=== shift_sequencer ===
**shift_sequencer: placed cells, one color a class**

(8 px per um) Fill, decap, tap and diode cells in gray.
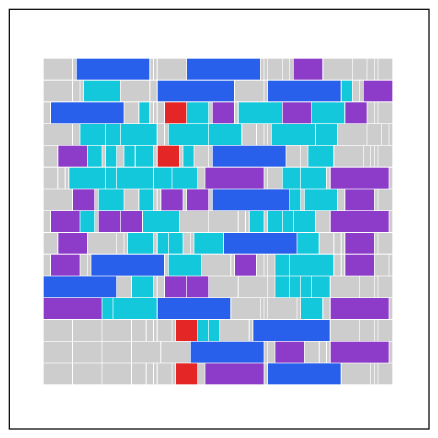

File: src/rtl/shift_seq_pkg.sv
// Shared encodings for the shift sequencer: shift modes and controller states.
package shift_seq_pkg;

    typedef enum logic [1:0] {
        MODE_LSR = 2'b00,
        MODE_ASR = 2'b01,
        MODE_LSL = 2'b10,
        MODE_ROR = 2'b11
    } shift_mode_e;

    typedef enum logic [1:0] {
        ST_IDLE  = 2'b00,
        ST_SHIFT = 2'b01,
        ST_DONE  = 2'b10
    } state_e;

endpackage

File: src/rtl/shift_stage.sv
// One-position shift/rotate stage; purely combinational.
module shift_stage
    import shift_seq_pkg::*;
#(
    parameter int WIDTH = 4
) (
    input  logic [WIDTH-1:0] in,
    input  logic [1:0]       mode,
    output logic [WIDTH-1:0] out
);

    always_comb begin
        out = in;
        case (mode)
            MODE_LSR: out = {1'b0, in[WIDTH-1:1]};
            MODE_ASR: out = {in[WIDTH-1], in[WIDTH-1:1]};
            MODE_LSL: out = {in[WIDTH-2:0], 1'b0};
            MODE_ROR: out = {in[0], in[WIDTH-1:1]};
            default:  out = in;
        endcase
    end

endmodule

File: src/rtl/shift_sequencer.sv
// Multi-cycle shift/rotate controller: iterates a single-step stage amount times
// on the data_out register, then pulses done for one cycle.
module shift_sequencer
    import shift_seq_pkg::*;
#(
    parameter int WIDTH = 4,
    parameter int AMT_W = 3
) (
    input  logic             clk,
    input  logic             rst,
    input  logic             start,
    input  logic [1:0]       mode,
    input  logic [AMT_W-1:0] amount,
    input  logic [WIDTH-1:0] data_in,
    output logic             ready,
    output logic             busy,
    output logic             done,
    output logic [WIDTH-1:0] data_out
);

    // Handshake: a request transfers on the rising edge where start=1 and ready=1;
    // start in any other cycle is dropped. done is a single-cycle result strobe
    // with no back-pressure, and data_out holds until the next accepted request.

    state_e            state;
    shift_mode_e       mode_q;
    logic [AMT_W-1:0]  count;
    logic [WIDTH-1:0]  stage_out;

    shift_stage #(.WIDTH(WIDTH)) u_stage (
        .in   (data_out),
        .mode (mode_q),
        .out  (stage_out)
    );

    always_ff @(posedge clk or posedge rst) begin
        if (rst) begin
            state    <= ST_IDLE;
            mode_q   <= MODE_LSR;
            count    <= '0;
            data_out <= '0;
            ready    <= 1'b1;
            busy     <= 1'b0;
            done     <= 1'b0;
        end else begin
            case (state)
                ST_IDLE: begin
                    done <= 1'b0;
                    if (start) begin
                        mode_q   <= shift_mode_e'(mode);
                        count    <= amount;
                        data_out <= data_in;
                        ready    <= 1'b0;
                        busy     <= 1'b1;
                        // A zero amount skips the loop entirely; the operand is the result.
                        if (amount == '0) begin
                            state <= ST_DONE;
                            done  <= 1'b1;
                        end else begin
                            state <= ST_SHIFT;
                        end
                    end
                end
                ST_SHIFT: begin
                    data_out <= stage_out;
                    count    <= count - AMT_W'(1);
                    if (count == AMT_W'(1)) begin
                        state <= ST_DONE;
                        done  <= 1'b1;
                    end
                end
                ST_DONE: begin
                    done  <= 1'b0;
                    ready <= 1'b1;
                    busy  <= 1'b0;
                    state <= ST_IDLE;
                end
                default: begin
                    state <= ST_IDLE;
                    ready <= 1'b1;
                    busy  <= 1'b0;
                    done  <= 1'b0;
                end
            endcase
        end
    end

endmodule

File: config.mk
export PLATFORM = sky130hd
export DESIGN_NAME = shift_sequencer
export DESIGN_NICKNAME = d
export VERILOG_FILES = /design/src/rtl/shift_seq_pkg.sv /design/src/rtl/shift_stage.sv /design/src/rtl/shift_sequencer.sv
export SDC_FILE = /design/constraint.sdc
export NUM_CORES = 1
export LEC_CHECK = 0
export CORE_MARGIN = 4
export CORE_UTILIZATION = 40
export CTS_BUF_LIST = sky130_fd_sc_hd__clkbuf_2 sky130_fd_sc_hd__clkbuf_4 sky130_fd_sc_hd__clkbuf_8
export DETAILED_ROUTE_END_ITERATION = 8
export HOLD_SLACK_MARGIN = 0.1
export PLACE_DENSITY = 0.72
export SYNTH_ARGS = -nofsm -noshare
export SYNTH_HDL_FRONTEND = slang
export SYNTH_HIERARCHICAL = 1
export SYNTH_SLANG_ARGS = --single-unit
File: constraint.sdc
create_clock -name clk -period 1.7 [get_ports clk]
set_clock_uncertainty 0.15 [all_clocks]
set_input_delay 0.425 -clock clk [delete_from_list [all_inputs] [get_ports clk]]
set_output_delay 0.425 -clock clk [all_outputs]
set_load 0.1 [all_outputs]
=== tlb_manager_flat ===
## src/rtl/tlb_cmd_if.sv

```systemverilog
// TLB command/response channel between CP0/pipeline (master) and tlb_manager (slave).
// Commands use a valid/ready handshake. Responses are a one-cycle pulse with no back-pressure.
interface tlb_cmd_if #(
  parameter int IDX_W = 4
);
  logic             cmd_valid;
  logic             cmd_ready;
  logic [1:0]       cmd_op;
  logic [IDX_W-1:0] cmd_index;
  logic [77:0]      cmd_entry;
  logic             resp_valid;
  logic [1:0]       resp_op;
  logic [IDX_W-1:0] resp_index;
  logic [77:0]      resp_entry;
  logic             resp_miss;

  modport master (
    output cmd_valid, cmd_op, cmd_index, cmd_entry,
    input  cmd_ready, resp_valid, resp_op, resp_index, resp_entry, resp_miss
  );

  modport slave (
    input  cmd_valid, cmd_op, cmd_index, cmd_entry,
    output cmd_ready, resp_valid, resp_op, resp_index, resp_entry, resp_miss
  );
endinterface

```

## src/rtl/tlb_manager.sv

```systemverilog
// tlb_manager: the only writer of the TLB entry array.
// It executes the TLBR, TLBWI, TLBWR and TLBP instructions and maintains the CP0 Random counter.
// Each entry is 78 bits: {vpn2[18:0], asid[7:0], G, pfn0[19:0], c0[2:0], d0, v0, pfn1[19:0], c1[2:0], d1, v1}.
// Build option TLB_PROBE_PARALLEL_EN: TLBP compares every entry in the accept cycle.
// When that option is not defined, TLBP scans one entry per cycle.
module tlb_manager #(
  parameter int TLB_ENTRIES = 16,
  parameter int IDX_W       = $clog2(TLB_ENTRIES)
) (
  input  logic                     clk,
  input  logic                     rst,
  tlb_cmd_if.slave                 bus,
  input  logic [IDX_W-1:0]         wired_i,
  input  logic                     wired_we,
  output logic [IDX_W-1:0]         random_o,
  output logic [78*TLB_ENTRIES-1:0] entries_o
);

  localparam logic [0:0] IDLE = 1'b0;
  localparam logic [0:0] SCAN = 1'b1;

  localparam logic [1:0] OP_TLBR  = 2'b00;
  localparam logic [1:0] OP_TLBWI = 2'b01;
  localparam logic [1:0] OP_TLBWR = 2'b10;
  localparam logic [1:0] OP_TLBP  = 2'b11;

  localparam logic [IDX_W-1:0] TOP_IDX = IDX_W'(TLB_ENTRIES - 1);

  logic [77:0]      entries [TLB_ENTRIES];
  logic [0:0]       state;
  logic [IDX_W-1:0] random_q;
  logic             accept;
  logic             wr_en;
  logic [IDX_W-1:0] wr_idx;
  logic [18:0]      cmd_vpn2;
  logic [7:0]       cmd_asid;

  // A match requires an equal VPN2, and either the global bit or an equal ASID.
  function automatic logic entry_match(input logic [77:0] e, input logic [18:0] vpn2,
                                       input logic [7:0] asid);
    return (e[77:59] == vpn2) && (e[50] || (e[58:51] == asid));
  endfunction

  assign bus.cmd_ready = (state == IDLE);
  assign accept        = bus.cmd_valid && bus.cmd_ready;
  assign cmd_vpn2      = bus.cmd_entry[77:59];
  assign cmd_asid      = bus.cmd_entry[58:51];
  assign random_o      = random_q;

  // Write decode: TLBWR takes its slot from the current Random value.
  always_comb begin
    wr_en  = accept && ((bus.cmd_op == OP_TLBWI) || (bus.cmd_op == OP_TLBWR));
    wr_idx = (bus.cmd_op == OP_TLBWR) ? random_q : bus.cmd_index;
  end

  // Entry array storage. The lookup logic observes it directly, so it must start from a known state.
  // NOTE: reset every element explicitly. An unreset array would expose X to the lookup logic after reset.
  always_ff @(posedge clk or posedge rst) begin
    if (rst) begin
      for (int i = 0; i < TLB_ENTRIES; i++) entries[i] <= '0;
    end else if (wr_en) begin
      entries[wr_idx] <= bus.cmd_entry;
    end
  end

  for (genvar g = 0; g < TLB_ENTRIES; g++) begin : g_flat
    assign entries_o[78*g +: 78] = entries[g];
  end

  // Random counter. Wired writes take priority, then the wrap at or below Wired, then the decrement.
  always_ff @(posedge clk or posedge rst) begin
    if (rst)                    random_q <= TOP_IDX;
    else if (wired_we)          random_q <= TOP_IDX;
    else if (random_q <= wired_i) random_q <= TOP_IDX;
    else                        random_q <= random_q - 1'b1;
  end

`ifdef TLB_PROBE_PARALLEL_EN
  logic             par_hit;
  logic [IDX_W-1:0] par_idx;

  // Parallel probe. The loop walks from the highest index down, so the lowest matching index is assigned last and wins.
  // NOTE: defaults come first so that every path assigns both outputs, which keeps this logic free of latches.
  always_comb begin
    par_hit = 1'b0;
    par_idx = '0;
    for (int i = TLB_ENTRIES - 1; i >= 0; i--) begin
      if (entry_match(entries[i], cmd_vpn2, cmd_asid)) begin
        par_hit = 1'b1;
        par_idx = IDX_W'(i);
      end
    end
  end
`else
  logic [IDX_W-1:0] scan_idx;
  logic [18:0]      key_vpn2;
  logic [7:0]       key_asid;
`endif

  // Command FSM and registered response. resp_valid is a single-cycle pulse; the other fields hold their value.
  always_ff @(posedge clk or posedge rst) begin
    if (rst) begin
      state      <= IDLE;
      resp_clear();
`ifndef TLB_PROBE_PARALLEL_EN
      scan_idx   <= '0;
      key_vpn2   <= '0;
      key_asid   <= '0;
`endif
    end else begin
      bus.resp_valid <= 1'b0;
      case (state)
        IDLE: begin
          if (accept) begin
            case (bus.cmd_op)
              OP_TLBR: begin
                bus.resp_valid <= 1'b1;
                bus.resp_op    <= OP_TLBR;
                bus.resp_index <= bus.cmd_index;
                bus.resp_entry <= entries[bus.cmd_index];
                bus.resp_miss  <= 1'b0;
              end
              OP_TLBWI, OP_TLBWR: begin
                bus.resp_valid <= 1'b1;
                bus.resp_op    <= bus.cmd_op;
                bus.resp_index <= wr_idx;
                bus.resp_entry <= '0;
                bus.resp_miss  <= 1'b0;
              end
              default: begin
`ifdef TLB_PROBE_PARALLEL_EN
                bus.resp_valid <= 1'b1;
                bus.resp_op    <= OP_TLBP;
                bus.resp_index <= par_hit ? par_idx : '0;
                bus.resp_entry <= '0;
                bus.resp_miss  <= !par_hit;
`else
                key_vpn2 <= cmd_vpn2;
                key_asid <= cmd_asid;
                scan_idx <= '0;
                state    <= SCAN;
`endif
              end
            endcase
          end
        end
`ifndef TLB_PROBE_PARALLEL_EN
        SCAN: begin
          if (entry_match(entries[scan_idx], key_vpn2, key_asid)) begin
            state          <= IDLE;
            bus.resp_valid <= 1'b1;
            bus.resp_op    <= OP_TLBP;
            bus.resp_index <= scan_idx;
            bus.resp_entry <= '0;
            bus.resp_miss  <= 1'b0;
          end else if (scan_idx == TOP_IDX) begin
            state          <= IDLE;
            bus.resp_valid <= 1'b1;
            bus.resp_op    <= OP_TLBP;
            bus.resp_index <= '0;
            bus.resp_entry <= '0;
            bus.resp_miss  <= 1'b1;
          end else begin
            scan_idx <= scan_idx + 1'b1;
          end
        end
`endif
        default: state <= IDLE;
      endcase
    end
  end

  // Reset values for the response register fields.
  task automatic resp_clear();
    bus.resp_valid <= 1'b0;
    bus.resp_op    <= '0;
    bus.resp_index <= '0;
    bus.resp_entry <= '0;
    bus.resp_miss  <= 1'b0;
  endtask

endmodule

```

## src/flat_wrapper.sv

```systemverilog
// flat-port wrapper written by rule: the top's interface ports become plain ports
module tlb_manager_flat 
#(
  parameter int TLB_ENTRIES = 16,
  parameter int IDX_W       = $clog2(TLB_ENTRIES)
)
  (clk, rst, wired_i, wired_we, random_o, entries_o, bus_cmd_valid, bus_cmd_op, bus_cmd_index, bus_cmd_entry, bus_cmd_ready, bus_resp_valid, bus_resp_op, bus_resp_index, bus_resp_entry, bus_resp_miss);
  tlb_cmd_if #(.IDX_W(IDX_W)) bus_i ();
  input  logic clk;
  input  logic rst;
  input  logic [IDX_W-1:0] wired_i;
  input  logic wired_we;
  output logic [IDX_W-1:0] random_o;
  output logic [78*TLB_ENTRIES-1:0] entries_o;
  input wire logic [$bits(bus_i.cmd_valid)-1:0] bus_cmd_valid;
  input wire logic [$bits(bus_i.cmd_op)-1:0] bus_cmd_op;
  input wire logic [$bits(bus_i.cmd_index)-1:0] bus_cmd_index;
  input wire logic [$bits(bus_i.cmd_entry)-1:0] bus_cmd_entry;
  output wire logic [$bits(bus_i.cmd_ready)-1:0] bus_cmd_ready;
  output wire logic [$bits(bus_i.resp_valid)-1:0] bus_resp_valid;
  output wire logic [$bits(bus_i.resp_op)-1:0] bus_resp_op;
  output wire logic [$bits(bus_i.resp_index)-1:0] bus_resp_index;
  output wire logic [$bits(bus_i.resp_entry)-1:0] bus_resp_entry;
  output wire logic [$bits(bus_i.resp_miss)-1:0] bus_resp_miss;
  assign bus_i.cmd_valid = bus_cmd_valid;
  assign bus_i.cmd_op = bus_cmd_op;
  assign bus_i.cmd_index = bus_cmd_index;
  assign bus_i.cmd_entry = bus_cmd_entry;
  assign bus_cmd_ready = bus_i.cmd_ready;
  assign bus_resp_valid = bus_i.resp_valid;
  assign bus_resp_op = bus_i.resp_op;
  assign bus_resp_index = bus_i.resp_index;
  assign bus_resp_entry = bus_i.resp_entry;
  assign bus_resp_miss = bus_i.resp_miss;
  tlb_manager #(.TLB_ENTRIES(TLB_ENTRIES), .IDX_W(IDX_W)) u_core (.clk(clk), .rst(rst), .bus(bus_i), .wired_i(wired_i), .wired_we(wired_we), .random_o(random_o), .entries_o(entries_o));
endmodule
```

## config.mk

```make
export PLATFORM = sky130hd
export DESIGN_NAME = tlb_manager_flat
export DESIGN_NICKNAME = d
export VERILOG_FILES = /design/src/rtl/tlb_cmd_if.sv /design/src/rtl/tlb_manager.sv /design/src/flat_wrapper.sv
export SDC_FILE = /design/constraint.sdc
export NUM_CORES = 2
export LEC_CHECK = 0
export CORE_AREA = 3 3 559 561
export DETAILED_ROUTE_END_ITERATION = 8
export DIE_AREA = 0 0 562 564
export PLACE_DENSITY = 0.44
export SYNTH_ARGS = -nofsm -noshare
export SYNTH_HDL_FRONTEND = slang
export SYNTH_SLANG_ARGS = --single-unit
export TNS_END_PERCENT = 5
```

## constraint.sdc

```tcl
create_clock -name clk -period 105.8 [get_ports clk]
set_input_delay 26.45 -clock clk [delete_from_list [all_inputs] [get_ports clk]]
set_output_delay 26.45 -clock clk [all_outputs]
set_load 0.01 [all_outputs]
```

=== stream_sched ===
<file path="config.mk">
export PLATFORM = sky130hd
export DESIGN_NAME = stream_sched
export DESIGN_NICKNAME = d
export VERILOG_FILES = /design/src/rtl/stream_sched.sv
export SDC_FILE = /design/constraint.sdc
export NUM_CORES = 1
export LEC_CHECK = 0
export ABC_CLOCK_PERIOD_IN_PS = 1900
export CORE_ASPECT_RATIO = 0.7
export CORE_MARGIN = 2
export CORE_UTILIZATION = 35
export DETAILED_ROUTE_END_ITERATION = 6
export GPL_ROUTABILITY_DRIVEN = 0
export GPL_TIMING_DRIVEN = 0
export PLACE_DENSITY_LB_ADDON = 0.05
export SLEW_MARGIN = 20
export SYNTH_ARGS = -nofsm -noshare
export SYNTH_HDL_FRONTEND = slang
export SYNTH_SLANG_ARGS = --single-unit
</file>
<file path="constraint.sdc">
create_clock -name clk -period 1.9 [get_ports clk]
set_input_delay 0.19 -clock clk [delete_from_list [all_inputs] [get_ports clk]]
set_output_delay 0.19 -clock clk [all_outputs]
set_load 0.01 [all_outputs]
</file>
<file path="src/rtl/stream_sched.sv">
`default_nettype none
// stream_sched: round-robin scheduler that grants N result producers the shared output
// stream and issues len+1 buffer read addresses per grant under dst_ready flow control.
module stream_sched #(
   parameter int N  = 4,
   parameter int AW = 8
) (
   input  logic                 clk,
   input  logic                 rst,
   input  logic [N-1:0]         req,
   input  logic [AW-1:0]        len,
   input  logic                 dst_ready,
   output logic                 dst_valid,
   output logic                 dst_last,
   output logic                 rd_v,
   output logic [AW-1:0]        rd_a,
   output logic [$clog2(N)-1:0] rd_sel,
   output logic [N-1:0]         gnt,
   output logic [N-1:0]         done,
   output logic                 busy
);
   localparam int SW = $clog2(N);
   localparam int IW = SW + 1;

   typedef enum logic [0:0] {
      IDLE   = 1'b0,
      STREAM = 1'b1
   } state_t;

   state_t        state;
   state_t        state_nxt;
   logic [N-1:0]  pending;
   logic [SW-1:0] ptr;
   logic [AW-1:0] cnt;
   logic [AW-1:0] len_q;
   logic [SW-1:0] winner;
   logic          found;
   logic [IW-1:0] idx;
   logic          take;
   logic          beat_last;
   logic          burst_end;
   logic [N-1:0]  win_oh;
   logic [N-1:0]  sel_oh;

   // Search upward from ptr with wrap; the extra index bit absorbs ptr+i overflow.
   always_comb begin
      found  = 1'b0;
      winner = '0;
      idx    = '0;
      for (int i = 0; i < N; i++) begin
         idx = {1'b0, ptr} + IW'(i);
         if (idx >= IW'(N)) begin
            idx = idx - IW'(N);
         end
         if (!found && pending[idx[SW-1:0]]) begin
            found  = 1'b1;
            winner = idx[SW-1:0];
         end
      end
   end

   assign win_oh    = {{(N-1){1'b0}}, 1'b1} << winner;
   assign sel_oh    = {{(N-1){1'b0}}, 1'b1} << rd_sel;
   assign beat_last = (cnt == len_q);
   assign burst_end = rd_v & beat_last;
   assign rd_a      = cnt;
   assign busy      = (state == STREAM) | (|pending);

   always_ff @(posedge clk or negedge rst) begin
      if (!rst) begin
         state <= IDLE;
      end else begin
         state <= state_nxt;
      end
   end

   always_comb begin
      state_nxt = state;
      rd_v      = 1'b0;
      take      = 1'b0;
      case (state)
         IDLE: begin
            if (found) begin
               take      = 1'b1;
               state_nxt = STREAM;
            end
         end
         STREAM: begin
            rd_v = dst_ready;
            if (dst_ready && beat_last) begin
               state_nxt = IDLE;
            end
         end
         default: state_nxt = IDLE;
      endcase
   end

   always_ff @(posedge clk or negedge rst) begin
      if (!rst) begin
         pending   <= '0;
         ptr       <= '0;
         cnt       <= '0;
         len_q     <= '0;
         gnt       <= '0;
         rd_sel    <= '0;
         done      <= '0;
         dst_valid <= 1'b0;
         dst_last  <= 1'b0;
      end else begin
         // A request arriving with its own grant re-arms the bit as a new job.
         pending <= (pending & ~({N{take}} & win_oh)) | req;
         done    <= burst_end ? sel_oh : '0;
         if (take) begin
            gnt    <= win_oh;
            rd_sel <= winner;
            len_q  <= len;
            cnt    <= '0;
            ptr    <= (winner == SW'(N - 1)) ? '0 : winner + SW'(1);
         end else if (rd_v) begin
            if (beat_last) begin
               gnt <= '0;
            end else begin
               cnt <= cnt + AW'(1);
            end
         end
         if (dst_ready) begin
            dst_valid <= rd_v;
            dst_last  <= burst_end;
         end
      end
   end
endmodule
`default_nettype wire

</file>
=== fifo_rd_ptr_empty ===
<file path="config.mk">
export PLATFORM = sky130hd
export DESIGN_NAME = fifo_rd_ptr_empty
export DESIGN_NICKNAME = d
export VERILOG_FILES = /design/src/rtl/fifo_rd_ptr_empty.sv
export SDC_FILE = /design/constraint.sdc
export NUM_CORES = 1
export LEC_CHECK = 0
export ABC_AREA = 1
export CORE_ASPECT_RATIO = 2
export CORE_MARGIN = 10
export CORE_UTILIZATION = 35
export DETAILED_ROUTE_END_ITERATION = 12
export PLACE_DENSITY = 0.66
export SETUP_SLACK_MARGIN = 0.1
export SYNTH_ARGS = -nofsm -noshare
export SYNTH_HDL_FRONTEND = slang
export SYNTH_SLANG_ARGS = --single-unit
</file>
<file path="constraint.sdc">
create_clock -name rclk -period 1.8 [get_ports rclk]
set_input_delay 0.54 -clock rclk [delete_from_list [all_inputs] [get_ports rclk]]
set_output_delay 0.54 -clock rclk [all_outputs]
set_load 0.1 [all_outputs]
</file>
<file path="src/rtl/fifo_rd_ptr_empty.sv">
// Read-domain side of the async FIFO: write-pointer synchroniser, binary/gray
// read pointer, registered empty flag, fill level and sticky underflow flag.
module fifo_rd_ptr_empty #(
  parameter int pointer_width = 4
) (
  input  logic                     rclk,
  input  logic                     rrst,
  input  logic                     rinc,
  input  logic [pointer_width-1:0] wptr_gray,
  output logic [pointer_width-2:0] raddr,
  output logic [pointer_width-1:0] rptr_gray,
  output logic                     rempty,
  output logic [pointer_width-1:0] rlevel,
  output logic                     rd_err
);

  function automatic logic [pointer_width-1:0] bin2gray(input logic [pointer_width-1:0] b);
    return b ^ (b >> 1);
  endfunction

  // Each binary bit is the XOR of all gray bits at and above it.
  function automatic logic [pointer_width-1:0] gray2bin(input logic [pointer_width-1:0] g);
    logic [pointer_width-1:0] b;
    b[pointer_width-1] = g[pointer_width-1];
    for (int i = pointer_width - 2; i >= 0; i--) begin
      b[i] = b[i+1] ^ g[i];
    end
    return b;
  endfunction

  logic [pointer_width-1:0] rq1_wptr_r;
  logic [pointer_width-1:0] rq2_wptr_r;
  logic [pointer_width-1:0] rbin_r;
  logic [pointer_width-1:0] rptr_gray_r;
  logic                     rempty_r;
  logic [pointer_width-1:0] rlevel_r;
  logic                     rd_err_r;

  logic                     rpop_s;
  logic                     under_s;
  logic [pointer_width-1:0] rbin_next_s;
  logic [pointer_width-1:0] rgray_next_s;
  logic [pointer_width-1:0] wbin_s;

  // Two-flop synchroniser for the gray write pointer, nothing between stages.
  always_ff @(posedge rclk or posedge rrst) begin
    if (rrst) begin
      rq1_wptr_r <= {pointer_width{1'b0}};
      rq2_wptr_r <= {pointer_width{1'b0}};
    end else begin
      rq1_wptr_r <= wptr_gray;
      rq2_wptr_r <= rq1_wptr_r;
    end
  end

  // Next-pointer arithmetic shared by the counter, empty and level registers.
  always_comb begin
    rpop_s       = 1'b0;
    under_s      = 1'b0;
    rbin_next_s  = rbin_r;
    rgray_next_s = {pointer_width{1'b0}};
    wbin_s       = {pointer_width{1'b0}};
    if (rinc) begin
      rpop_s  = ~rempty_r;
      under_s = rempty_r;
    end else begin
      rpop_s  = 1'b0;
      under_s = 1'b0;
    end
    rbin_next_s  = rbin_r + {{(pointer_width-1){1'b0}}, rpop_s};
    rgray_next_s = bin2gray(rbin_next_s);
    wbin_s       = gray2bin(rq2_wptr_r);
  end

  // Read pointer, empty flag, level and sticky underflow registers.
  always_ff @(posedge rclk or posedge rrst) begin
    if (rrst) begin
      rbin_r      <= {pointer_width{1'b0}};
      rptr_gray_r <= {pointer_width{1'b0}};
      rempty_r    <= 1'b1;
      rlevel_r    <= {pointer_width{1'b0}};
      rd_err_r    <= 1'b0;
    end else begin
      rbin_r      <= rbin_next_s;
      rptr_gray_r <= rgray_next_s;
      rempty_r    <= (rgray_next_s == rq2_wptr_r);
      rlevel_r    <= wbin_s - rbin_next_s;
      rd_err_r    <= rd_err_r | under_s;
    end
  end

  assign raddr     = rbin_r[pointer_width-2:0];
  assign rptr_gray = rptr_gray_r;
  assign rempty    = rempty_r;
  assign rlevel    = rlevel_r;
  assign rd_err    = rd_err_r;

endmodule

</file>
**stream_sched: M3 wires**

(6 px per um)
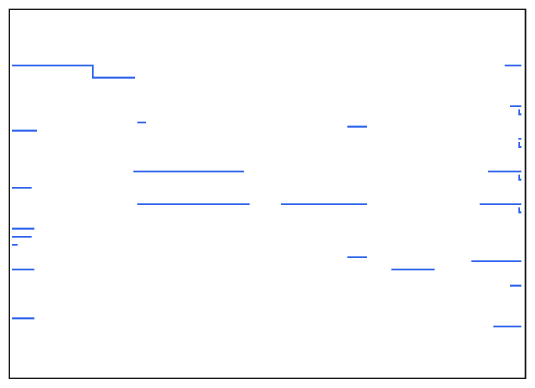
22 nets have wire on it. The layer carries 142 um of wire. The wires run mostly horizontal. The longest straight run is 18.4 um.
total wire length: 3740 um
via count of the routed design: 1265
met3 Track Usage GR: 4.42%

==> run notes, stream_sched <==
Status on the layout run. Adding up every negative setup slack in the final design gives 0 ps. Summed over all routing layers, the global router reports a total usage of 16.7%. Number of port buffers landed at 36. Per the timing report, the most critical flop-to-flop path originates at ptr[1]. Count of cell instances traversed by the critical path landed at 8. The main area contributors are sky130_fd_sc_hd__dfrtp_1 (53%), sky130_fd_sc_hd__nand2_1 (11%), sky130_fd_sc_hd__xor2_1 (4.3%). Total standard cell area after synthesis landed at 1640 um2. Data on the critical path is required at its endpoint by 2080 ps. The number of cells on the worst reg-to-reg path is 8.

Setup repair after global routing left no endpoint under its margin. Number of DRC violations after detailed routing landed at 4. Number of buffers added by the clock tree synthesis step landed at 5.

The run finished, with violations left. The timing report gives the biggest stage delay along the critical path as 440 ps. The number of global-route vias before repair came to around 1.3k.

Checking max transition, the worst relative margin is ~56%. Once iteration 0 of detailed routing completed, the report listed roughly 77 DRC markers. The final reports fail on DRC. The layout report lists the multi-input gate area as 759 um2. Number of placed cells counting well taps landed at ~260. In the synthesized netlist, the dominant kind of combinational cell is simple AND/OR/NAND/NOR gates. For the final database, setup skew stands at approximately 3.6 ps.

Worst setup slack after placement landed at -32.4 ps. The initial antenna violation count was 0.
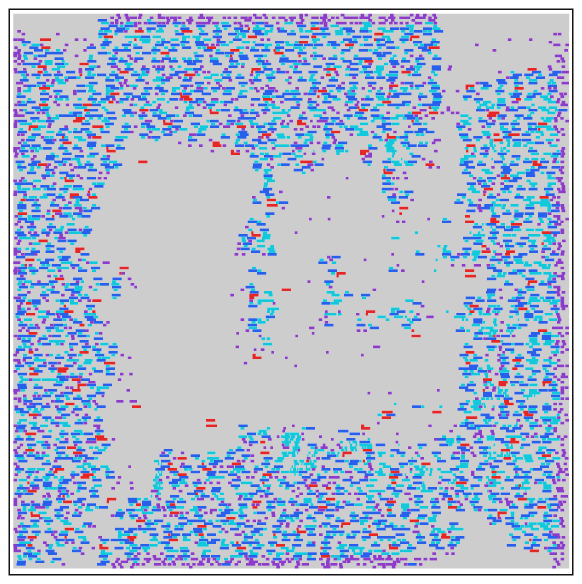
**Above:** tlb_manager_flat (placed cells, one color a class).
(1 px per um) Fill, decap, tap and diode cells in gray.
Key: cyan = remaining logic cells [cells 2176, share of their area 34%]; red = clock drivers and dummy loads [cells 322, share of their area 7.1%]; blue = registers [cells 1370, share of their area 41%]; purple = remaining buffers and delay cells [cells 1519, share of their area 18%]

==> run notes, tlb_manager_flat <==
Status on the layout run. Once layout is complete, the cells apart from fillers number 9514. Initial antenna violation count landed at 27. Chip area in the Yosys report landed at 64200 um2.

Post-synth tally of flip-flops with integrated enable landed at 0. Global routing usage on met3 landed at between 7 and 8%. The run finished with clean final reports. Slack of the worst reg-to-reg path landed at between 90000 and 100000 ps.

The final antenna diode tally reported by the flow is 7. Transition time at the pin with the least slew margin landed at 1170 ps. Looking at the hold checks, the worst path lands on u_core.bus.resp_entry[15].

The most critical setup path has its startpoint at rst. Once placement completed, the tool counted placed cells totaling 9185. Register bit total from synthesis landed at 1370.

The critical path endpoint has a required time of 106700 ps. Ranked by instance count, the synthesized netlist is headed by sky130_fd_sc_hd__dfrtp_1 (1366), sky130_fd_sc_hd__mux2_2 (1281), sky130_fd_sc_hd__mux4_2 (481), sky130_fd_sc_hd__clkbuf_1 (213), sky130_fd_sc_hd__buf_1 (106). Arrival time of the worst setup path landed at about 33000 ps. Post-CTS repair timing setup buffer count landed at 0.

Per-cell routed wire length landed at 37.6 um. In this run, the synthesized area fraction spent on adder and majority cells is recorded as 0.195%. According to the finish report, the design has a final net count of roughly 5.3k. The worst register-to-register path begins at u_core.scan_idx[0].

The clock tree synthesis step divided the H-tree into 4 levels. Height of the chip landed at 564 um. From synthesis to final layout, the design area changed by 38.8%. Number of clock sinks landed at between 1k and 1.5k. Detailed-routing iteration count for the pre-antenna-repair pass landed at 5.

Hold violation count in the final report landed at 0. The floorplan step records an initial core utilization of a little over a fifth.
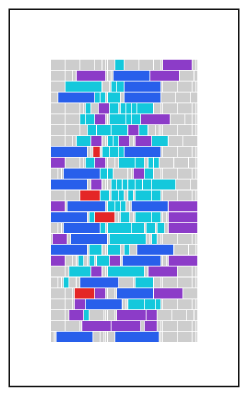
**Above:** fifo_rd_ptr_empty (placed cells, one color a class).
(4 px per um) Fill, decap, tap and diode cells in gray.
Key: blue = registers [cells 21, share of their area 34%]; red = clock drivers and dummy loads [cells 4, share of their area 3.0%]; purple = remaining buffers and delay cells [cells 33, share of their area 27%]; cyan = remaining logic cells [cells 78, share of their area 35%]
flop share of the area: 33.5%
final cell area excluding filler cells: 1600 um2
Core Region: 2600 um2
fraction of the core area covered by cells at the end of the flow: 61.3%

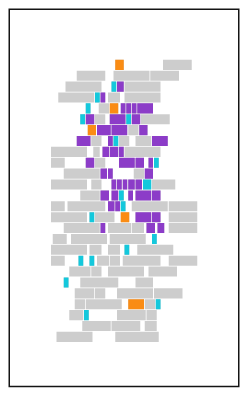
**Above:** fifo_rd_ptr_empty (logic cells by family).
(4 px per um)
Key: purple = nand cells [cells 42, where center]; orange = nor cells [cells 5]; cyan = inv cells [cells 18]
most frequently placed logic cell in the final layout: sky130_fd_sc_hd__dfrtp_1
Comb/total area: 30.3%
post-route non-filler standard cell count: 164

==> run notes, fifo_rd_ptr_empty <==
Status on the layout run. For reference, the top cells by count after synthesis are sky130_fd_sc_hd__nand2_1 (21), sky130_fd_sc_hd__dfrtp_1 (20), sky130_fd_sc_hd__inv_1 (16), sky130_fd_sc_hd__nand2_2 (10), sky130_fd_sc_hd__nand3_1 (9). The run finished, with violations left. Timing would allow up to approximately 0.54 GHz. The worst setup path is launched from a flip-flop. Count of final setup violators landed at 1. In the Yosys stats the netlist draws on 16 distinct library cells. Number of filler cells placed in the layout landed at ~210. Post-synth tally of flip-flops with integrated enable landed at 0. Once routing completed, OpenROAD measured the worst setup slack at -51.3 ps. The final reports fail on setup timing.

Sorting the synthesized cells by area gives the leading types as sky130_fd_sc_hd__dfrtp_1 (52%), sky130_fd_sc_hd__nand2_1 (8.2%), sky130_fd_sc_hd__ha_1 (6.5%). Summed over all instances, the cell type with the most area after synthesis is sky130_fd_sc_hd__dfrtp_1. Per the log, the first TritonRoute iteration ended with a DRC count of 12. Boundary pin count landed at 20. The tree is rooted in a sky130_fd_sc_hd__clkbuf_8.
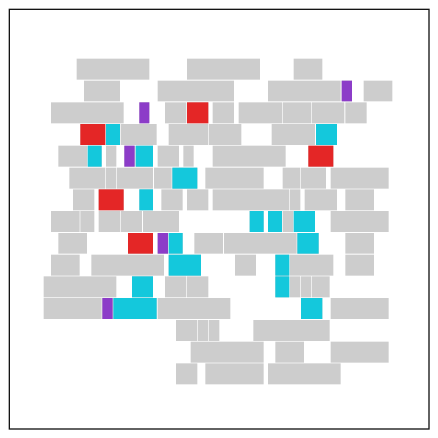
**Above:** shift_sequencer (logic cells by family).
(8 px per um)
Key: red = non-inverting ao/oa cells [cells 5]; cyan = aoi and oai cells [cells 17]; purple = inv cells [cells 5]
Comb/total area: 34.1%
post-route non-filler standard cell count: 125

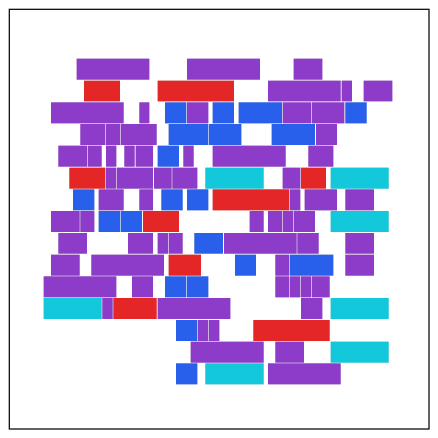
**Above:** shift_sequencer (drive-strength map).
(8 px per um)
Key: purple = x1 and smaller [cells 64, share 64%]; blue = x3 and x4 [cells 20, share 20%]; red = x2 [cells 9, share 9.0%]; cyan = x6 and larger [cells 7, share 7.0%]
final cell area excluding filler cells: 1150 um2
non-clock buffer instance count of the final layout: 28

About 'placed cells, one color a class' of shift_sequencer:
Key: red = clock drivers and dummy loads [cells 4, share of their area 2.7%]; blue = registers [cells 14, share of their area 32%]; cyan = remaining logic cells [cells 54, share of their area 37%]; purple = remaining buffers and delay cells [cells 28, share of their area 29%]

==> run notes, shift_sequencer <==
Status on the layout run. The flow ran to the end, and the final reports show no timing, DRC or antenna violations. The first global-routing pass estimated 2660 um of wire. Number of design-rule violations left by the first detailed-router iteration landed at 4.

In the finished layout, the clock tree contains a buffer count of 4. In the synthesized netlist, the cells that appear most often are sky130_fd_sc_hd__dfrtp_1 (13), sky130_fd_sc_hd__inv_1 (5), sky130_fd_sc_hd__nor2_1 (5). The initial antenna violation count was 0.

The largest registers in the layout are data_out: 4 flops, count: 3 flops. Clock latency on the worst-skew pair landed at 280 ps. Largest incremental delay on the critical path landed at 670 ps. The vertical die dimension reported for this design is 52.3 um.

The register with the most flip-flops in the layout has 4 of them. Global routing used 13.5% of the available tracks across all layers. After floorplanning, the core was divided into 15 placement rows.

Pin count of the biggest net entering global routing landed at 15. Buffer-and-inverter tally for the worst setup path landed at 1. Clock transition at the registers of the reported paths landed at 90 ps.

==> layout pictures side by side <==
Routing congestion map.
panel A
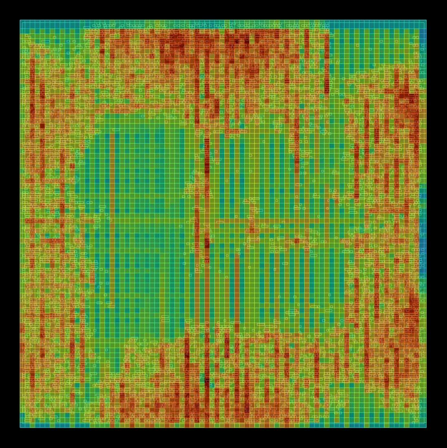
panel B
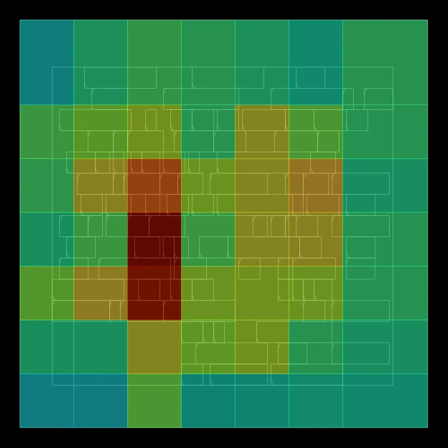
panel C
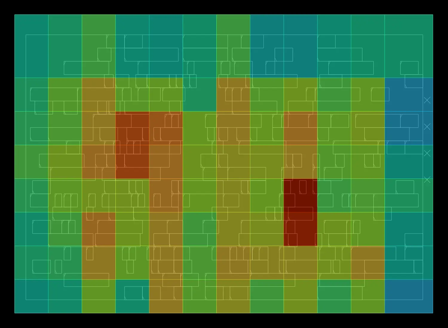
panel D
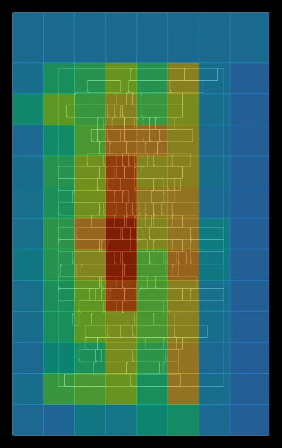
tlb_manager_flat is panel A.
stream_sched is panel C.
shift_sequencer is panel B.
fifo_rd_ptr_empty is panel D.
Of these, highest track usage: panel A
Of these, lowest track usage: panel D


=== lsu_ctrl ===
**lsu_ctrl: logic cells by family**

(3 px per um)
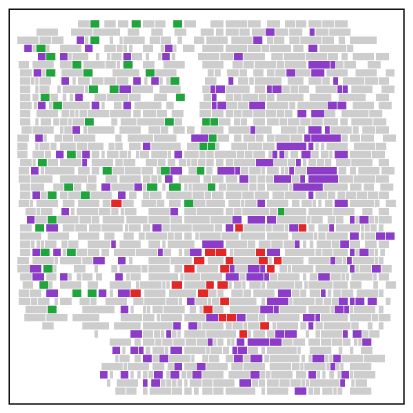

==> src/rtl/lsu_ctrl.sv <==
// -----------------------------------------------------------------------------
// lsu_ctrl
// Load/store control stage in front of a word-addressed data memory that has a
// word-only write port and a 1-cycle registered read port. Handles byte, half
// and word loads/stores one at a time. Sub-word stores are read-modify-write.
// Load data is lane-extracted and sign/zero-extended. Misaligned, illegal-size
// and out-of-range requests are rejected without any memory access.
//
// Ports
//   clk, rst        : rising-edge clock, synchronous active-low reset
//   req_valid/ready : request handshake (ready only in IDLE)
//   req_we          : 1 = store, 0 = load
//   req_size        : 00 byte, 01 half, 10 word, 11 illegal
//   req_unsigned    : zero-extend loads (LBU/LHU)
//   req_addr        : byte address
//   req_wdata       : right-justified store data
//   resp_valid      : one-cycle response pulse
//   resp_rdata      : extended load data, 0 for stores and errors
//   resp_err        : qualifies resp_valid, request rejected
//   mem_ad          : byte address to memory (memory uses [31:2])
//   writ_dat        : full word to write
//   mem_wrt         : memory write enable
//   red_dat         : memory read data, valid the cycle after a read address
//
// Handshake: a request transfers at the rising edge where req_valid and
// req_ready are both high. req_ready is high only in IDLE, so the upstream
// stage must hold a request stable until it transfers. There is no response
// back-pressure: resp_valid is a single-cycle pulse, and because the FSM is
// already back in IDLE during that pulse, a new request may transfer in the
// same cycle.
// -----------------------------------------------------------------------------
module lsu_ctrl #(
   parameter int WORDS  = 64,
   parameter int DATA_W = 32
) (
   input  logic              clk,
   input  logic              rst,
   input  logic              req_valid,
   output logic              req_ready,
   input  logic              req_we,
   input  logic [1:0]        req_size,
   input  logic              req_unsigned,
   input  logic [DATA_W-1:0] req_addr,
   input  logic [DATA_W-1:0] req_wdata,
   output logic              resp_valid,
   output logic [DATA_W-1:0] resp_rdata,
   output logic              resp_err,
   output logic [DATA_W-1:0] mem_ad,
   output logic [DATA_W-1:0] writ_dat,
   output logic              mem_wrt,
   input  logic [DATA_W-1:0] red_dat
);

   localparam logic [1:0] SZ_BYTE = 2'b00;
   localparam logic [1:0] SZ_HALF = 2'b01;
   localparam logic [1:0] SZ_WORD = 2'b10;
   localparam logic [1:0] SZ_ILL  = 2'b11;

   localparam logic [DATA_W-1:0] WORDS_L = DATA_W'(WORDS);

   typedef enum logic [1:0] {IDLE, RD, DAT, WR} state_t;

   state_t            state;
   logic              we_q;
   logic              unsigned_q;
   logic [1:0]        size_q;
   logic [DATA_W-1:0] addr_q;
   logic [DATA_W-1:0] wdata_q;
   logic [DATA_W-1:0] merge_q;

   logic              req_err;
   logic [DATA_W-1:0] word_idx;
   logic [7:0]        lane_b;
   logic [15:0]       lane_h;
   logic [DATA_W-1:0] load_ext;
   logic [DATA_W-1:0] merge_w;

   assign req_ready = (state == IDLE);

   // Request checks, evaluated on the values being captured at accept.
   always_comb begin
      word_idx = {2'b00, req_addr[DATA_W-1:2]};
      req_err  = 1'b0;
      if (req_size == SZ_ILL)                          req_err = 1'b1;
      if (req_size == SZ_HALF && req_addr[0])          req_err = 1'b1;
      if (req_size == SZ_WORD && req_addr[1:0] != 2'b00) req_err = 1'b1;
      if (word_idx >= WORDS_L)                         req_err = 1'b1;
   end

   // Lane extraction and extension of the word returned by memory.
   always_comb begin
      lane_b = 8'h00;
      case (addr_q[1:0])
         2'd0: lane_b = red_dat[7:0];
         2'd1: lane_b = red_dat[15:8];
         2'd2: lane_b = red_dat[23:16];
         2'd3: lane_b = red_dat[31:24];
         default: lane_b = 8'h00;
      endcase
      lane_h = addr_q[1] ? red_dat[31:16] : red_dat[15:0];

      load_ext = red_dat;
      if (size_q == SZ_BYTE)
         load_ext = {{24{~unsigned_q & lane_b[7]}}, lane_b};
      else if (size_q == SZ_HALF)
         load_ext = {{16{~unsigned_q & lane_h[15]}}, lane_h};
   end

   // Read-modify-write merge: only the addressed lane(s) take store data.
   always_comb begin
      merge_w = red_dat;
      if (size_q == SZ_BYTE) begin
         case (addr_q[1:0])
            2'd0: merge_w[7:0]   = wdata_q[7:0];
            2'd1: merge_w[15:8]  = wdata_q[7:0];
            2'd2: merge_w[23:16] = wdata_q[7:0];
            2'd3: merge_w[31:24] = wdata_q[7:0];
            default: merge_w = red_dat;
         endcase
      end else if (addr_q[1]) begin
         merge_w[31:16] = wdata_q[15:0];
      end else begin
         merge_w[15:0] = wdata_q[15:0];
      end
   end

   always_ff @(posedge clk) begin
      if (!rst) begin
         state      <= IDLE;
         resp_valid <= 1'b0;
         resp_err   <= 1'b0;
         resp_rdata <= '0;
         we_q       <= 1'b0;
         unsigned_q <= 1'b0;
         size_q     <= 2'b00;
         addr_q     <= '0;
         wdata_q    <= '0;
         merge_q    <= '0;
      end else begin
         // Response fields are pulses; they only carry data in the cycle
         // resp_valid is high.
         resp_valid <= 1'b0;
         resp_err   <= 1'b0;
         resp_rdata <= '0;
         case (state)
            IDLE: begin
               if (req_valid) begin
                  we_q       <= req_we;
                  unsigned_q <= req_unsigned;
                  size_q     <= req_size;
                  addr_q     <= req_addr;
                  wdata_q    <= req_wdata;
                  if (req_err) begin
                     resp_valid <= 1'b1;
                     resp_err   <= 1'b1;
                  end else if (req_we && req_size == SZ_WORD) begin
                     state <= WR;
                  end else begin
                     state <= RD;
                  end
               end
            end
            RD: state <= DAT;
            DAT: begin
               if (we_q) begin
                  merge_q <= merge_w;
                  state   <= WR;
               end else begin
                  resp_rdata <= load_ext;
                  resp_valid <= 1'b1;
                  state      <= IDLE;
               end
            end
            WR: begin
               resp_valid <= 1'b1;
               state      <= IDLE;
            end
            default: state <= IDLE;
         endcase
      end
   end

   // Memory port decode. The write enable is gated by rst so that a reset
   // asserted during WR suppresses the write in that same cycle.
   always_comb begin
      mem_ad   = '0;
      writ_dat = '0;
      mem_wrt  = 1'b0;
      if (state == RD) begin
         mem_ad = addr_q;
      end else if (state == WR) begin
         mem_ad   = addr_q;
         writ_dat = (size_q == SZ_WORD) ? wdata_q : merge_q;
         mem_wrt  = rst;
      end
   end

endmodule

==> config.mk <==
export PLATFORM = sky130hd
export DESIGN_NAME = lsu_ctrl
export DESIGN_NICKNAME = d
export VERILOG_FILES = /design/src/rtl/lsu_ctrl.sv
export SDC_FILE = /design/constraint.sdc
export NUM_CORES = 1
export LEC_CHECK = 0
export CAP_MARGIN = 0
export CORE_MARGIN = 2
export CORE_UTILIZATION = 39
export DETAILED_ROUTE_END_ITERATION = 8
export PLACE_DENSITY = 0.7
export SYNTH_ARGS = -nofsm -noshare
export SYNTH_HDL_FRONTEND = slang
export SYNTH_SLANG_ARGS = --single-unit
==> constraint.sdc <==
create_clock -name clk -period 1.4 [get_ports clk]
set_clock_uncertainty 0.1 [all_clocks]
set_input_delay 0.21 -clock clk [delete_from_list [all_inputs] [get_ports clk]]
set_output_delay 0.21 -clock clk [all_outputs]
set_load 0.01 [all_outputs]
=== mem_access_ctrl ===
[src/rtl/mem_access_ctrl.sv]
// mem_access_ctrl: single-request load/store controller for a byte-addressed,
// little-endian data memory with combinational read and posedge write.
// Sub-word stores are done as read-modify-write of the aligned word.
//
// Handshake: the CPU side presents a request with req_i; it is accepted on the
// posedge where req_i && ready_o. ready_o is high only in IDLE, so requests
// made while busy are dropped (never queued). Completion is a one-cycle
// done_o pulse, with err_o qualifying it.
module mem_access_ctrl #(
  parameter int MEM_BYTES = 32
) (
  input  logic        clk_i,
  input  logic        rst_i,
  input  logic        req_i,
  input  logic        we_i,
  input  logic [1:0]  size_i,
  input  logic        unsigned_i,
  input  logic [31:0] addr_i,
  input  logic [31:0] wdata_i,
  output logic        ready_o,
  output logic        done_o,
  output logic        err_o,
  output logic [31:0] rdata_o,
  output logic [31:0] mem_addr_o,
  output logic [31:0] mem_data_o,
  output logic        mem_read_o,
  output logic        mem_write_o,
  input  logic [31:0] mem_data_i,
  output logic [1:0]  state_o
);

  typedef enum logic [1:0] {
    IDLE = 2'd0,
    RD   = 2'd1,
    WR   = 2'd2,
    DONE = 2'd3
  } state_t;

  localparam logic [1:0]  SZ_BYTE  = 2'b00;
  localparam logic [1:0]  SZ_HALF  = 2'b01;
  localparam logic [1:0]  SZ_WORD  = 2'b10;
  localparam logic [31:0] MAX_BASE = 32'(MEM_BYTES - 4);

  state_t      state;

  // Request registers captured on accept
  logic        we_q;
  logic [1:0]  size_q;
  logic        uns_q;
  logic [1:0]  lane_q;
  logic [15:0] wdata_q;

  logic [31:0] base_i;
  logic        acc_err;
  logic [31:0] shifted;
  logic [31:0] load_ext;
  logic [31:0] merged;

  assign state_o = state;
  assign base_i  = {addr_i[31:2], 2'b00};

  // Reject checks on the incoming request: reserved size, misalignment, range
  always_comb begin
    acc_err = 1'b0;
    if (size_i == 2'b11)                              acc_err = 1'b1;
    if ((size_i == SZ_WORD) && (addr_i[1:0] != 2'b00)) acc_err = 1'b1;
    if ((size_i == SZ_HALF) && addr_i[0])              acc_err = 1'b1;
    if (base_i > MAX_BASE)                             acc_err = 1'b1;
  end

  // Load path: move the addressed lane down to bit 0 and extend it
  always_comb begin
    shifted  = mem_data_i >> {lane_q, 3'b000};
    load_ext = shifted;
    case (size_q)
      SZ_BYTE: load_ext = uns_q ? {24'h0, shifted[7:0]}
                                : {{24{shifted[7]}}, shifted[7:0]};
      SZ_HALF: load_ext = uns_q ? {16'h0, shifted[15:0]}
                                : {{16{shifted[15]}}, shifted[15:0]};
      default: load_ext = shifted;
    endcase
  end

  // Store merge: old word with only the target lane bytes replaced
  always_comb begin
    merged = mem_data_i;
    if (size_q == SZ_BYTE) begin
      case (lane_q)
        2'd0:    merged[7:0]   = wdata_q[7:0];
        2'd1:    merged[15:8]  = wdata_q[7:0];
        2'd2:    merged[23:16] = wdata_q[7:0];
        default: merged[31:24] = wdata_q[7:0];
      endcase
    end else if (size_q == SZ_HALF) begin
      if (lane_q[1]) merged[31:16] = wdata_q;
      else           merged[15:0]  = wdata_q;
    end
  end

  // Control FSM; every output is registered and cleared asynchronously by reset,
  // so a reset during WR removes mem_write_o before the next edge can commit
  always_ff @(posedge clk_i or posedge rst_i) begin
    if (rst_i) begin
      state       <= IDLE;
      ready_o     <= 1'b1;
      done_o      <= 1'b0;
      err_o       <= 1'b0;
      rdata_o     <= 32'h0;
      mem_addr_o  <= 32'h0;
      mem_data_o  <= 32'h0;
      mem_read_o  <= 1'b0;
      mem_write_o <= 1'b0;
      we_q        <= 1'b0;
      size_q      <= 2'b00;
      uns_q       <= 1'b0;
      lane_q      <= 2'b00;
      wdata_q     <= 16'h0;
    end else begin
      case (state)
        IDLE: begin
          if (req_i) begin
            we_q    <= we_i;
            size_q  <= size_i;
            uns_q   <= unsigned_i;
            lane_q  <= addr_i[1:0];
            wdata_q <= wdata_i[15:0];
            ready_o <= 1'b0;
            if (acc_err) begin
              state  <= DONE;
              done_o <= 1'b1;
              err_o  <= 1'b1;
            end else if (we_i && (size_i == SZ_WORD)) begin
              state       <= WR;
              mem_write_o <= 1'b1;
              mem_addr_o  <= base_i;
              mem_data_o  <= wdata_i;
            end else begin
              state      <= RD;
              mem_read_o <= 1'b1;
              mem_addr_o <= base_i;
            end
          end
        end
        RD: begin
          mem_read_o <= 1'b0;
          if (we_q) begin
            state       <= WR;
            mem_write_o <= 1'b1;
            mem_data_o  <= merged;
          end else begin
            state      <= DONE;
            rdata_o    <= load_ext;
            mem_addr_o <= 32'h0;
            done_o     <= 1'b1;
            err_o      <= 1'b0;
          end
        end
        WR: begin
          state       <= DONE;
          mem_write_o <= 1'b0;
          mem_addr_o  <= 32'h0;
          mem_data_o  <= 32'h0;
          done_o      <= 1'b1;
          err_o       <= 1'b0;
        end
        default: begin
          state   <= IDLE;
          done_o  <= 1'b0;
          err_o   <= 1'b0;
          ready_o <= 1'b1;
        end
      endcase
    end
  end

endmodule
[config.mk]
export PLATFORM = sky130hd
export DESIGN_NAME = mem_access_ctrl
export DESIGN_NICKNAME = d
export VERILOG_FILES = /design/src/rtl/mem_access_ctrl.sv
export SDC_FILE = /design/constraint.sdc
export NUM_CORES = 1
export LEC_CHECK = 0
export CORE_MARGIN = 4
export CORE_UTILIZATION = 50
export DETAILED_ROUTE_END_ITERATION = 16
export GPL_ROUTABILITY_DRIVEN = 0
export PLACE_DENSITY = 0.9
export SLEW_MARGIN = 20
export SYNTH_ARGS = -nofsm -noshare
export SYNTH_HDL_FRONTEND = slang
export SYNTH_SLANG_ARGS = --single-unit
export TNS_END_PERCENT = 1
[constraint.sdc]
create_clock -name clk_i -period 10 [get_ports clk_i]
set_input_delay 1 -clock clk_i [delete_from_list [all_inputs] [get_ports clk_i]]
set_output_delay 1 -clock clk_i [all_outputs]
set_load 0.02 [all_outputs]
=== imgstat_flat ===
--- config.mk ---
export PLATFORM = sky130hd
export DESIGN_NAME = imgstat_flat
export DESIGN_NICKNAME = d
export VERILOG_FILES = /design/src/rtl/imgstat_pkg.sv /design/src/rtl/imgstat_if.sv /design/src/rtl/imgstat_accum.sv /design/src/rtl/imgstat.sv /design/src/flat_wrapper.sv
export SDC_FILE = /design/constraint.sdc
export NUM_CORES = 1
export LEC_CHECK = 0
export CORE_MARGIN = 2
export CORE_UTILIZATION = 45
export DETAILED_ROUTE_END_ITERATION = 7
export DONT_BUFFER_PORTS = 1
export PLACE_DENSITY = 0.67
export SYNTH_ARGS = -nofsm -noshare
export SYNTH_HDL_FRONTEND = slang
export SYNTH_SLANG_ARGS = --single-unit
--- constraint.sdc ---
create_clock -name clk -period 4.6 [get_ports clk]
set_clock_uncertainty 0.1 [all_clocks]
set_input_delay 0.92 -clock clk [delete_from_list [all_inputs] [get_ports clk]]
set_output_delay 0.92 -clock clk [all_outputs]
set_load 0.02 [all_outputs]
--- src/rtl/imgstat_pkg.sv ---
// imgproc_pkg: shared definitions for the image-statistics block.
//   PIX_W / PIX_MAX / PIX_MIN : pixel width and the saturated / zero codes.
//   acc_state_e               : accumulator FSM state encoding.
//   log2_f                    : ceil(log2(n)); exact for the power-of-two
//                               frame sizes used here.
package imgproc_pkg;

  localparam int         PIX_W   = 8;
  localparam logic [7:0] PIX_MAX = 8'hFF;
  localparam logic [7:0] PIX_MIN = 8'h00;

  typedef enum logic [0:0] {
    ST_IDLE  = 1'b0,
    ST_ACCUM = 1'b1
  } acc_state_e;

  // Smallest r with 2**r >= n; evaluated at elaboration for port widths.
  function automatic int log2_f(input int n);
    int r;
    int p;
    r = 32'sd0;
    p = 32'sd1;
    for (int i = 0; i < 31; i++) begin
      if (p < n) begin
        r = r + 32'sd1;
        p = p + p;
      end else begin
        r = r;
      end
    end
    return r;
  endfunction

endpackage

--- src/rtl/imgstat_if.sv ---
// imgstat_if: pixel input stream plus the result valid/ready port.
//   pix_valid / pix / sof : encoder pixel stream (no backpressure); pix bit 0
//                           is the MSB, matching the encoder output bus.
//   stats_valid / stats_ready and st_* : one result set per frame.
// Modports: slave = statistics block, master = pixel source / result consumer.
interface imgstat_if
  import imgproc_pkg::*;
#(
  parameter int IMG_W = 256,
  parameter int IMG_H = 256
);
  localparam int NW = log2_f(IMG_W * IMG_H);
  localparam int SW = PIX_W + NW;
  localparam int CW = NW + 1;

  logic             pix_valid;
  logic [0:PIX_W-1] pix;
  logic             sof;

  logic             stats_valid;
  logic             stats_ready;
  logic [0:PIX_W-1] st_min;
  logic [0:PIX_W-1] st_max;
  logic [0:PIX_W-1] st_mean;
  logic [SW-1:0]    st_sum;
  logic [CW-1:0]    st_sat_cnt;
  logic [CW-1:0]    st_zero_cnt;

  modport slave (
    input  pix_valid, pix, sof, stats_ready,
    output stats_valid, st_min, st_max, st_mean, st_sum, st_sat_cnt, st_zero_cnt
  );

  modport master (
    output pix_valid, pix, sof, stats_ready,
    input  stats_valid, st_min, st_max, st_mean, st_sum, st_sat_cnt, st_zero_cnt
  );

endinterface

--- src/rtl/imgstat_accum.sv ---
// imgstat_accum: per-frame pixel datapath (count, sum, min, max, sat, zero).
//   clk, rst     : clock and synchronous active-high reset.
//   load_i       : restart the accumulators from pix_i (first pixel of frame).
//   update_i     : fold pix_i into the running values.
//   pix_i        : pixel value.
//   upd_*_o      : running values with pix_i already folded in; the top
//                  publishes these on the last pixel so that pixel counts.
module imgstat_accum
  import imgproc_pkg::*;
#(
  parameter int CW = 4,
  parameter int SW = 11
) (
  input  logic             clk,
  input  logic             rst,
  input  logic             load_i,
  input  logic             update_i,
  input  logic [PIX_W-1:0] pix_i,
  output logic [CW-1:0]    upd_cnt_o,
  output logic [SW-1:0]    upd_sum_o,
  output logic [PIX_W-1:0] upd_min_o,
  output logic [PIX_W-1:0] upd_max_o,
  output logic [CW-1:0]    upd_sat_o,
  output logic [CW-1:0]    upd_zero_o
);

  logic [CW-1:0]    cnt_q,  cnt_d;
  logic [SW-1:0]    sum_q,  sum_d;
  logic [PIX_W-1:0] min_q,  min_d;
  logic [PIX_W-1:0] max_q,  max_d;
  logic [CW-1:0]    sat_q,  sat_d;
  logic [CW-1:0]    zero_q, zero_d;
  logic             is_sat_s;
  logic             is_zero_s;

  // Running values including the current pixel.
  always_comb begin
    is_sat_s   = (pix_i == PIX_MAX);
    is_zero_s  = (pix_i == PIX_MIN);
    upd_cnt_o  = cnt_q + CW'(1'b1);
    upd_sum_o  = sum_q + SW'(pix_i);
    upd_min_o  = (pix_i < min_q) ? pix_i : min_q;
    upd_max_o  = (pix_i > max_q) ? pix_i : max_q;
    upd_sat_o  = sat_q + CW'(is_sat_s);
    upd_zero_o = zero_q + CW'(is_zero_s);
  end

  // Next-state selection: load a fresh frame, update, or hold.
  always_comb begin
    cnt_d  = cnt_q;
    sum_d  = sum_q;
    min_d  = min_q;
    max_d  = max_q;
    sat_d  = sat_q;
    zero_d = zero_q;
    if (load_i) begin
      cnt_d  = CW'(1'b1);
      sum_d  = SW'(pix_i);
      min_d  = pix_i;
      max_d  = pix_i;
      sat_d  = CW'(is_sat_s);
      zero_d = CW'(is_zero_s);
    end else if (update_i) begin
      cnt_d  = upd_cnt_o;
      sum_d  = upd_sum_o;
      min_d  = upd_min_o;
      max_d  = upd_max_o;
      sat_d  = upd_sat_o;
      zero_d = upd_zero_o;
    end else begin
      cnt_d  = cnt_q;
    end
  end

  // Accumulator registers.
  always_ff @(posedge clk) begin
    if (rst) begin
      cnt_q  <= '0;
      sum_q  <= '0;
      min_q  <= '0;
      max_q  <= '0;
      sat_q  <= '0;
      zero_q <= '0;
    end else begin
      cnt_q  <= cnt_d;
      sum_q  <= sum_d;
      min_q  <= min_d;
      max_q  <= max_d;
      sat_q  <= sat_d;
      zero_q <= zero_d;
    end
  end

endmodule

--- src/rtl/imgstat.sv ---
// imgstat: per-frame statistics collector for the encoder output stream.
//   clk, rst : single clock, synchronous active-high reset.
//   bus      : imgstat_if.slave -- pixel stream in, result set out with
//              valid/ready handshake (st_min/max/mean/sum/sat_cnt/zero_cnt).
//   err_sync : one-cycle pulse when a pixel is dropped for lack of sof or a
//              partial frame is discarded by an early sof.
//   overrun  : one-cycle pulse when an unaccepted result is overwritten.
// The accumulator FSM and the output register are independent, so the next
// frame accumulates while a result waits for the consumer.
module imgstat
  import imgproc_pkg::*;
#(
  parameter int IMG_W = 256,
  parameter int IMG_H = 256
) (
  input  logic      clk,
  input  logic      rst,
  imgstat_if.slave  bus,
  output logic      err_sync,
  output logic      overrun
);

  localparam int N  = IMG_W * IMG_H;
  localparam int NW = log2_f(N);
  localparam int SW = PIX_W + NW;
  localparam int CW = NW + 1;
  localparam logic [CW-1:0] N_CNT = CW'(N);

  acc_state_e       state_q, state_d;
  logic             load_s, update_s, publish_s;
  logic             err_q, err_d;
  logic             ovr_q, ovr_d;
  logic [PIX_W-1:0] pix_s;

  logic [CW-1:0]    upd_cnt_s, upd_sat_s, upd_zero_s;
  logic [SW-1:0]    upd_sum_s;
  logic [PIX_W-1:0] upd_min_s, upd_max_s;

  logic             valid_q, valid_d;
  logic [PIX_W-1:0] min_q, min_d, max_q, max_d, mean_q, mean_d;
  logic [SW-1:0]    sum_q, sum_d;
  logic [CW-1:0]    sat_q, sat_d, zero_q, zero_d;

  assign pix_s = bus.pix;

  imgstat_accum #(.CW(CW), .SW(SW)) u_accum (
    .clk        (clk),
    .rst        (rst),
    .load_i     (load_s),
    .update_i   (update_s),
    .pix_i      (pix_s),
    .upd_cnt_o  (upd_cnt_s),
    .upd_sum_o  (upd_sum_s),
    .upd_min_o  (upd_min_s),
    .upd_max_o  (upd_max_s),
    .upd_sat_o  (upd_sat_s),
    .upd_zero_o (upd_zero_s)
  );

  // Accumulator FSM: frame start, pixel folding, publish and framing errors.
  always_comb begin
    state_d   = state_q;
    load_s    = 1'b0;
    update_s  = 1'b0;
    publish_s = 1'b0;
    err_d     = 1'b0;
    case (state_q)
      ST_IDLE: begin
        if (bus.pix_valid) begin
          if (bus.sof) begin
            load_s  = 1'b1;
            state_d = ST_ACCUM;
          end else begin
            err_d = 1'b1;
          end
        end else begin
          state_d = ST_IDLE;
        end
      end
      ST_ACCUM: begin
        if (bus.pix_valid) begin
          if (bus.sof) begin
            // Early sof: drop the partial frame and restart from this pixel.
            load_s = 1'b1;
            err_d  = 1'b1;
          end else begin
            update_s = 1'b1;
            if (upd_cnt_s == N_CNT) begin
              publish_s = 1'b1;
              state_d   = ST_IDLE;
            end else begin
              state_d = ST_ACCUM;
            end
          end
        end else begin
          state_d = ST_ACCUM;
        end
      end
      default: begin
        state_d = ST_IDLE;
      end
    endcase
  end

  // Result register and handshake; publish takes priority over consumption.
  always_comb begin
    valid_d = valid_q;
    min_d   = min_q;
    max_d   = max_q;
    mean_d  = mean_q;
    sum_d   = sum_q;
    sat_d   = sat_q;
    zero_d  = zero_q;
    ovr_d   = 1'b0;
    if (publish_s) begin
      valid_d = 1'b1;
      min_d   = upd_min_s;
      max_d   = upd_max_s;
      sum_d   = upd_sum_s;
      // N is a power of two, so the mean is the top PIX_W bits of the sum.
      mean_d  = upd_sum_s[SW-1:NW];
      sat_d   = upd_sat_s;
      zero_d  = upd_zero_s;
      ovr_d   = valid_q & ~bus.stats_ready;
    end else if (valid_q && bus.stats_ready) begin
      valid_d = 1'b0;
    end else begin
      valid_d = valid_q;
    end
  end

  // State, pulse and result registers.
  always_ff @(posedge clk) begin
    if (rst) begin
      state_q <= ST_IDLE;
      err_q   <= 1'b0;
      ovr_q   <= 1'b0;
      valid_q <= 1'b0;
      min_q   <= '0;
      max_q   <= '0;
      mean_q  <= '0;
      sum_q   <= '0;
      sat_q   <= '0;
      zero_q  <= '0;
    end else begin
      state_q <= state_d;
      err_q   <= err_d;
      ovr_q   <= ovr_d;
      valid_q <= valid_d;
      min_q   <= min_d;
      max_q   <= max_d;
      mean_q  <= mean_d;
      sum_q   <= sum_d;
      sat_q   <= sat_d;
      zero_q  <= zero_d;
    end
  end

  assign bus.stats_valid = valid_q;
  assign bus.st_min      = min_q;
  assign bus.st_max      = max_q;
  assign bus.st_mean     = mean_q;
  assign bus.st_sum      = sum_q;
  assign bus.st_sat_cnt  = sat_q;
  assign bus.st_zero_cnt = zero_q;
  assign err_sync        = err_q;
  assign overrun         = ovr_q;

endmodule
--- src/flat_wrapper.sv ---
// flat-port wrapper written by rule: the top's interface ports become plain ports
module imgstat_flat import imgproc_pkg::*;
#(
  parameter int IMG_W = 256,
  parameter int IMG_H = 256
)
  (clk, rst, err_sync, overrun, bus_pix_valid, bus_pix, bus_sof, bus_stats_ready, bus_stats_valid, bus_st_min, bus_st_max, bus_st_mean, bus_st_sum, bus_st_sat_cnt, bus_st_zero_cnt);
  imgstat_if #(.IMG_W(IMG_W), .IMG_H(IMG_H)) bus_i ();
  input  logic clk;
  input  logic rst;
  output logic err_sync;
  output logic overrun;
  input wire logic [$bits(bus_i.pix_valid)-1:0] bus_pix_valid;
  input wire logic [$bits(bus_i.pix)-1:0] bus_pix;
  input wire logic [$bits(bus_i.sof)-1:0] bus_sof;
  input wire logic [$bits(bus_i.stats_ready)-1:0] bus_stats_ready;
  output wire logic [$bits(bus_i.stats_valid)-1:0] bus_stats_valid;
  output wire logic [$bits(bus_i.st_min)-1:0] bus_st_min;
  output wire logic [$bits(bus_i.st_max)-1:0] bus_st_max;
  output wire logic [$bits(bus_i.st_mean)-1:0] bus_st_mean;
  output wire logic [$bits(bus_i.st_sum)-1:0] bus_st_sum;
  output wire logic [$bits(bus_i.st_sat_cnt)-1:0] bus_st_sat_cnt;
  output wire logic [$bits(bus_i.st_zero_cnt)-1:0] bus_st_zero_cnt;
  assign bus_i.pix_valid = bus_pix_valid;
  assign bus_i.pix = bus_pix;
  assign bus_i.sof = bus_sof;
  assign bus_i.stats_ready = bus_stats_ready;
  assign bus_stats_valid = bus_i.stats_valid;
  assign bus_st_min = bus_i.st_min;
  assign bus_st_max = bus_i.st_max;
  assign bus_st_mean = bus_i.st_mean;
  assign bus_st_sum = bus_i.st_sum;
  assign bus_st_sat_cnt = bus_i.st_sat_cnt;
  assign bus_st_zero_cnt = bus_i.st_zero_cnt;
  imgstat #(.IMG_W(IMG_W), .IMG_H(IMG_H)) u_core (.clk(clk), .rst(rst), .bus(bus_i), .err_sync(err_sync), .overrun(overrun));
endmodule
**lsu_ctrl: routing congestion map**

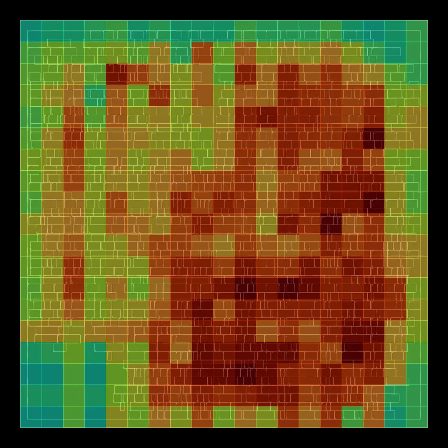
fraction of the core area covered by cells at the end of the flow: 80.1%
met2 layer usage reported by global route: 52.3%

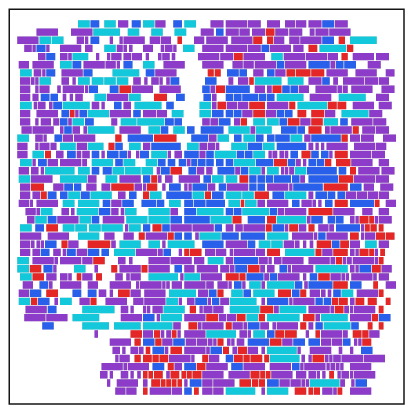
**Above:** lsu_ctrl (drive-strength map).
(3 px per um)
Key: purple = x1 and smaller [cells 592, share 50%]; blue = x3 and x4 [cells 233, share 20%]; cyan = x6 and larger [cells 162, share 14%]; red = x2 [cells 186, share 16%]
final cell area excluding filler cells: 12700 um2
area overhead of the layout relative to synthesis: 101%
non-clock buffer instance count of the final layout: 418

Notes on 'logic cells by family' of lsu_ctrl above:
Key: green = and/or cells [cells 46]; purple = aoi and oai cells [cells 188, where all over the die]; red = non-inverting ao/oa cells [cells 24]

==> run notes, lsu_ctrl <==
Status on the layout run. Hold analysis shows the worst path with a depth of 3. met3 track demand over resource after global routing is 10.6%. Per the GRT log, the top usage layer is met2. The area recorded from the Yosys report for this design is 6300 um2. The final reports fail on setup timing. The initialized floorplan defines roughly 46 standard-cell rows. The flow ran to the end, but the final reports show violations. The detailed placer reported the number of placed instances as 1269. Post-detailed-routing wire length landed at 32300 um. The share of the core area taken by cells at floorplan is 39.8%.

Global routing usage summed across all routing layers landed at 31.5%. The most common logic cell in the final layout is sky130_fd_sc_hd__nand2_1. In this run the worst path has a maximum fanout of 8. Looking at the critical path, the single cell with the biggest stage delay is sky130_fd_sc_hd__dfxtp_4. Reported max-cap violation count landed at 0. Internal power landed at 7.95 mW.

Per the layout report, the design carries 4 non-clock inverters. Detailed-routing iteration count for the pre-antenna-repair pass landed at 6. Looking at the group totals, the largest power group turns out to be clock. Final setup slack of the worst path landed at -614 ps. Switching portion of total power landed at 26.9%. Height of the chip landed at 131 um. The finished design was reported to have a net count of 1263. Per the finish-stage timing summary, setup violations number about 200. The cell family contributing the most delay on the critical path is buffers and inverters. Post-layout minimum cycle time landed at 2010 ps.
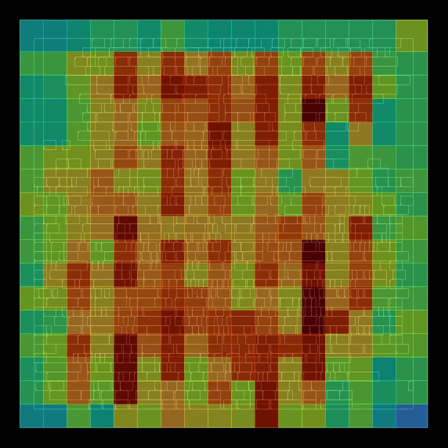
**Above:** mem_access_ctrl (routing congestion map).
met2 layer usage reported by global route: 47.4%
Total GRT Usage: 29.2%

==> run notes, mem_access_ctrl <==
Status on the layout run. Hold violation count in the final report landed at 0. The flow ran to the end, and the final reports show no timing, DRC or antenna violations. The first global-routing pass estimated 32500 um of wire.

For the worst reg-to-reg path, the endpoint reported by OpenROAD is mem_data_o[18]. Portion of total power attributed to sequential cells landed at between 20 and 30%. Per the detail_route log, the uppermost layer with routed signals is met4.

In this run switching power makes up between 40% and 50% of total power. In this run the clock root is driven by a sky130_fd_sc_hd__clkbuf_16. Register bit total from synthesis landed at 123.

Pin count of the biggest net entering global routing landed at 82. Adder and majority cell fraction of the synthesized area landed at roughly 1%. In this run the most used layer during global routing was met2. According to the cell report, flip-flops and latches in the layout number 123.

Detailed-routing iteration count for the pre-antenna-repair pass landed at 5. In this run the worst path has a maximum fanout of 33. Summing every instance area after synthesis gives 6240 um2. After detailed routing, the total wire length is 20800 um. For this run, design rule violations remaining after detail routing come to 0. The most frequently used library cell after synthesis is sky130_fd_sc_hd__dfrtp_1. Per the CTS log, the maximum H-tree level is 4. Once placement completed, the tool counted placed cells totaling 942. TritonRoute output was used to compute an average wire per cell of ~21 um. Tap insertion was completed with 168 tapcells.

Per the GRT congestion report, total overflow comes to 0. In the layout the commonest cells are sky130_fd_sc_hd__clkdlybuf4s50_1 (203), sky130_fd_sc_hd__dfrtp_1 (122), sky130_fd_sc_hd__nor2_1 (50), sky130_fd_sc_hd__inv_1 (43).
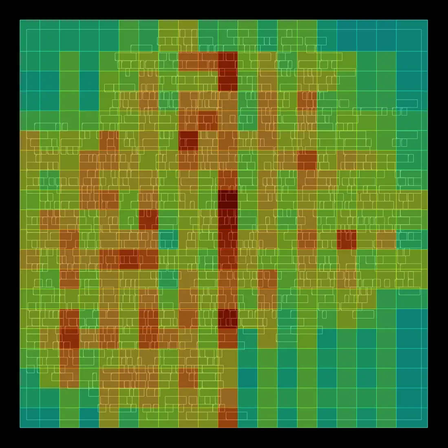
**Above:** imgstat_flat (routing congestion map).
met2 layer usage reported by global route: 33.0%
met1 usage: 26.9%
Total GRT Usage: 20.3%
DR WL/cell: 16.6 um

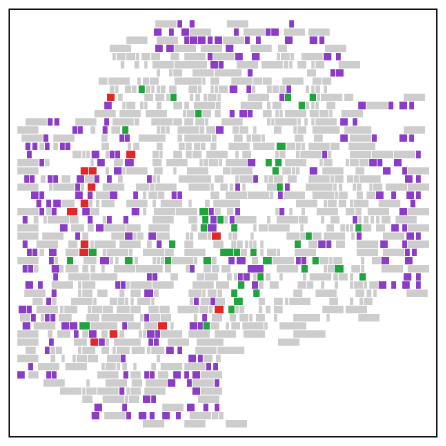
**Above:** imgstat_flat (logic cells by family).
(3 px per um)
Key: green = and/or cells [cells 42]; red = non-inverting ao/oa cells [cells 14, where west]; purple = aoi and oai cells [cells 241, where all over the die]
Comb/total area: 51.3%
most frequently placed logic cell in the final layout: sky130_fd_sc_hd__dfxtp_1

==> run notes, imgstat_flat <==
Status on the layout run. The run finished with clean final reports. The filler cells instantiated in the layout total 1801. STA classifies the critical path startpoint as a flip-flop.

Combinational cell power landed at 0.170 mW. The script extracted a net switching power of approximately 0.70 mW. Area added between synthesis and finish landed at 7.11%.

Utilization after layout landed at around half. In this run the remaining antenna-violating nets after routing total 0. Per the OpenROAD floorplan log, the height of the die is 142 um. Ranked by total area, the top cell class in this layout is multi-input combinational cells.

On the critical path, the stage with the largest delay is an instance of sky130_fd_sc_hd__or4_1. Number of flip-flops and latches landed at 169. The synthesized netlist occupies a cell area of 8570 um2.

Vias per cell landed at around 5.8. The number of maximum-capacitance violations recorded for the run is 0. The pre-CTS setup check shows a worst slack of a little under 800 ps.

The later pin in the worst-skew pair is clocked with a latency of ~430 ps. The report puts the hold buffer count at CTS at 0. Internal power landed at 2.48 mW. Initial antenna violation count landed at 0. Register bit total from synthesis landed at 169. Across all hold checks on the routed design, the worst slack comes to 365 ps.

The floorplan report gives the top-level pin count as 98. Clock tree synthesis selected as its root buffer the cell sky130_fd_sc_hd__clkbuf_16. Maximum buffer depth of the clock tree landed at 2. According to the hold report, the worst path is of the reg2reg type.

==> gallery <==
Placed cells, one color a class.
(3 px per um) Fill, decap, tap and diode cells in gray.
image #1
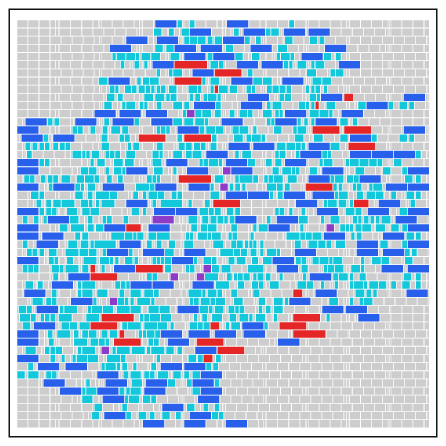
image #2
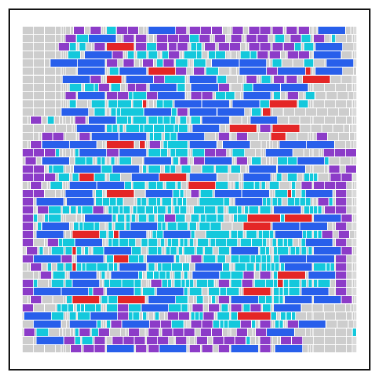
image #3
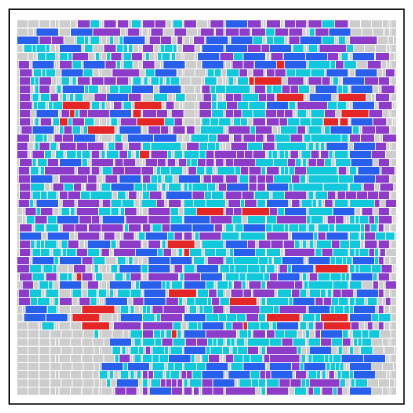
- lsu_ctrl = image #3
- mem_access_ctrl = image #2
- imgstat_flat = image #1
Of these, fewest cells: image #2

Key to image #3:
Key: blue = registers [cells 136, share of their area 22%]; cyan = remaining logic cells [cells 587, share of their area 37%]; purple = remaining buffers and delay cells [cells 418, share of their area 37%]; red = clock drivers and dummy loads [cells 32, share of their area 4.8%]


=== imem_loader ===
`config.mk`:
```
export PLATFORM = sky130hd
export DESIGN_NAME = imem_loader
export DESIGN_NICKNAME = d
export VERILOG_FILES = /design/src/rtl/imem_loader.sv
export SDC_FILE = /design/constraint.sdc
export NUM_CORES = 1
export LEC_CHECK = 0
export CORE_MARGIN = 2
export CORE_UTILIZATION = 30
export DETAILED_ROUTE_END_ITERATION = 6
export PLACE_DENSITY = 0.5
export REMOVE_ABC_BUFFERS = 1
export SLEW_MARGIN = 20
export SYNTH_ARGS = -nofsm -noshare
export SYNTH_HDL_FRONTEND = slang
export SYNTH_SLANG_ARGS = --single-unit
```
`constraint.sdc`:
```
create_clock -name clk -period 4.1 [get_ports clk]
set_input_delay 0.82 -clock clk [delete_from_list [all_inputs] [get_ports clk]]
set_output_delay 0.82 -clock clk [all_outputs]
set_load 0.05 [all_outputs]
```
`src/rtl/imem_loader.sv`:
```
// Streams bytes into 32-bit little-endian words and writes them to instruction
// memory, holding the processor in stall for the duration of the load.
module imem_loader #(
  parameter int unsigned MEM_BYTES = 65536
) (
  input  logic        clk,
  input  logic        rst_n,
  input  logic        start,
  input  logic [31:0] base_adr,
  input  logic [15:0] word_count,
  input  logic        in_valid,
  input  logic [7:0]  in_data,
  output logic        in_ready,
  output logic        wr_en,
  output logic [31:0] wr_adr,
  output logic [31:0] wr_data,
  output logic        cpu_stall,
  output logic        busy,
  output logic        done,
  output logic        error
);

  typedef enum logic [1:0] {IDLE, LOAD, WRITE, FINISH} state_t;

  state_t      state_reg, state_next;
  logic [31:0] adr_reg;
  logic [15:0] cnt_reg;
  logic [1:0]  idx_reg;
  logic [31:0] word_reg;
  logic        err_reg;

  logic [33:0] end_adr;
  logic        misaligned;
  logic        out_of_range;
  logic        start_ok;
  logic        start_bad;
  logic        byte_acc;

  // End address is formed at 34 bits so a large base plus count cannot wrap.
  assign end_adr      = {2'b00, base_adr} + {16'b0, word_count, 2'b00};
  assign misaligned   = (base_adr[1:0] != 2'b00);
  assign out_of_range = (end_adr > 34'(MEM_BYTES));
  assign start_ok     = (state_reg == IDLE) && start && !misaligned && !out_of_range;
  assign start_bad    = (state_reg == IDLE) && start && (misaligned || out_of_range);
  assign byte_acc     = (state_reg == LOAD) && in_valid;

  always_ff @(posedge clk or negedge rst_n) begin
    if (!rst_n) begin
      state_reg <= IDLE;
    end else begin
      state_reg <= state_next;
    end
  end

  always_comb begin
    state_next = state_reg;
    case (state_reg)
      IDLE: begin
        if (start_ok) begin
          state_next = (word_count == 16'd0) ? FINISH : LOAD;
        end
      end
      LOAD: begin
        if (byte_acc && (idx_reg == 2'd3)) begin
          state_next = WRITE;
        end
      end
      WRITE: begin
        state_next = (cnt_reg == 16'd1) ? FINISH : LOAD;
      end
      FINISH: begin
        state_next = IDLE;
      end
      default: begin
        state_next = IDLE;
      end
    endcase
  end

  always_comb begin
    in_ready  = (state_reg == LOAD);
    wr_en     = (state_reg == WRITE);
    done      = (state_reg == FINISH);
    busy      = (state_reg != IDLE);
    cpu_stall = (state_reg != IDLE);
    error     = err_reg;
    wr_adr    = adr_reg;
    wr_data   = word_reg;
  end

  always_ff @(posedge clk or negedge rst_n) begin
    if (!rst_n) begin
      adr_reg  <= 32'd0;
      cnt_reg  <= 16'd0;
      idx_reg  <= 2'd0;
      word_reg <= 32'd0;
      err_reg  <= 1'b0;
    end else begin
      err_reg <= start_bad;
      if (start_ok) begin
        adr_reg <= base_adr;
        cnt_reg <= word_count;
        idx_reg <= 2'd0;
      end
      if (byte_acc) begin
        word_reg[{idx_reg, 3'b000} +: 8] <= in_data;
        idx_reg                          <= idx_reg + 2'd1;
      end
      if (state_reg == WRITE) begin
        adr_reg <= adr_reg + 32'd4;
        cnt_reg <= cnt_reg - 16'd1;
      end
    end
  end

endmodule

```
=== id_stage_pipelined ===
**src/rtl/id_stage_pipelined.sv**
```systemverilog
// -----------------------------------------------------------------------------
// id_stage_pipelined
//   Instruction-decode stage of the pipelined MIPS core with its ID/EX pipeline
//   register built in. It decodes the fields of the instruction and picks the
//   destination register. It also sign- or zero-extends the immediate and the
//   shamt field. Operands come from an internal register file, which has a
//   write-to-read bypass so that a WB write is seen in the same cycle. A
//   load-use hazard detector stalls IF for one cycle and inserts a bubble.
//
// Ports
//   clk, reset           rising-edge clock, synchronous active-high reset
//   id_valid             instruction in ID is valid
//   instruction          32-bit instruction word from IF/ID
//   id_pc_plus4          PC+4 of the instruction in ID
//   id_ctrl              opaque control bundle for the instruction in ID
//   id_mem_read          instruction in ID is a load
//   wb_reg_write         WB write enable
//   wb_write_reg         WB destination register
//   wb_write_data        WB write data
//   flush                discard the instruction in ID
//   stall                hold PC and IF/ID this cycle (combinational)
//   ex_*                 registered ID/EX fields handed to the EX stage
// -----------------------------------------------------------------------------
module id_stage_pipelined #(
  parameter int DATA_W = 32,
  parameter int REG_AW = 5,
  parameter int CTRL_W = 12
) (
  input  logic              clk,
  input  logic              reset,
  input  logic              id_valid,
  input  logic [31:0]       instruction,
  input  logic [DATA_W-1:0] id_pc_plus4,
  input  logic [CTRL_W-1:0] id_ctrl,
  input  logic              id_mem_read,
  input  logic              wb_reg_write,
  input  logic [REG_AW-1:0] wb_write_reg,
  input  logic [DATA_W-1:0] wb_write_data,
  input  logic              flush,
  output logic              stall,
  output logic              ex_valid,
  output logic [CTRL_W-1:0] ex_ctrl,
  output logic              ex_mem_read,
  output logic [DATA_W-1:0] ex_read_data1,
  output logic [DATA_W-1:0] ex_read_data2,
  output logic [DATA_W-1:0] ex_imm_ext,
  output logic [DATA_W-1:0] ex_shamt_ext,
  output logic [DATA_W-1:0] ex_pc_plus4,
  output logic [REG_AW-1:0] ex_rs,
  output logic [REG_AW-1:0] ex_rt,
  output logic [REG_AW-1:0] ex_write_reg
);

  localparam int NREGS = 2 ** REG_AW;

  // Decoded fields and combinational ID results
  logic [5:0]        opcode_s;
  logic [REG_AW-1:0] rs_s;
  logic [REG_AW-1:0] rt_s;
  logic [REG_AW-1:0] rd_s;
  logic [REG_AW-1:0] dest_s;
  logic [DATA_W-1:0] rdata1_s;
  logic [DATA_W-1:0] rdata2_s;
  logic [DATA_W-1:0] imm_ext_s;
  logic [DATA_W-1:0] shamt_ext_s;
  logic              hazard_s;
  logic              bubble_s;
  logic              wb_active_s;

  // Register file storage. Entry 0 is never written, so it always reads 0.
  logic [DATA_W-1:0] regs_r [NREGS];

  assign opcode_s    = instruction[31:26];
  assign rs_s        = instruction[21 +: REG_AW];
  assign rt_s        = instruction[16 +: REG_AW];
  assign rd_s        = instruction[11 +: REG_AW];
  assign imm_ext_s   = {{(DATA_W-16){instruction[15]}}, instruction[15:0]};
  assign shamt_ext_s = {{(DATA_W-5){1'b0}}, instruction[10:6]};

  // A WB write only has an effect (and only bypasses) for a nonzero register.
  assign wb_active_s = wb_reg_write && (wb_write_reg != {REG_AW{1'b0}});

  // Destination register select: R-type writes rd, jal writes the link register, others rt
  always_comb begin
    dest_s = rt_s;
    case (opcode_s)
      6'd0:    dest_s = rd_s;
      6'd3:    dest_s = {REG_AW{1'b1}};
      default: dest_s = rt_s;
    endcase
  end

  // Register file reads with same-cycle WB bypass
  always_comb begin
    rdata1_s = regs_r[rs_s];
    rdata2_s = regs_r[rt_s];
    if (wb_active_s && (wb_write_reg == rs_s)) begin
      rdata1_s = wb_write_data;
    end else begin
      rdata1_s = regs_r[rs_s];
    end
    if (wb_active_s && (wb_write_reg == rt_s)) begin
      rdata2_s = wb_write_data;
    end else begin
      rdata2_s = regs_r[rt_s];
    end
  end

  // Load-use hazard: a load in EX whose result is a source operand of the instruction in ID.
  // The stall is suppressed by flush, because the instruction in ID is being discarded anyway.
  always_comb begin
    hazard_s = ex_valid && ex_mem_read && (ex_write_reg != {REG_AW{1'b0}}) &&
               ((ex_write_reg == rs_s) || (ex_write_reg == rt_s));
    stall    = hazard_s && id_valid && !flush;
    bubble_s = flush || stall || !id_valid;
  end

  // Register file write port; reset clears every entry
  always_ff @(posedge clk) begin
    if (reset) begin
      for (int i = 0; i < NREGS; i++) begin
        regs_r[i] <= {DATA_W{1'b0}};
      end
    end else if (wb_active_s) begin
      regs_r[wb_write_reg] <= wb_write_data;
    end else begin
      regs_r[wb_write_reg] <= regs_r[wb_write_reg];
    end
  end

  // ID/EX pipeline register. A bubble loads all fields as zero, which also
  // clears ex_mem_read, so a load-use stall lasts exactly one cycle.
  always_ff @(posedge clk) begin
    if (reset || bubble_s) begin
      ex_valid      <= 1'b0;
      ex_ctrl       <= {CTRL_W{1'b0}};
      ex_mem_read   <= 1'b0;
      ex_read_data1 <= {DATA_W{1'b0}};
      ex_read_data2 <= {DATA_W{1'b0}};
      ex_imm_ext    <= {DATA_W{1'b0}};
      ex_shamt_ext  <= {DATA_W{1'b0}};
      ex_pc_plus4   <= {DATA_W{1'b0}};
      ex_rs         <= {REG_AW{1'b0}};
      ex_rt         <= {REG_AW{1'b0}};
      ex_write_reg  <= {REG_AW{1'b0}};
    end else begin
      ex_valid      <= 1'b1;
      ex_ctrl       <= id_ctrl;
      ex_mem_read   <= id_mem_read;
      ex_read_data1 <= rdata1_s;
      ex_read_data2 <= rdata2_s;
      ex_imm_ext    <= imm_ext_s;
      ex_shamt_ext  <= shamt_ext_s;
      ex_pc_plus4   <= id_pc_plus4;
      ex_rs         <= rs_s;
      ex_rt         <= rt_s;
      ex_write_reg  <= dest_s;
    end
  end

endmodule

```
**config.mk**
```make
export PLATFORM = sky130hd
export DESIGN_NAME = id_stage_pipelined
export DESIGN_NICKNAME = d
export VERILOG_FILES = /design/src/rtl/id_stage_pipelined.sv
export SDC_FILE = /design/constraint.sdc
export NUM_CORES = 2
export LEC_CHECK = 0
export CAP_MARGIN = 30
export CORE_MARGIN = 2
export CORE_UTILIZATION = 40
export CTS_CLUSTER_DIAMETER = 120
export DETAILED_ROUTE_END_ITERATION = 7
export HOLD_SLACK_MARGIN = 0.06
export PLACE_DENSITY_LB_ADDON = 0.15
export SLEW_MARGIN = 40
export SYNTH_ARGS = -nofsm -noshare
export SYNTH_HDL_FRONTEND = slang
export SYNTH_SLANG_ARGS = --single-unit
```
**constraint.sdc**
```tcl
create_clock -name clk -period 2.5 [get_ports clk]
set_clock_uncertainty 0.1 [all_clocks]
set_input_delay 0.5 -clock clk [delete_from_list [all_inputs] [get_ports clk]]
set_output_delay 0.5 -clock clk [all_outputs]
set_load 0.1 [all_outputs]
```
**id_stage_pipelined: placed cells, one color a class**

(1 px per um) Fill, decap, tap and diode cells in gray.
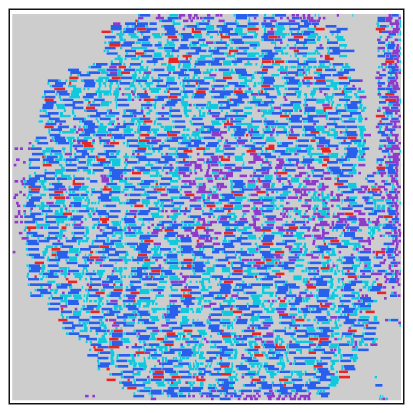
Key: blue = registers [cells 1165, share of their area 47%]; red = clock drivers and dummy loads [cells 257, share of their area 6.2%]; cyan = remaining logic cells [cells 2664, share of their area 34%]; purple = remaining buffers and delay cells [cells 840, share of their area 13%]
flop share of the area: 44.9%
row cnt: 142

==> run notes, id_stage_pipelined <==
Status on the layout run. Endpoints with negative setup slack in the final report add up to 1. Clock transition at the registers of the reported paths landed at 60 ps. The number of clock sinks came to 1165.

The critical path in the final layout is reported with a setup slack of -322 ps. Worst setup slack after placement landed at -493 ps. The final reports fail on setup timing. Number of multi-input logic gates landed at 2653. The first routing iteration left about 4.8k violations. Relative slew slack landed at 47.8%. The flow ran to the end, but the final reports show violations. Per the cell usage report, the commonest logic cell in the layout is sky130_fd_sc_hd__and2_1. Detailed placement reports a standard cell area of 70100 um2. Met1 global-route usage landed at between 40% and 50%. Of all the cell area in the finished design, non-clock buffers hold 12.5%. Cell count after synthesis landed at roughly 4.3k.

The area taken by multi-input combinational cells is reported as 24700 um2.
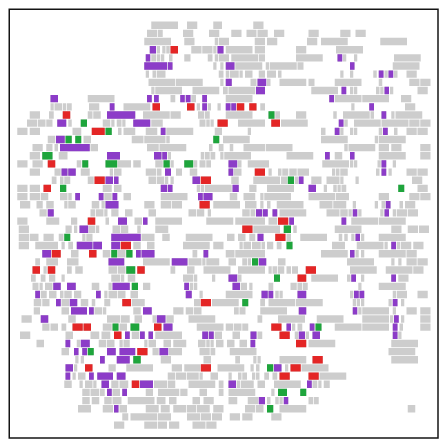
**Above:** imem_loader (logic cells by family).
(3 px per um)
Key: red = non-inverting ao/oa cells [cells 44]; purple = aoi and oai cells [cells 155, where all over the die]; green = and/or cells [cells 33]

==> run notes, imem_loader <==
Status on the layout run. Per-cell routed wire length landed at 18.2 um. Number of filler cells placed in the layout landed at around 1.8k. Area of combinational cells with multiple inputs landed at 3690 um2. Horizontal die dimension landed at 142 um.

Counting pins that exceed their max-slew limit in the final report gives 0. Cells fill a little under half of the core in the end. Clock transition at the registers of the reported paths landed at about 60 ps. In this run the power density over the cells is 231 nW/um2.

Hold violation count in the final report landed at 0. Footprint of the flip-flops and latches landed at 2130 um2. Reported clock group power landed at 0.736 mW.

Vias per cell landed at 5.37. The number of cells on the worst hold path is listed as 2. The worst path uses 96.0% of the clock period.

Post-CTS repair timing setup buffer count landed at 9. In the layout the commonest cells are sky130_fd_sc_hd__nand2_1 (126), sky130_fd_sc_hd__buf_4 (112), sky130_fd_sc_hd__clkdlybuf4s50_1 (109), sky130_fd_sc_hd__dfrtp_1 (85), sky130_fd_sc_hd__nor2_1 (48). Portion of netlist area occupied by mux cells landed at 0.566%. The run finished with clean final reports. Highest clock rate landed at roughly 0.25 GHz. Maximum fanout encountered on the critical timing path landed at 5. The number of cells reported by Yosys stat comes to between 600 and 700.

Register bit total from synthesis landed at between 80 and 90. The final timing report derives a shortest allowable period of 3940 ps. Global routing usage summed across all routing layers landed at 21.1%.

==> layout pictures side by side <==
Routing congestion map.
picture 1
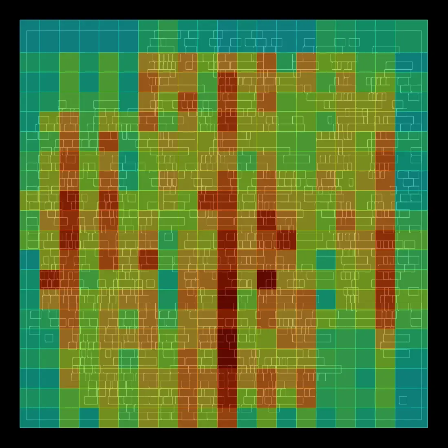
picture 2
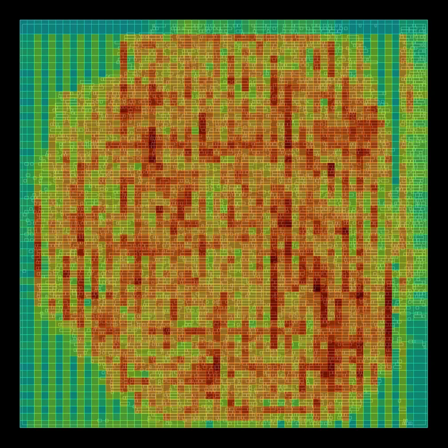
Of these, most wire per cell: picture 2
Of these, highest track usage: picture 2
id_stage_pipelined is picture 2.
imem_loader is picture 1.


=== alu_serial_sequencer ===
**alu_serial_sequencer: drive-strength map**

(3 px per um)
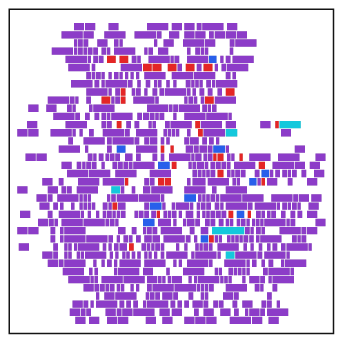

`src/rtl/alu_serial_sequencer.sv`:
```
// Bit-serial ALU sequencer: runs one 1-bit ALU slice over WIDTH cycles,
// LSB first, and assembles the result and the Zero/CarryOut/Overflow flags.
module alu_serial_sequencer #(
    parameter int unsigned WIDTH = 24
) (
    input  logic             Clock,
    input  logic             Reset,
    input  logic             Start,
    input  logic [WIDTH-1:0] A,
    input  logic [WIDTH-1:0] B,
    input  logic [3:0]       ALUCtrl,
    output logic             Busy,
    output logic             Done,
    output logic [WIDTH-1:0] Result,
    output logic             Zero,
    output logic             CarryOut,
    output logic             Overflow
);

    localparam int unsigned CW = (WIDTH > 1) ? $clog2(WIDTH) : 1;
    localparam logic [CW-1:0] LAST_BIT = CW'(WIDTH - 1);

    typedef enum logic [1:0] {
        IDLE,
        RUN,
        DONE
    } state_t;

    state_t           state;
    logic [WIDTH-1:0] a_reg;
    logic [WIDTH-1:0] b_reg;
    logic [3:0]       ctrl_reg;
    logic [CW-1:0]    bit_cnt;
    logic             carry;
    logic [WIDTH-1:0] acc;

    logic             a_bit;
    logic             b_bit;
    logic             res_bit;
    logic             carry_nxt;
    logic             msb_ovf;
    logic [WIDTH-1:0] acc_nxt;
    logic [WIDTH-1:0] fin_result;
    logic             fin_co;
    logic             fin_ov;

    // Slice evaluation for the current bit plus the final result/flags,
    // which are only consumed on the last RUN cycle (Cm = carry, Co = carry_nxt).
    always_comb begin
        a_bit     = a_reg[bit_cnt];
        b_bit     = b_reg[bit_cnt] ^ ctrl_reg[3];
        carry_nxt = (a_bit & b_bit) | (a_bit & carry) | (b_bit & carry);
        case (ctrl_reg[2:0])
            3'b000:  res_bit = a_bit & b_bit;
            3'b001:  res_bit = a_bit | b_bit;
            3'b101:  res_bit = a_bit ^ b_bit;
            default: res_bit = a_bit ^ b_bit ^ carry;
        endcase
        acc_nxt    = {res_bit, acc[WIDTH-1:1]};
        msb_ovf    = carry ^ carry_nxt;
        fin_result = '0;
        fin_co     = 1'b0;
        fin_ov     = 1'b0;
        case (ctrl_reg)
            4'b0000, 4'b0001, 4'b0101: fin_result = acc_nxt;
            4'b0010, 4'b1010: begin
                fin_result = acc_nxt;
                fin_co     = carry_nxt;
                fin_ov     = msb_ovf;
            end
            4'b1011: fin_result[0] = res_bit ^ msb_ovf;
            default: fin_result = '0;
        endcase
    end

    // Sequencer FSM with registered Busy/Done and result/flag registers.
    always_ff @(posedge Clock) begin
        if (Reset) begin
            state    <= IDLE;
            Busy     <= 1'b0;
            Done     <= 1'b0;
            Result   <= '0;
            Zero     <= 1'b1;
            CarryOut <= 1'b0;
            Overflow <= 1'b0;
            bit_cnt  <= '0;
            carry    <= 1'b0;
            acc      <= '0;
            a_reg    <= '0;
            b_reg    <= '0;
            ctrl_reg <= '0;
        end else begin
            case (state)
                IDLE: begin
                    Done <= 1'b0;
                    if (Start) begin
                        a_reg    <= A;
                        b_reg    <= B;
                        ctrl_reg <= ALUCtrl;
                        bit_cnt  <= '0;
                        carry    <= ALUCtrl[3];
                        Busy     <= 1'b1;
                        state    <= RUN;
                    end
                end
                RUN: begin
                    acc     <= acc_nxt;
                    carry   <= carry_nxt;
                    bit_cnt <= bit_cnt + CW'(1);
                    if (bit_cnt == LAST_BIT) begin
                        bit_cnt  <= '0;
                        Busy     <= 1'b0;
                        Done     <= 1'b1;
                        Result   <= fin_result;
                        Zero     <= (fin_result == '0);
                        CarryOut <= fin_co;
                        Overflow <= fin_ov;
                        state    <= DONE;
                    end
                end
                DONE: begin
                    Done <= 1'b0;
                    if (Start) begin
                        a_reg    <= A;
                        b_reg    <= B;
                        ctrl_reg <= ALUCtrl;
                        bit_cnt  <= '0;
                        carry    <= ALUCtrl[3];
                        Busy     <= 1'b1;
                        state    <= RUN;
                    end else begin
                        state <= IDLE;
                    end
                end
                default: state <= IDLE;
            endcase
        end
    end

endmodule

```
`config.mk`:
```
export PLATFORM = sky130hd
export DESIGN_NAME = alu_serial_sequencer
export DESIGN_NICKNAME = d
export VERILOG_FILES = /design/src/rtl/alu_serial_sequencer.sv
export SDC_FILE = /design/constraint.sdc
export NUM_CORES = 1
export LEC_CHECK = 0
export ABC_AREA = 1
export CORE_MARGIN = 2
export CORE_UTILIZATION = 45
export CTS_BUF_LIST = sky130_fd_sc_hd__clkbuf_2
export DETAILED_ROUTE_END_ITERATION = 8
export PLACE_DENSITY = 0.82
export SYNTH_ARGS = -nofsm -noshare
export SYNTH_HDL_FRONTEND = slang
export SYNTH_SLANG_ARGS = --single-unit
```
`constraint.sdc`:
```
create_clock -name Clock -period 3.7 [get_ports Clock]
set_clock_uncertainty 0.05 [all_clocks]
set_input_delay 0.37 -clock Clock [delete_from_list [all_inputs] [get_ports Clock]]
set_output_delay 0.37 -clock Clock [all_outputs]
set_load 0.1 [all_outputs]
```
=== burst_beat_sequencer ===
## src/rtl/beat_seq_pkg.sv

```systemverilog
// Shared types for the burst beat sequencer:
// request bundle, FSM states, default sizes.
package beat_seq_pkg;

  localparam int BEATS_DEF = 8;
  localparam int IDW_DEF   = 3;
  localparam int BW_DEF    = $clog2(BEATS_DEF);

  typedef struct packed {
    logic [IDW_DEF-1:0] id;
    logic [BW_DEF-1:0]  offset;
  } req_t;

  typedef enum logic {
    S_IDLE,
    S_BURST
  } state_t;

endpackage

```

## src/rtl/req_fifo.sv

```systemverilog
// Circular request buffer with enq/deq handshakes.
// Ready depends only on occupancy, never on the dequeue side.
module req_fifo
  import beat_seq_pkg::*;
#(
  parameter int  DEPTH = 2,
  parameter type T     = req_t,
  localparam int CW    = $clog2(DEPTH) + 1
) (
  input  logic          clock,
  input  logic          reset,
  input  logic          i_enq_valid,
  output logic          o_enq_ready,
  input  T              i_enq_data,
  output logic          o_deq_valid,
  input  logic          i_deq_ready,
  output T              o_deq_data,
  output logic [CW-1:0] o_count
);

  localparam int AW = (DEPTH > 1) ? $clog2(DEPTH) : 1;
  localparam logic [AW-1:0] LAST_PTR = AW'(DEPTH - 1);

  T              r_mem [DEPTH];
  logic [AW-1:0] r_wr_ptr;
  logic [AW-1:0] r_rd_ptr;
  logic [CW-1:0] r_count;
  logic          w_enq;
  logic          w_deq;

  assign o_enq_ready = (r_count != CW'(DEPTH));
  assign o_deq_valid = (r_count != '0);
  assign o_deq_data  = r_mem[r_rd_ptr];
  assign o_count     = r_count;
  assign w_enq       = i_enq_valid & o_enq_ready;
  assign w_deq       = i_deq_ready & o_deq_valid;

  always_ff @(posedge clock) begin
    if (w_enq) r_mem[r_wr_ptr] <= i_enq_data;
  end

  always_ff @(posedge clock or negedge reset) begin
    if (!reset) begin
      r_wr_ptr <= '0;
      r_rd_ptr <= '0;
      r_count  <= '0;
    end else begin
      if (w_enq)
        r_wr_ptr <= (r_wr_ptr == LAST_PTR) ? '0 : r_wr_ptr + 1'b1;
      if (w_deq)
        r_rd_ptr <= (r_rd_ptr == LAST_PTR) ? '0 : r_rd_ptr + 1'b1;
      case ({w_enq, w_deq})
        2'b10:   r_count <= r_count + 1'b1;
        2'b01:   r_count <= r_count - 1'b1;
        default: r_count <= r_count;
      endcase
    end
  end

endmodule

```

## src/rtl/burst_beat_sequencer.sv

```systemverilog
// Expands buffered {id, offset} requests into wrap-around
// critical-beat-first bursts of BEATS beats.
module burst_beat_sequencer
  import beat_seq_pkg::*;
#(
  parameter int  BEATS = BEATS_DEF,
  parameter int  IDW   = IDW_DEF,
  parameter int  DEPTH = 2,
  localparam int BW    = $clog2(BEATS)
) (
  input  logic           clock,
  input  logic           reset,
  input  logic           io_in_valid,
  output logic           io_in_ready,
  input  logic [IDW-1:0] io_in_bits_id,
  input  logic [BW-1:0]  io_in_bits_offset,
  output logic           io_out_valid,
  input  logic           io_out_ready,
  output logic [IDW-1:0] io_out_bits_id,
  output logic [BW-1:0]  io_out_bits_beat,
  output logic           io_out_bits_last,
  output logic           io_busy
);

  localparam int CW = $clog2(DEPTH) + 1;
  localparam logic [BW-1:0] LAST_CNT = BW'(BEATS - 1);

  typedef struct packed {
    logic [IDW-1:0] id;
    logic [BW-1:0]  offset;
  } beat_req_t;

  state_t          r_state;
  state_t          w_next;
  logic [IDW-1:0]  r_cur_id;
  logic [BW-1:0]   r_beat;
  logic [BW-1:0]   r_cnt;
  beat_req_t       w_in;
  beat_req_t       w_head;
  logic            w_head_valid;
  logic [CW-1:0]   w_count;
  logic            w_fire;
  logic            w_last;
  logic            w_load;

  assign w_in = '{id: io_in_bits_id, offset: io_in_bits_offset};

  req_fifo #(
    .DEPTH (DEPTH),
    .T     (beat_req_t)
  ) u_fifo (
    .clock       (clock),
    .reset       (reset),
    .i_enq_valid (io_in_valid),
    .o_enq_ready (io_in_ready),
    .i_enq_data  (w_in),
    .o_deq_valid (w_head_valid),
    .i_deq_ready (w_load),
    .o_deq_data  (w_head),
    .o_count     (w_count)
  );

  assign w_last = (r_cnt == LAST_CNT);
  assign w_fire = io_out_valid & io_out_ready;
  // Reload on the last beat keeps back-to-back bursts gapless.
  assign w_load = w_head_valid &
                  ((r_state == S_IDLE) | (w_fire & w_last));

  always_ff @(posedge clock or negedge reset) begin
    if (!reset) r_state <= S_IDLE;
    else        r_state <= w_next;
  end

  always_comb begin
    w_next = r_state;
    unique case (r_state)
      S_IDLE:  if (w_load) w_next = S_BURST;
      S_BURST: if (w_fire & w_last)
                 w_next = w_load ? S_BURST : S_IDLE;
      default: w_next = S_IDLE;
    endcase
  end

  always_ff @(posedge clock or negedge reset) begin
    if (!reset) begin
      r_cur_id <= '0;
      r_beat   <= '0;
      r_cnt    <= '0;
    end else if (w_load) begin
      r_cur_id <= w_head.id;
      r_beat   <= w_head.offset;
      r_cnt    <= '0;
    end else if (w_fire) begin
      r_beat   <= r_beat + 1'b1;
      r_cnt    <= r_cnt + 1'b1;
    end
  end

  always_comb begin
    io_out_valid     = (r_state == S_BURST);
    io_out_bits_id   = r_cur_id;
    io_out_bits_beat = r_beat;
    io_out_bits_last = (r_state == S_BURST) & w_last;
    io_busy          = (r_state == S_BURST) | (w_count != '0);
  end

endmodule

```

## config.mk

```make
export PLATFORM = sky130hd
export DESIGN_NAME = burst_beat_sequencer
export DESIGN_NICKNAME = d
export VERILOG_FILES = /design/src/rtl/beat_seq_pkg.sv /design/src/rtl/req_fifo.sv /design/src/rtl/burst_beat_sequencer.sv
export SDC_FILE = /design/constraint.sdc
export NUM_CORES = 1
export LEC_CHECK = 0
export CAP_MARGIN = 5
export CORE_ASPECT_RATIO = 1.4
export CORE_MARGIN = 1
export CORE_UTILIZATION = 50
export DETAILED_ROUTE_END_ITERATION = 8
export HOLD_SLACK_MARGIN = 0.1
export PLACE_DENSITY = 0.75
export SYNTH_ARGS = -nofsm -noshare
export SYNTH_HDL_FRONTEND = slang
export SYNTH_SLANG_ARGS = --single-unit
```

## constraint.sdc

```tcl
create_clock -name clock -period 2.3 [get_ports clock]
set_input_delay 0.345 -clock clock [delete_from_list [all_inputs] [get_ports clock]]
set_output_delay 0.345 -clock clock [all_outputs]
set_load 0.005 [all_outputs]
```

=== regfile_wb_arbiter ===
$ cat src/rtl/regfile_wb_arbiter.sv
// Round-robin arbiter sharing the regfile write port between the ALU and the load unit,
// with one registered write stage and a busy scoreboard for decode hazard checks.
module regfile_wb_arbiter #(
    parameter int DATA_WIDTH = 64,
    parameter int REG_AW     = 5
) (
    input  logic                   clk,
    input  logic                   rst,
    input  logic                   req0_valid,
    output logic                   req0_ready,
    input  logic [REG_AW-1:0]      req0_reg,
    input  logic [DATA_WIDTH-1:0]  req0_data,
    input  logic                   req1_valid,
    output logic                   req1_ready,
    input  logic [REG_AW-1:0]      req1_reg,
    input  logic [DATA_WIDTH-1:0]  req1_data,
    input  logic                   issue_en,
    input  logic [REG_AW-1:0]      issue_reg,
    input  logic [REG_AW-1:0]      chk_reg_a,
    input  logic [REG_AW-1:0]      chk_reg_b,
    output logic                   busy_a,
    output logic                   busy_b,
    output logic [2**REG_AW-1:0]   busy_vec,
    output logic                   sb_err,
    output logic                   write_en,
    output logic [REG_AW-1:0]      write_reg,
    output logic [DATA_WIDTH-1:0]  write_data
);

    logic                  last;
    logic                  grant0;
    logic                  grant1;
    logic                  grant_any;
    logic [REG_AW-1:0]     sel_reg_p0;
    logic [DATA_WIDTH-1:0] sel_data_p0;
    logic                  vld_p0;
    logic                  issue_live;
    logic [2**REG_AW-1:0]  busy_nxt;

    // Stage 0: arbitration; last holds the index of the most recently granted requester.
    always_comb begin
        grant0      = !rst && req0_valid && (!req1_valid || last);
        grant1      = !rst && req1_valid && (!req0_valid || !last);
        grant_any   = grant0 || grant1;
        sel_reg_p0  = grant1 ? req1_reg  : req0_reg;
        sel_data_p0 = grant1 ? req1_data : req0_data;
        vld_p0      = grant_any && (sel_reg_p0 != '0);
    end

    assign req0_ready = grant0;
    assign req1_ready = grant1;

    // Stage 1: write stage; a reg-0 grant is consumed without producing a write.
    always_ff @(posedge clk) begin
        if (rst) begin
            last       <= 1'b1;
            write_en   <= 1'b0;
            write_reg  <= '0;
            write_data <= '0;
        end else begin
            if (grant_any) begin
                last <= grant1;
            end
            write_en <= vld_p0;
            if (vld_p0) begin
                write_reg  <= sel_reg_p0;
                write_data <= sel_data_p0;
            end
        end
    end

    assign issue_live = issue_en && (issue_reg != '0);

    // Set is applied after clear so an issue on the commit edge keeps the bit busy.
    always_comb begin
        busy_nxt = busy_vec;
        if (write_en) begin
            busy_nxt[write_reg] = 1'b0;
        end
        if (issue_live) begin
            busy_nxt[issue_reg] = 1'b1;
        end
    end

    always_ff @(posedge clk) begin
        if (rst) begin
            busy_vec <= '0;
            sb_err   <= 1'b0;
        end else begin
            busy_vec <= busy_nxt;
            sb_err   <= issue_live && busy_vec[issue_reg];
        end
    end

    assign busy_a = busy_vec[chk_reg_a];
    assign busy_b = busy_vec[chk_reg_b];

endmodule

$ cat config.mk
export PLATFORM = sky130hd
export DESIGN_NAME = regfile_wb_arbiter
export DESIGN_NICKNAME = d
export VERILOG_FILES = /design/src/rtl/regfile_wb_arbiter.sv
export SDC_FILE = /design/constraint.sdc
export NUM_CORES = 1
export LEC_CHECK = 0
export CORE_MARGIN = 4
export CORE_UTILIZATION = 42
export CTS_CLUSTER_DIAMETER = 60
export DETAILED_ROUTE_END_ITERATION = 8
export PLACE_DENSITY = 0.9
export SYNTH_ARGS = -nofsm -noshare
export SYNTH_HDL_FRONTEND = slang
export SYNTH_SLANG_ARGS = --single-unit
$ cat constraint.sdc
create_clock -name clk -period 2.66 [get_ports clk]
set_input_delay 0.399 -clock clk [delete_from_list [all_inputs] [get_ports clk]]
set_output_delay 0.399 -clock clk [all_outputs]
set_load 0.05 [all_outputs]
**alu_serial_sequencer: logic cells by family**

(3 px per um)
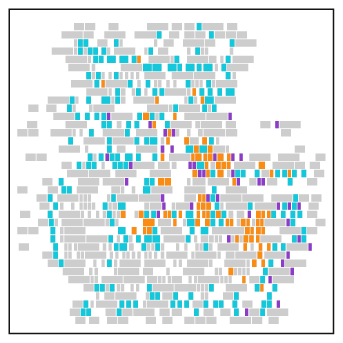
Key: purple = inv cells [cells 42]; orange = nand cells [cells 81]; cyan = aoi and oai cells [cells 198]

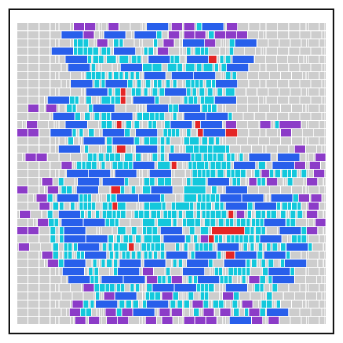
**Above:** alu_serial_sequencer (placed cells, one color a class).
(3 px per um) Fill, decap, tap and diode cells in gray.
Key: blue = registers [cells 112, share of their area 40%]; red = clock drivers and dummy loads [cells 16, share of their area 2.2%]; cyan = remaining logic cells [cells 499, share of their area 42%]; purple = remaining buffers and delay cells [cells 88, share of their area 16%]

About 'drive-strength map' of alu_serial_sequencer:
Key: blue = x3 and x4 [cells 11, share 1.5%]; purple = x1 and smaller [cells 665, share 93%]; cyan = x6 and larger [cells 5, share 0.70%]; red = x2 [cells 34, share 4.8%]
area overhead of the layout relative to synthesis: 19.2%
non-clock buffer instance count of the final layout: 88
final cell area excluding filler cells: 5750 um2
worst setup slack after layout: 786 ps

==> run notes, alu_serial_sequencer <==
Status on the layout run. Total placed instance area landed at 5620 um2. In the hold timing report, the worst path depth is 3. In the global route stage, met3 resource usage came out at under 10%. The area recorded from the Yosys report for this design is slightly below 5000 um2. The largest total area in the synthesized netlist belongs to sky130_fd_sc_hd__dfxtp_1. Effective utilization at floorplan landed at a little under half. Per the layout area report, the combinational gate area comes to 2170 um2. After its last routability iteration, the placer logged a weighted congestion of 0.854.

The global router reports that the layer with the highest usage is met2. On met1, the global router reports a usage of approximately 25%. The flow ran to the end, and the final reports show no timing, DRC or antenna violations. In the finished design, the share of the clock period the worst path needs comes to 78.8%. Among the non-sequential cells, AND-OR/OR-AND gates take the most area. Area of the placeable core landed at 10400 um2. The highest clock rate this design can be run at is 0.343 GHz. Row count landed at 37.

Wire length of the first global-routing pass landed at 18600 um. The stage logs contain a warning count of 29. The final timing report lists a hold violation count of 0.

The chip occupies 11600 um2. The commonest register cell is sky130_fd_sc_hd__dfxtp_1. Fraction of final layout cells with drive strength greater than 1 landed at under 10%. Per-cell routed wire length landed at 12.8 um.
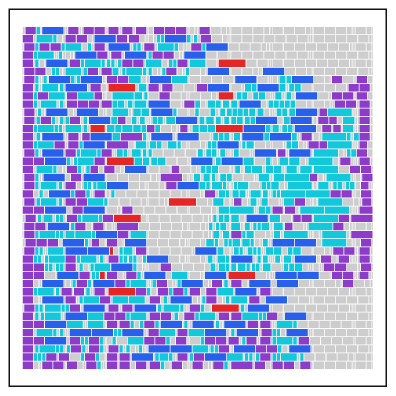
**Above:** regfile_wb_arbiter (placed cells, one color a class).
(3 px per um) Fill, decap, tap and diode cells in gray.
Key: purple = remaining buffers and delay cells [cells 286, share of their area 33%]; cyan = remaining logic cells [cells 497, share of their area 40%]; blue = registers [cells 104, share of their area 24%]; red = clock drivers and dummy loads [cells 13, share of their area 3.0%]
row cnt: 42
fraction of the core area covered by cells at the end of the flow: 66.6%
final cell area excluding filler cells: 8880 um2
Core Region: 13300 um2
flop share of the area: 23.4%

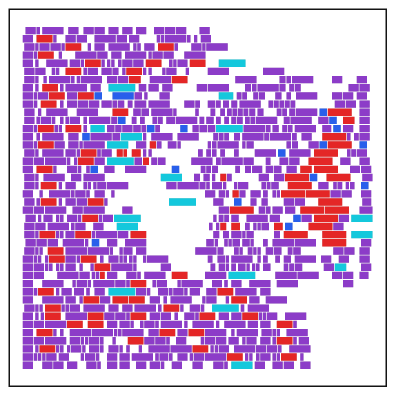
**Above:** regfile_wb_arbiter (drive-strength map).
(3 px per um)
Key: purple = x1 and smaller [cells 768, share 85%]; cyan = x6 and larger [cells 19, share 2.1%]; blue = x3 and x4 [cells 20, share 2.2%]; red = x2 [cells 93, share 10%]

==> run notes, regfile_wb_arbiter <==
Status on the layout run. Portion of total power attributed to sequential cells landed at 40.7%. The stage logs contain a warning count of 27. Total standard cell area after synthesis landed at approximately 5800 um2. Yosys reported that registers with async set or reset make up 0%.

Among the non-sequential cells, AND-OR/OR-AND gates take the most area. The script logs the mean routed wire length per placed instance as 19.3 um. Number of flip-flops and latches landed at 104. Complex-gate fraction of the synthesized area landed at 24.0%. Buffers added to address setup during post-CTS repair amount to 1. In the floorplan report the effective utilization is 43.2%. Proportion of cell area spent on the clock network landed at under 10%. Area share of the largest cell type after synthesis landed at 36.1%.

Number of design-rule violations left by the first detailed-router iteration landed at 400. The flow ran to the end, and the final reports show no timing, DRC or antenna violations. The worst hold path passes through 4 cells. Footprint of the flip-flops and latches landed at between 2000 and 2500 um2.
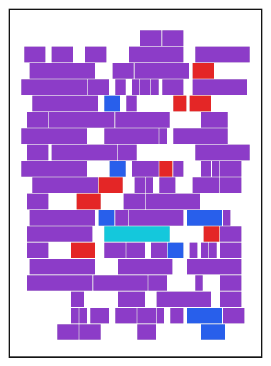
**Above:** burst_beat_sequencer (drive-strength map).
(6 px per um)
Key: red = x2 [cells 8, share 8.0%]; cyan = x6 and larger [cells 1, share 1.0%]; blue = x3 and x4 [cells 7, share 7.0%]; purple = x1 and smaller [cells 84, share 84%]
area overhead of the layout relative to synthesis: 23.4%
final cell area excluding filler cells: 1370 um2

==> run notes, burst_beat_sequencer <==
Status on the layout run. Post-CTS repair timing setup buffer count landed at 0. Pin count of the biggest net entering global routing landed at 16. The tree is rooted in a sky130_fd_sc_hd__clkbuf_4. For this run, the total global-route usage over all layers was measured as 15.7%. STA shows the worst reg2reg path with a cell count of 7.

The run finished with clean final reports. Post-synthesis cell count from yosys landed at 78. The number of clock buffers added by TritonCTS is 3.

Area fraction in xor and xnor cells landed at approximately 3.9%. Counting flops with a built-in enable in the synthesized netlist gives 12. As reported, the later end of the worst-skew pair has a clock insertion delay of just over 300 ps.

Cells fill 67.8% of the core in the end. Portion of netlist area occupied by mux cells landed at about 7.6%. The clock net in this run drives a total of 26 sinks. Among all stages on the critical path, the maximum delay recorded is between 400 and 500 ps. The worst setup path is launched from a flip-flop. By count the netlist is led by sky130_fd_sc_hd__dfrtp_1 (14), sky130_fd_sc_hd__edfxtp_1 (12), sky130_fd_sc_hd__nand2_1 (6), sky130_fd_sc_hd__nor2_1 (6), sky130_fd_sc_hd__mux2i_1 (5). After the last flow step, the layout net total stands at 115. Vias per cell landed at 5.24. Combinational cell power landed at 0.505 mW. Transition time at the pin with the least slew margin landed at 604 ps. Across the run, the number of max-cap violations was 0. Global routing usage on met3 landed at roughly 1.9%. For flop-to-flop paths, the worst setup slack is 510 ps.


==> gallery <==
Routing congestion map.
Plate I
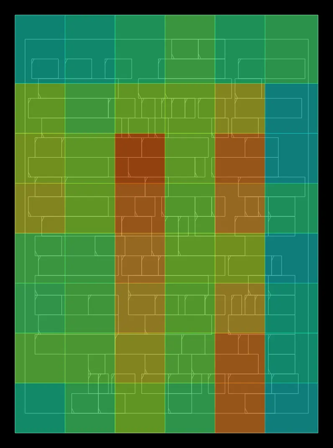
Plate II
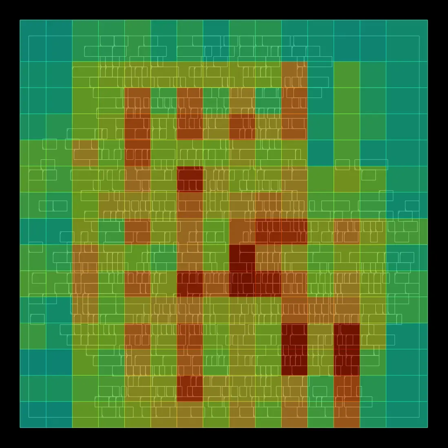
Plate III
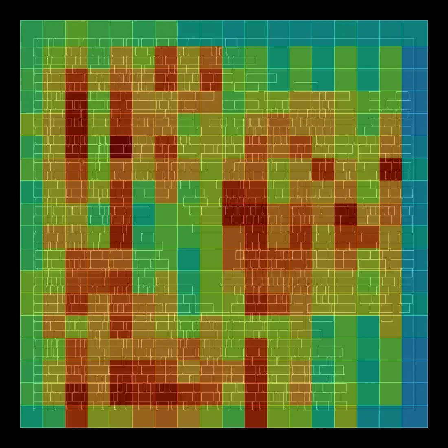
Plate II is alu_serial_sequencer.
Plate I is burst_beat_sequencer.
Plate III is regfile_wb_arbiter.
Of these, lowest track usage: Plate I
Of these, highest track usage: Plate III


==> gallery <==
M3 wires.
(a)
(1 px per um)
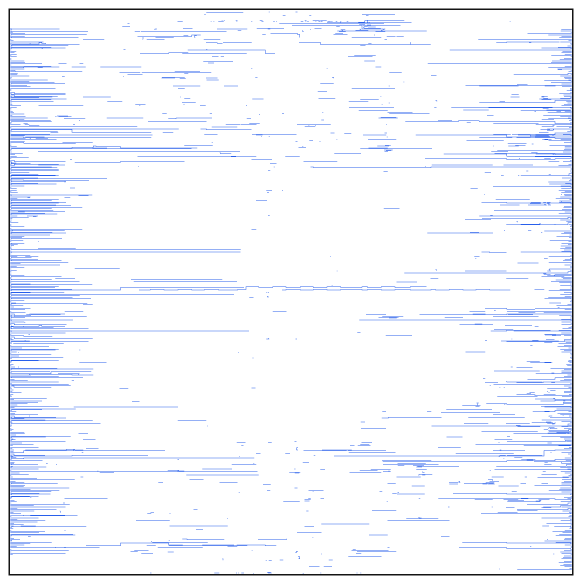
(b)
(3 px per um)
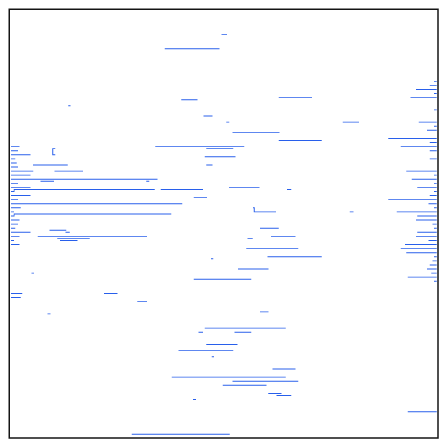
(c)
(3 px per um)
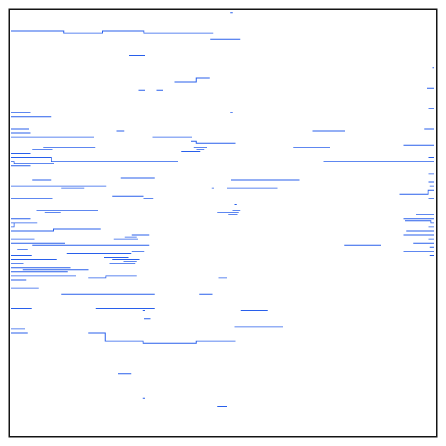
(d)
(10 px per um)
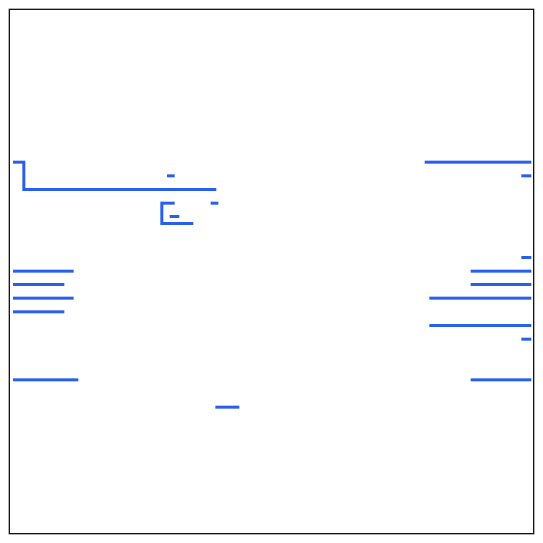
(e)
(4 px per um)
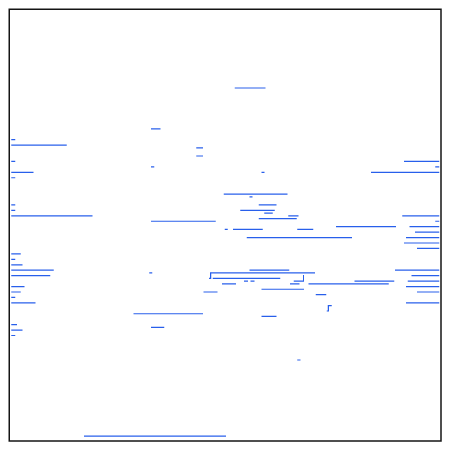
(f)
(4 px per um)
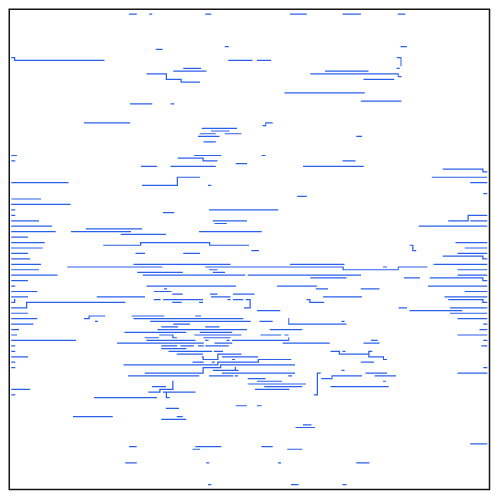
imem_loader is (b).
imgstat_flat is (c).
mem_access_ctrl is (f).
alu_serial_sequencer is (e).
tlb_manager_flat is (a).
shift_sequencer is (d).

Power and IR drop assume default switching activity.
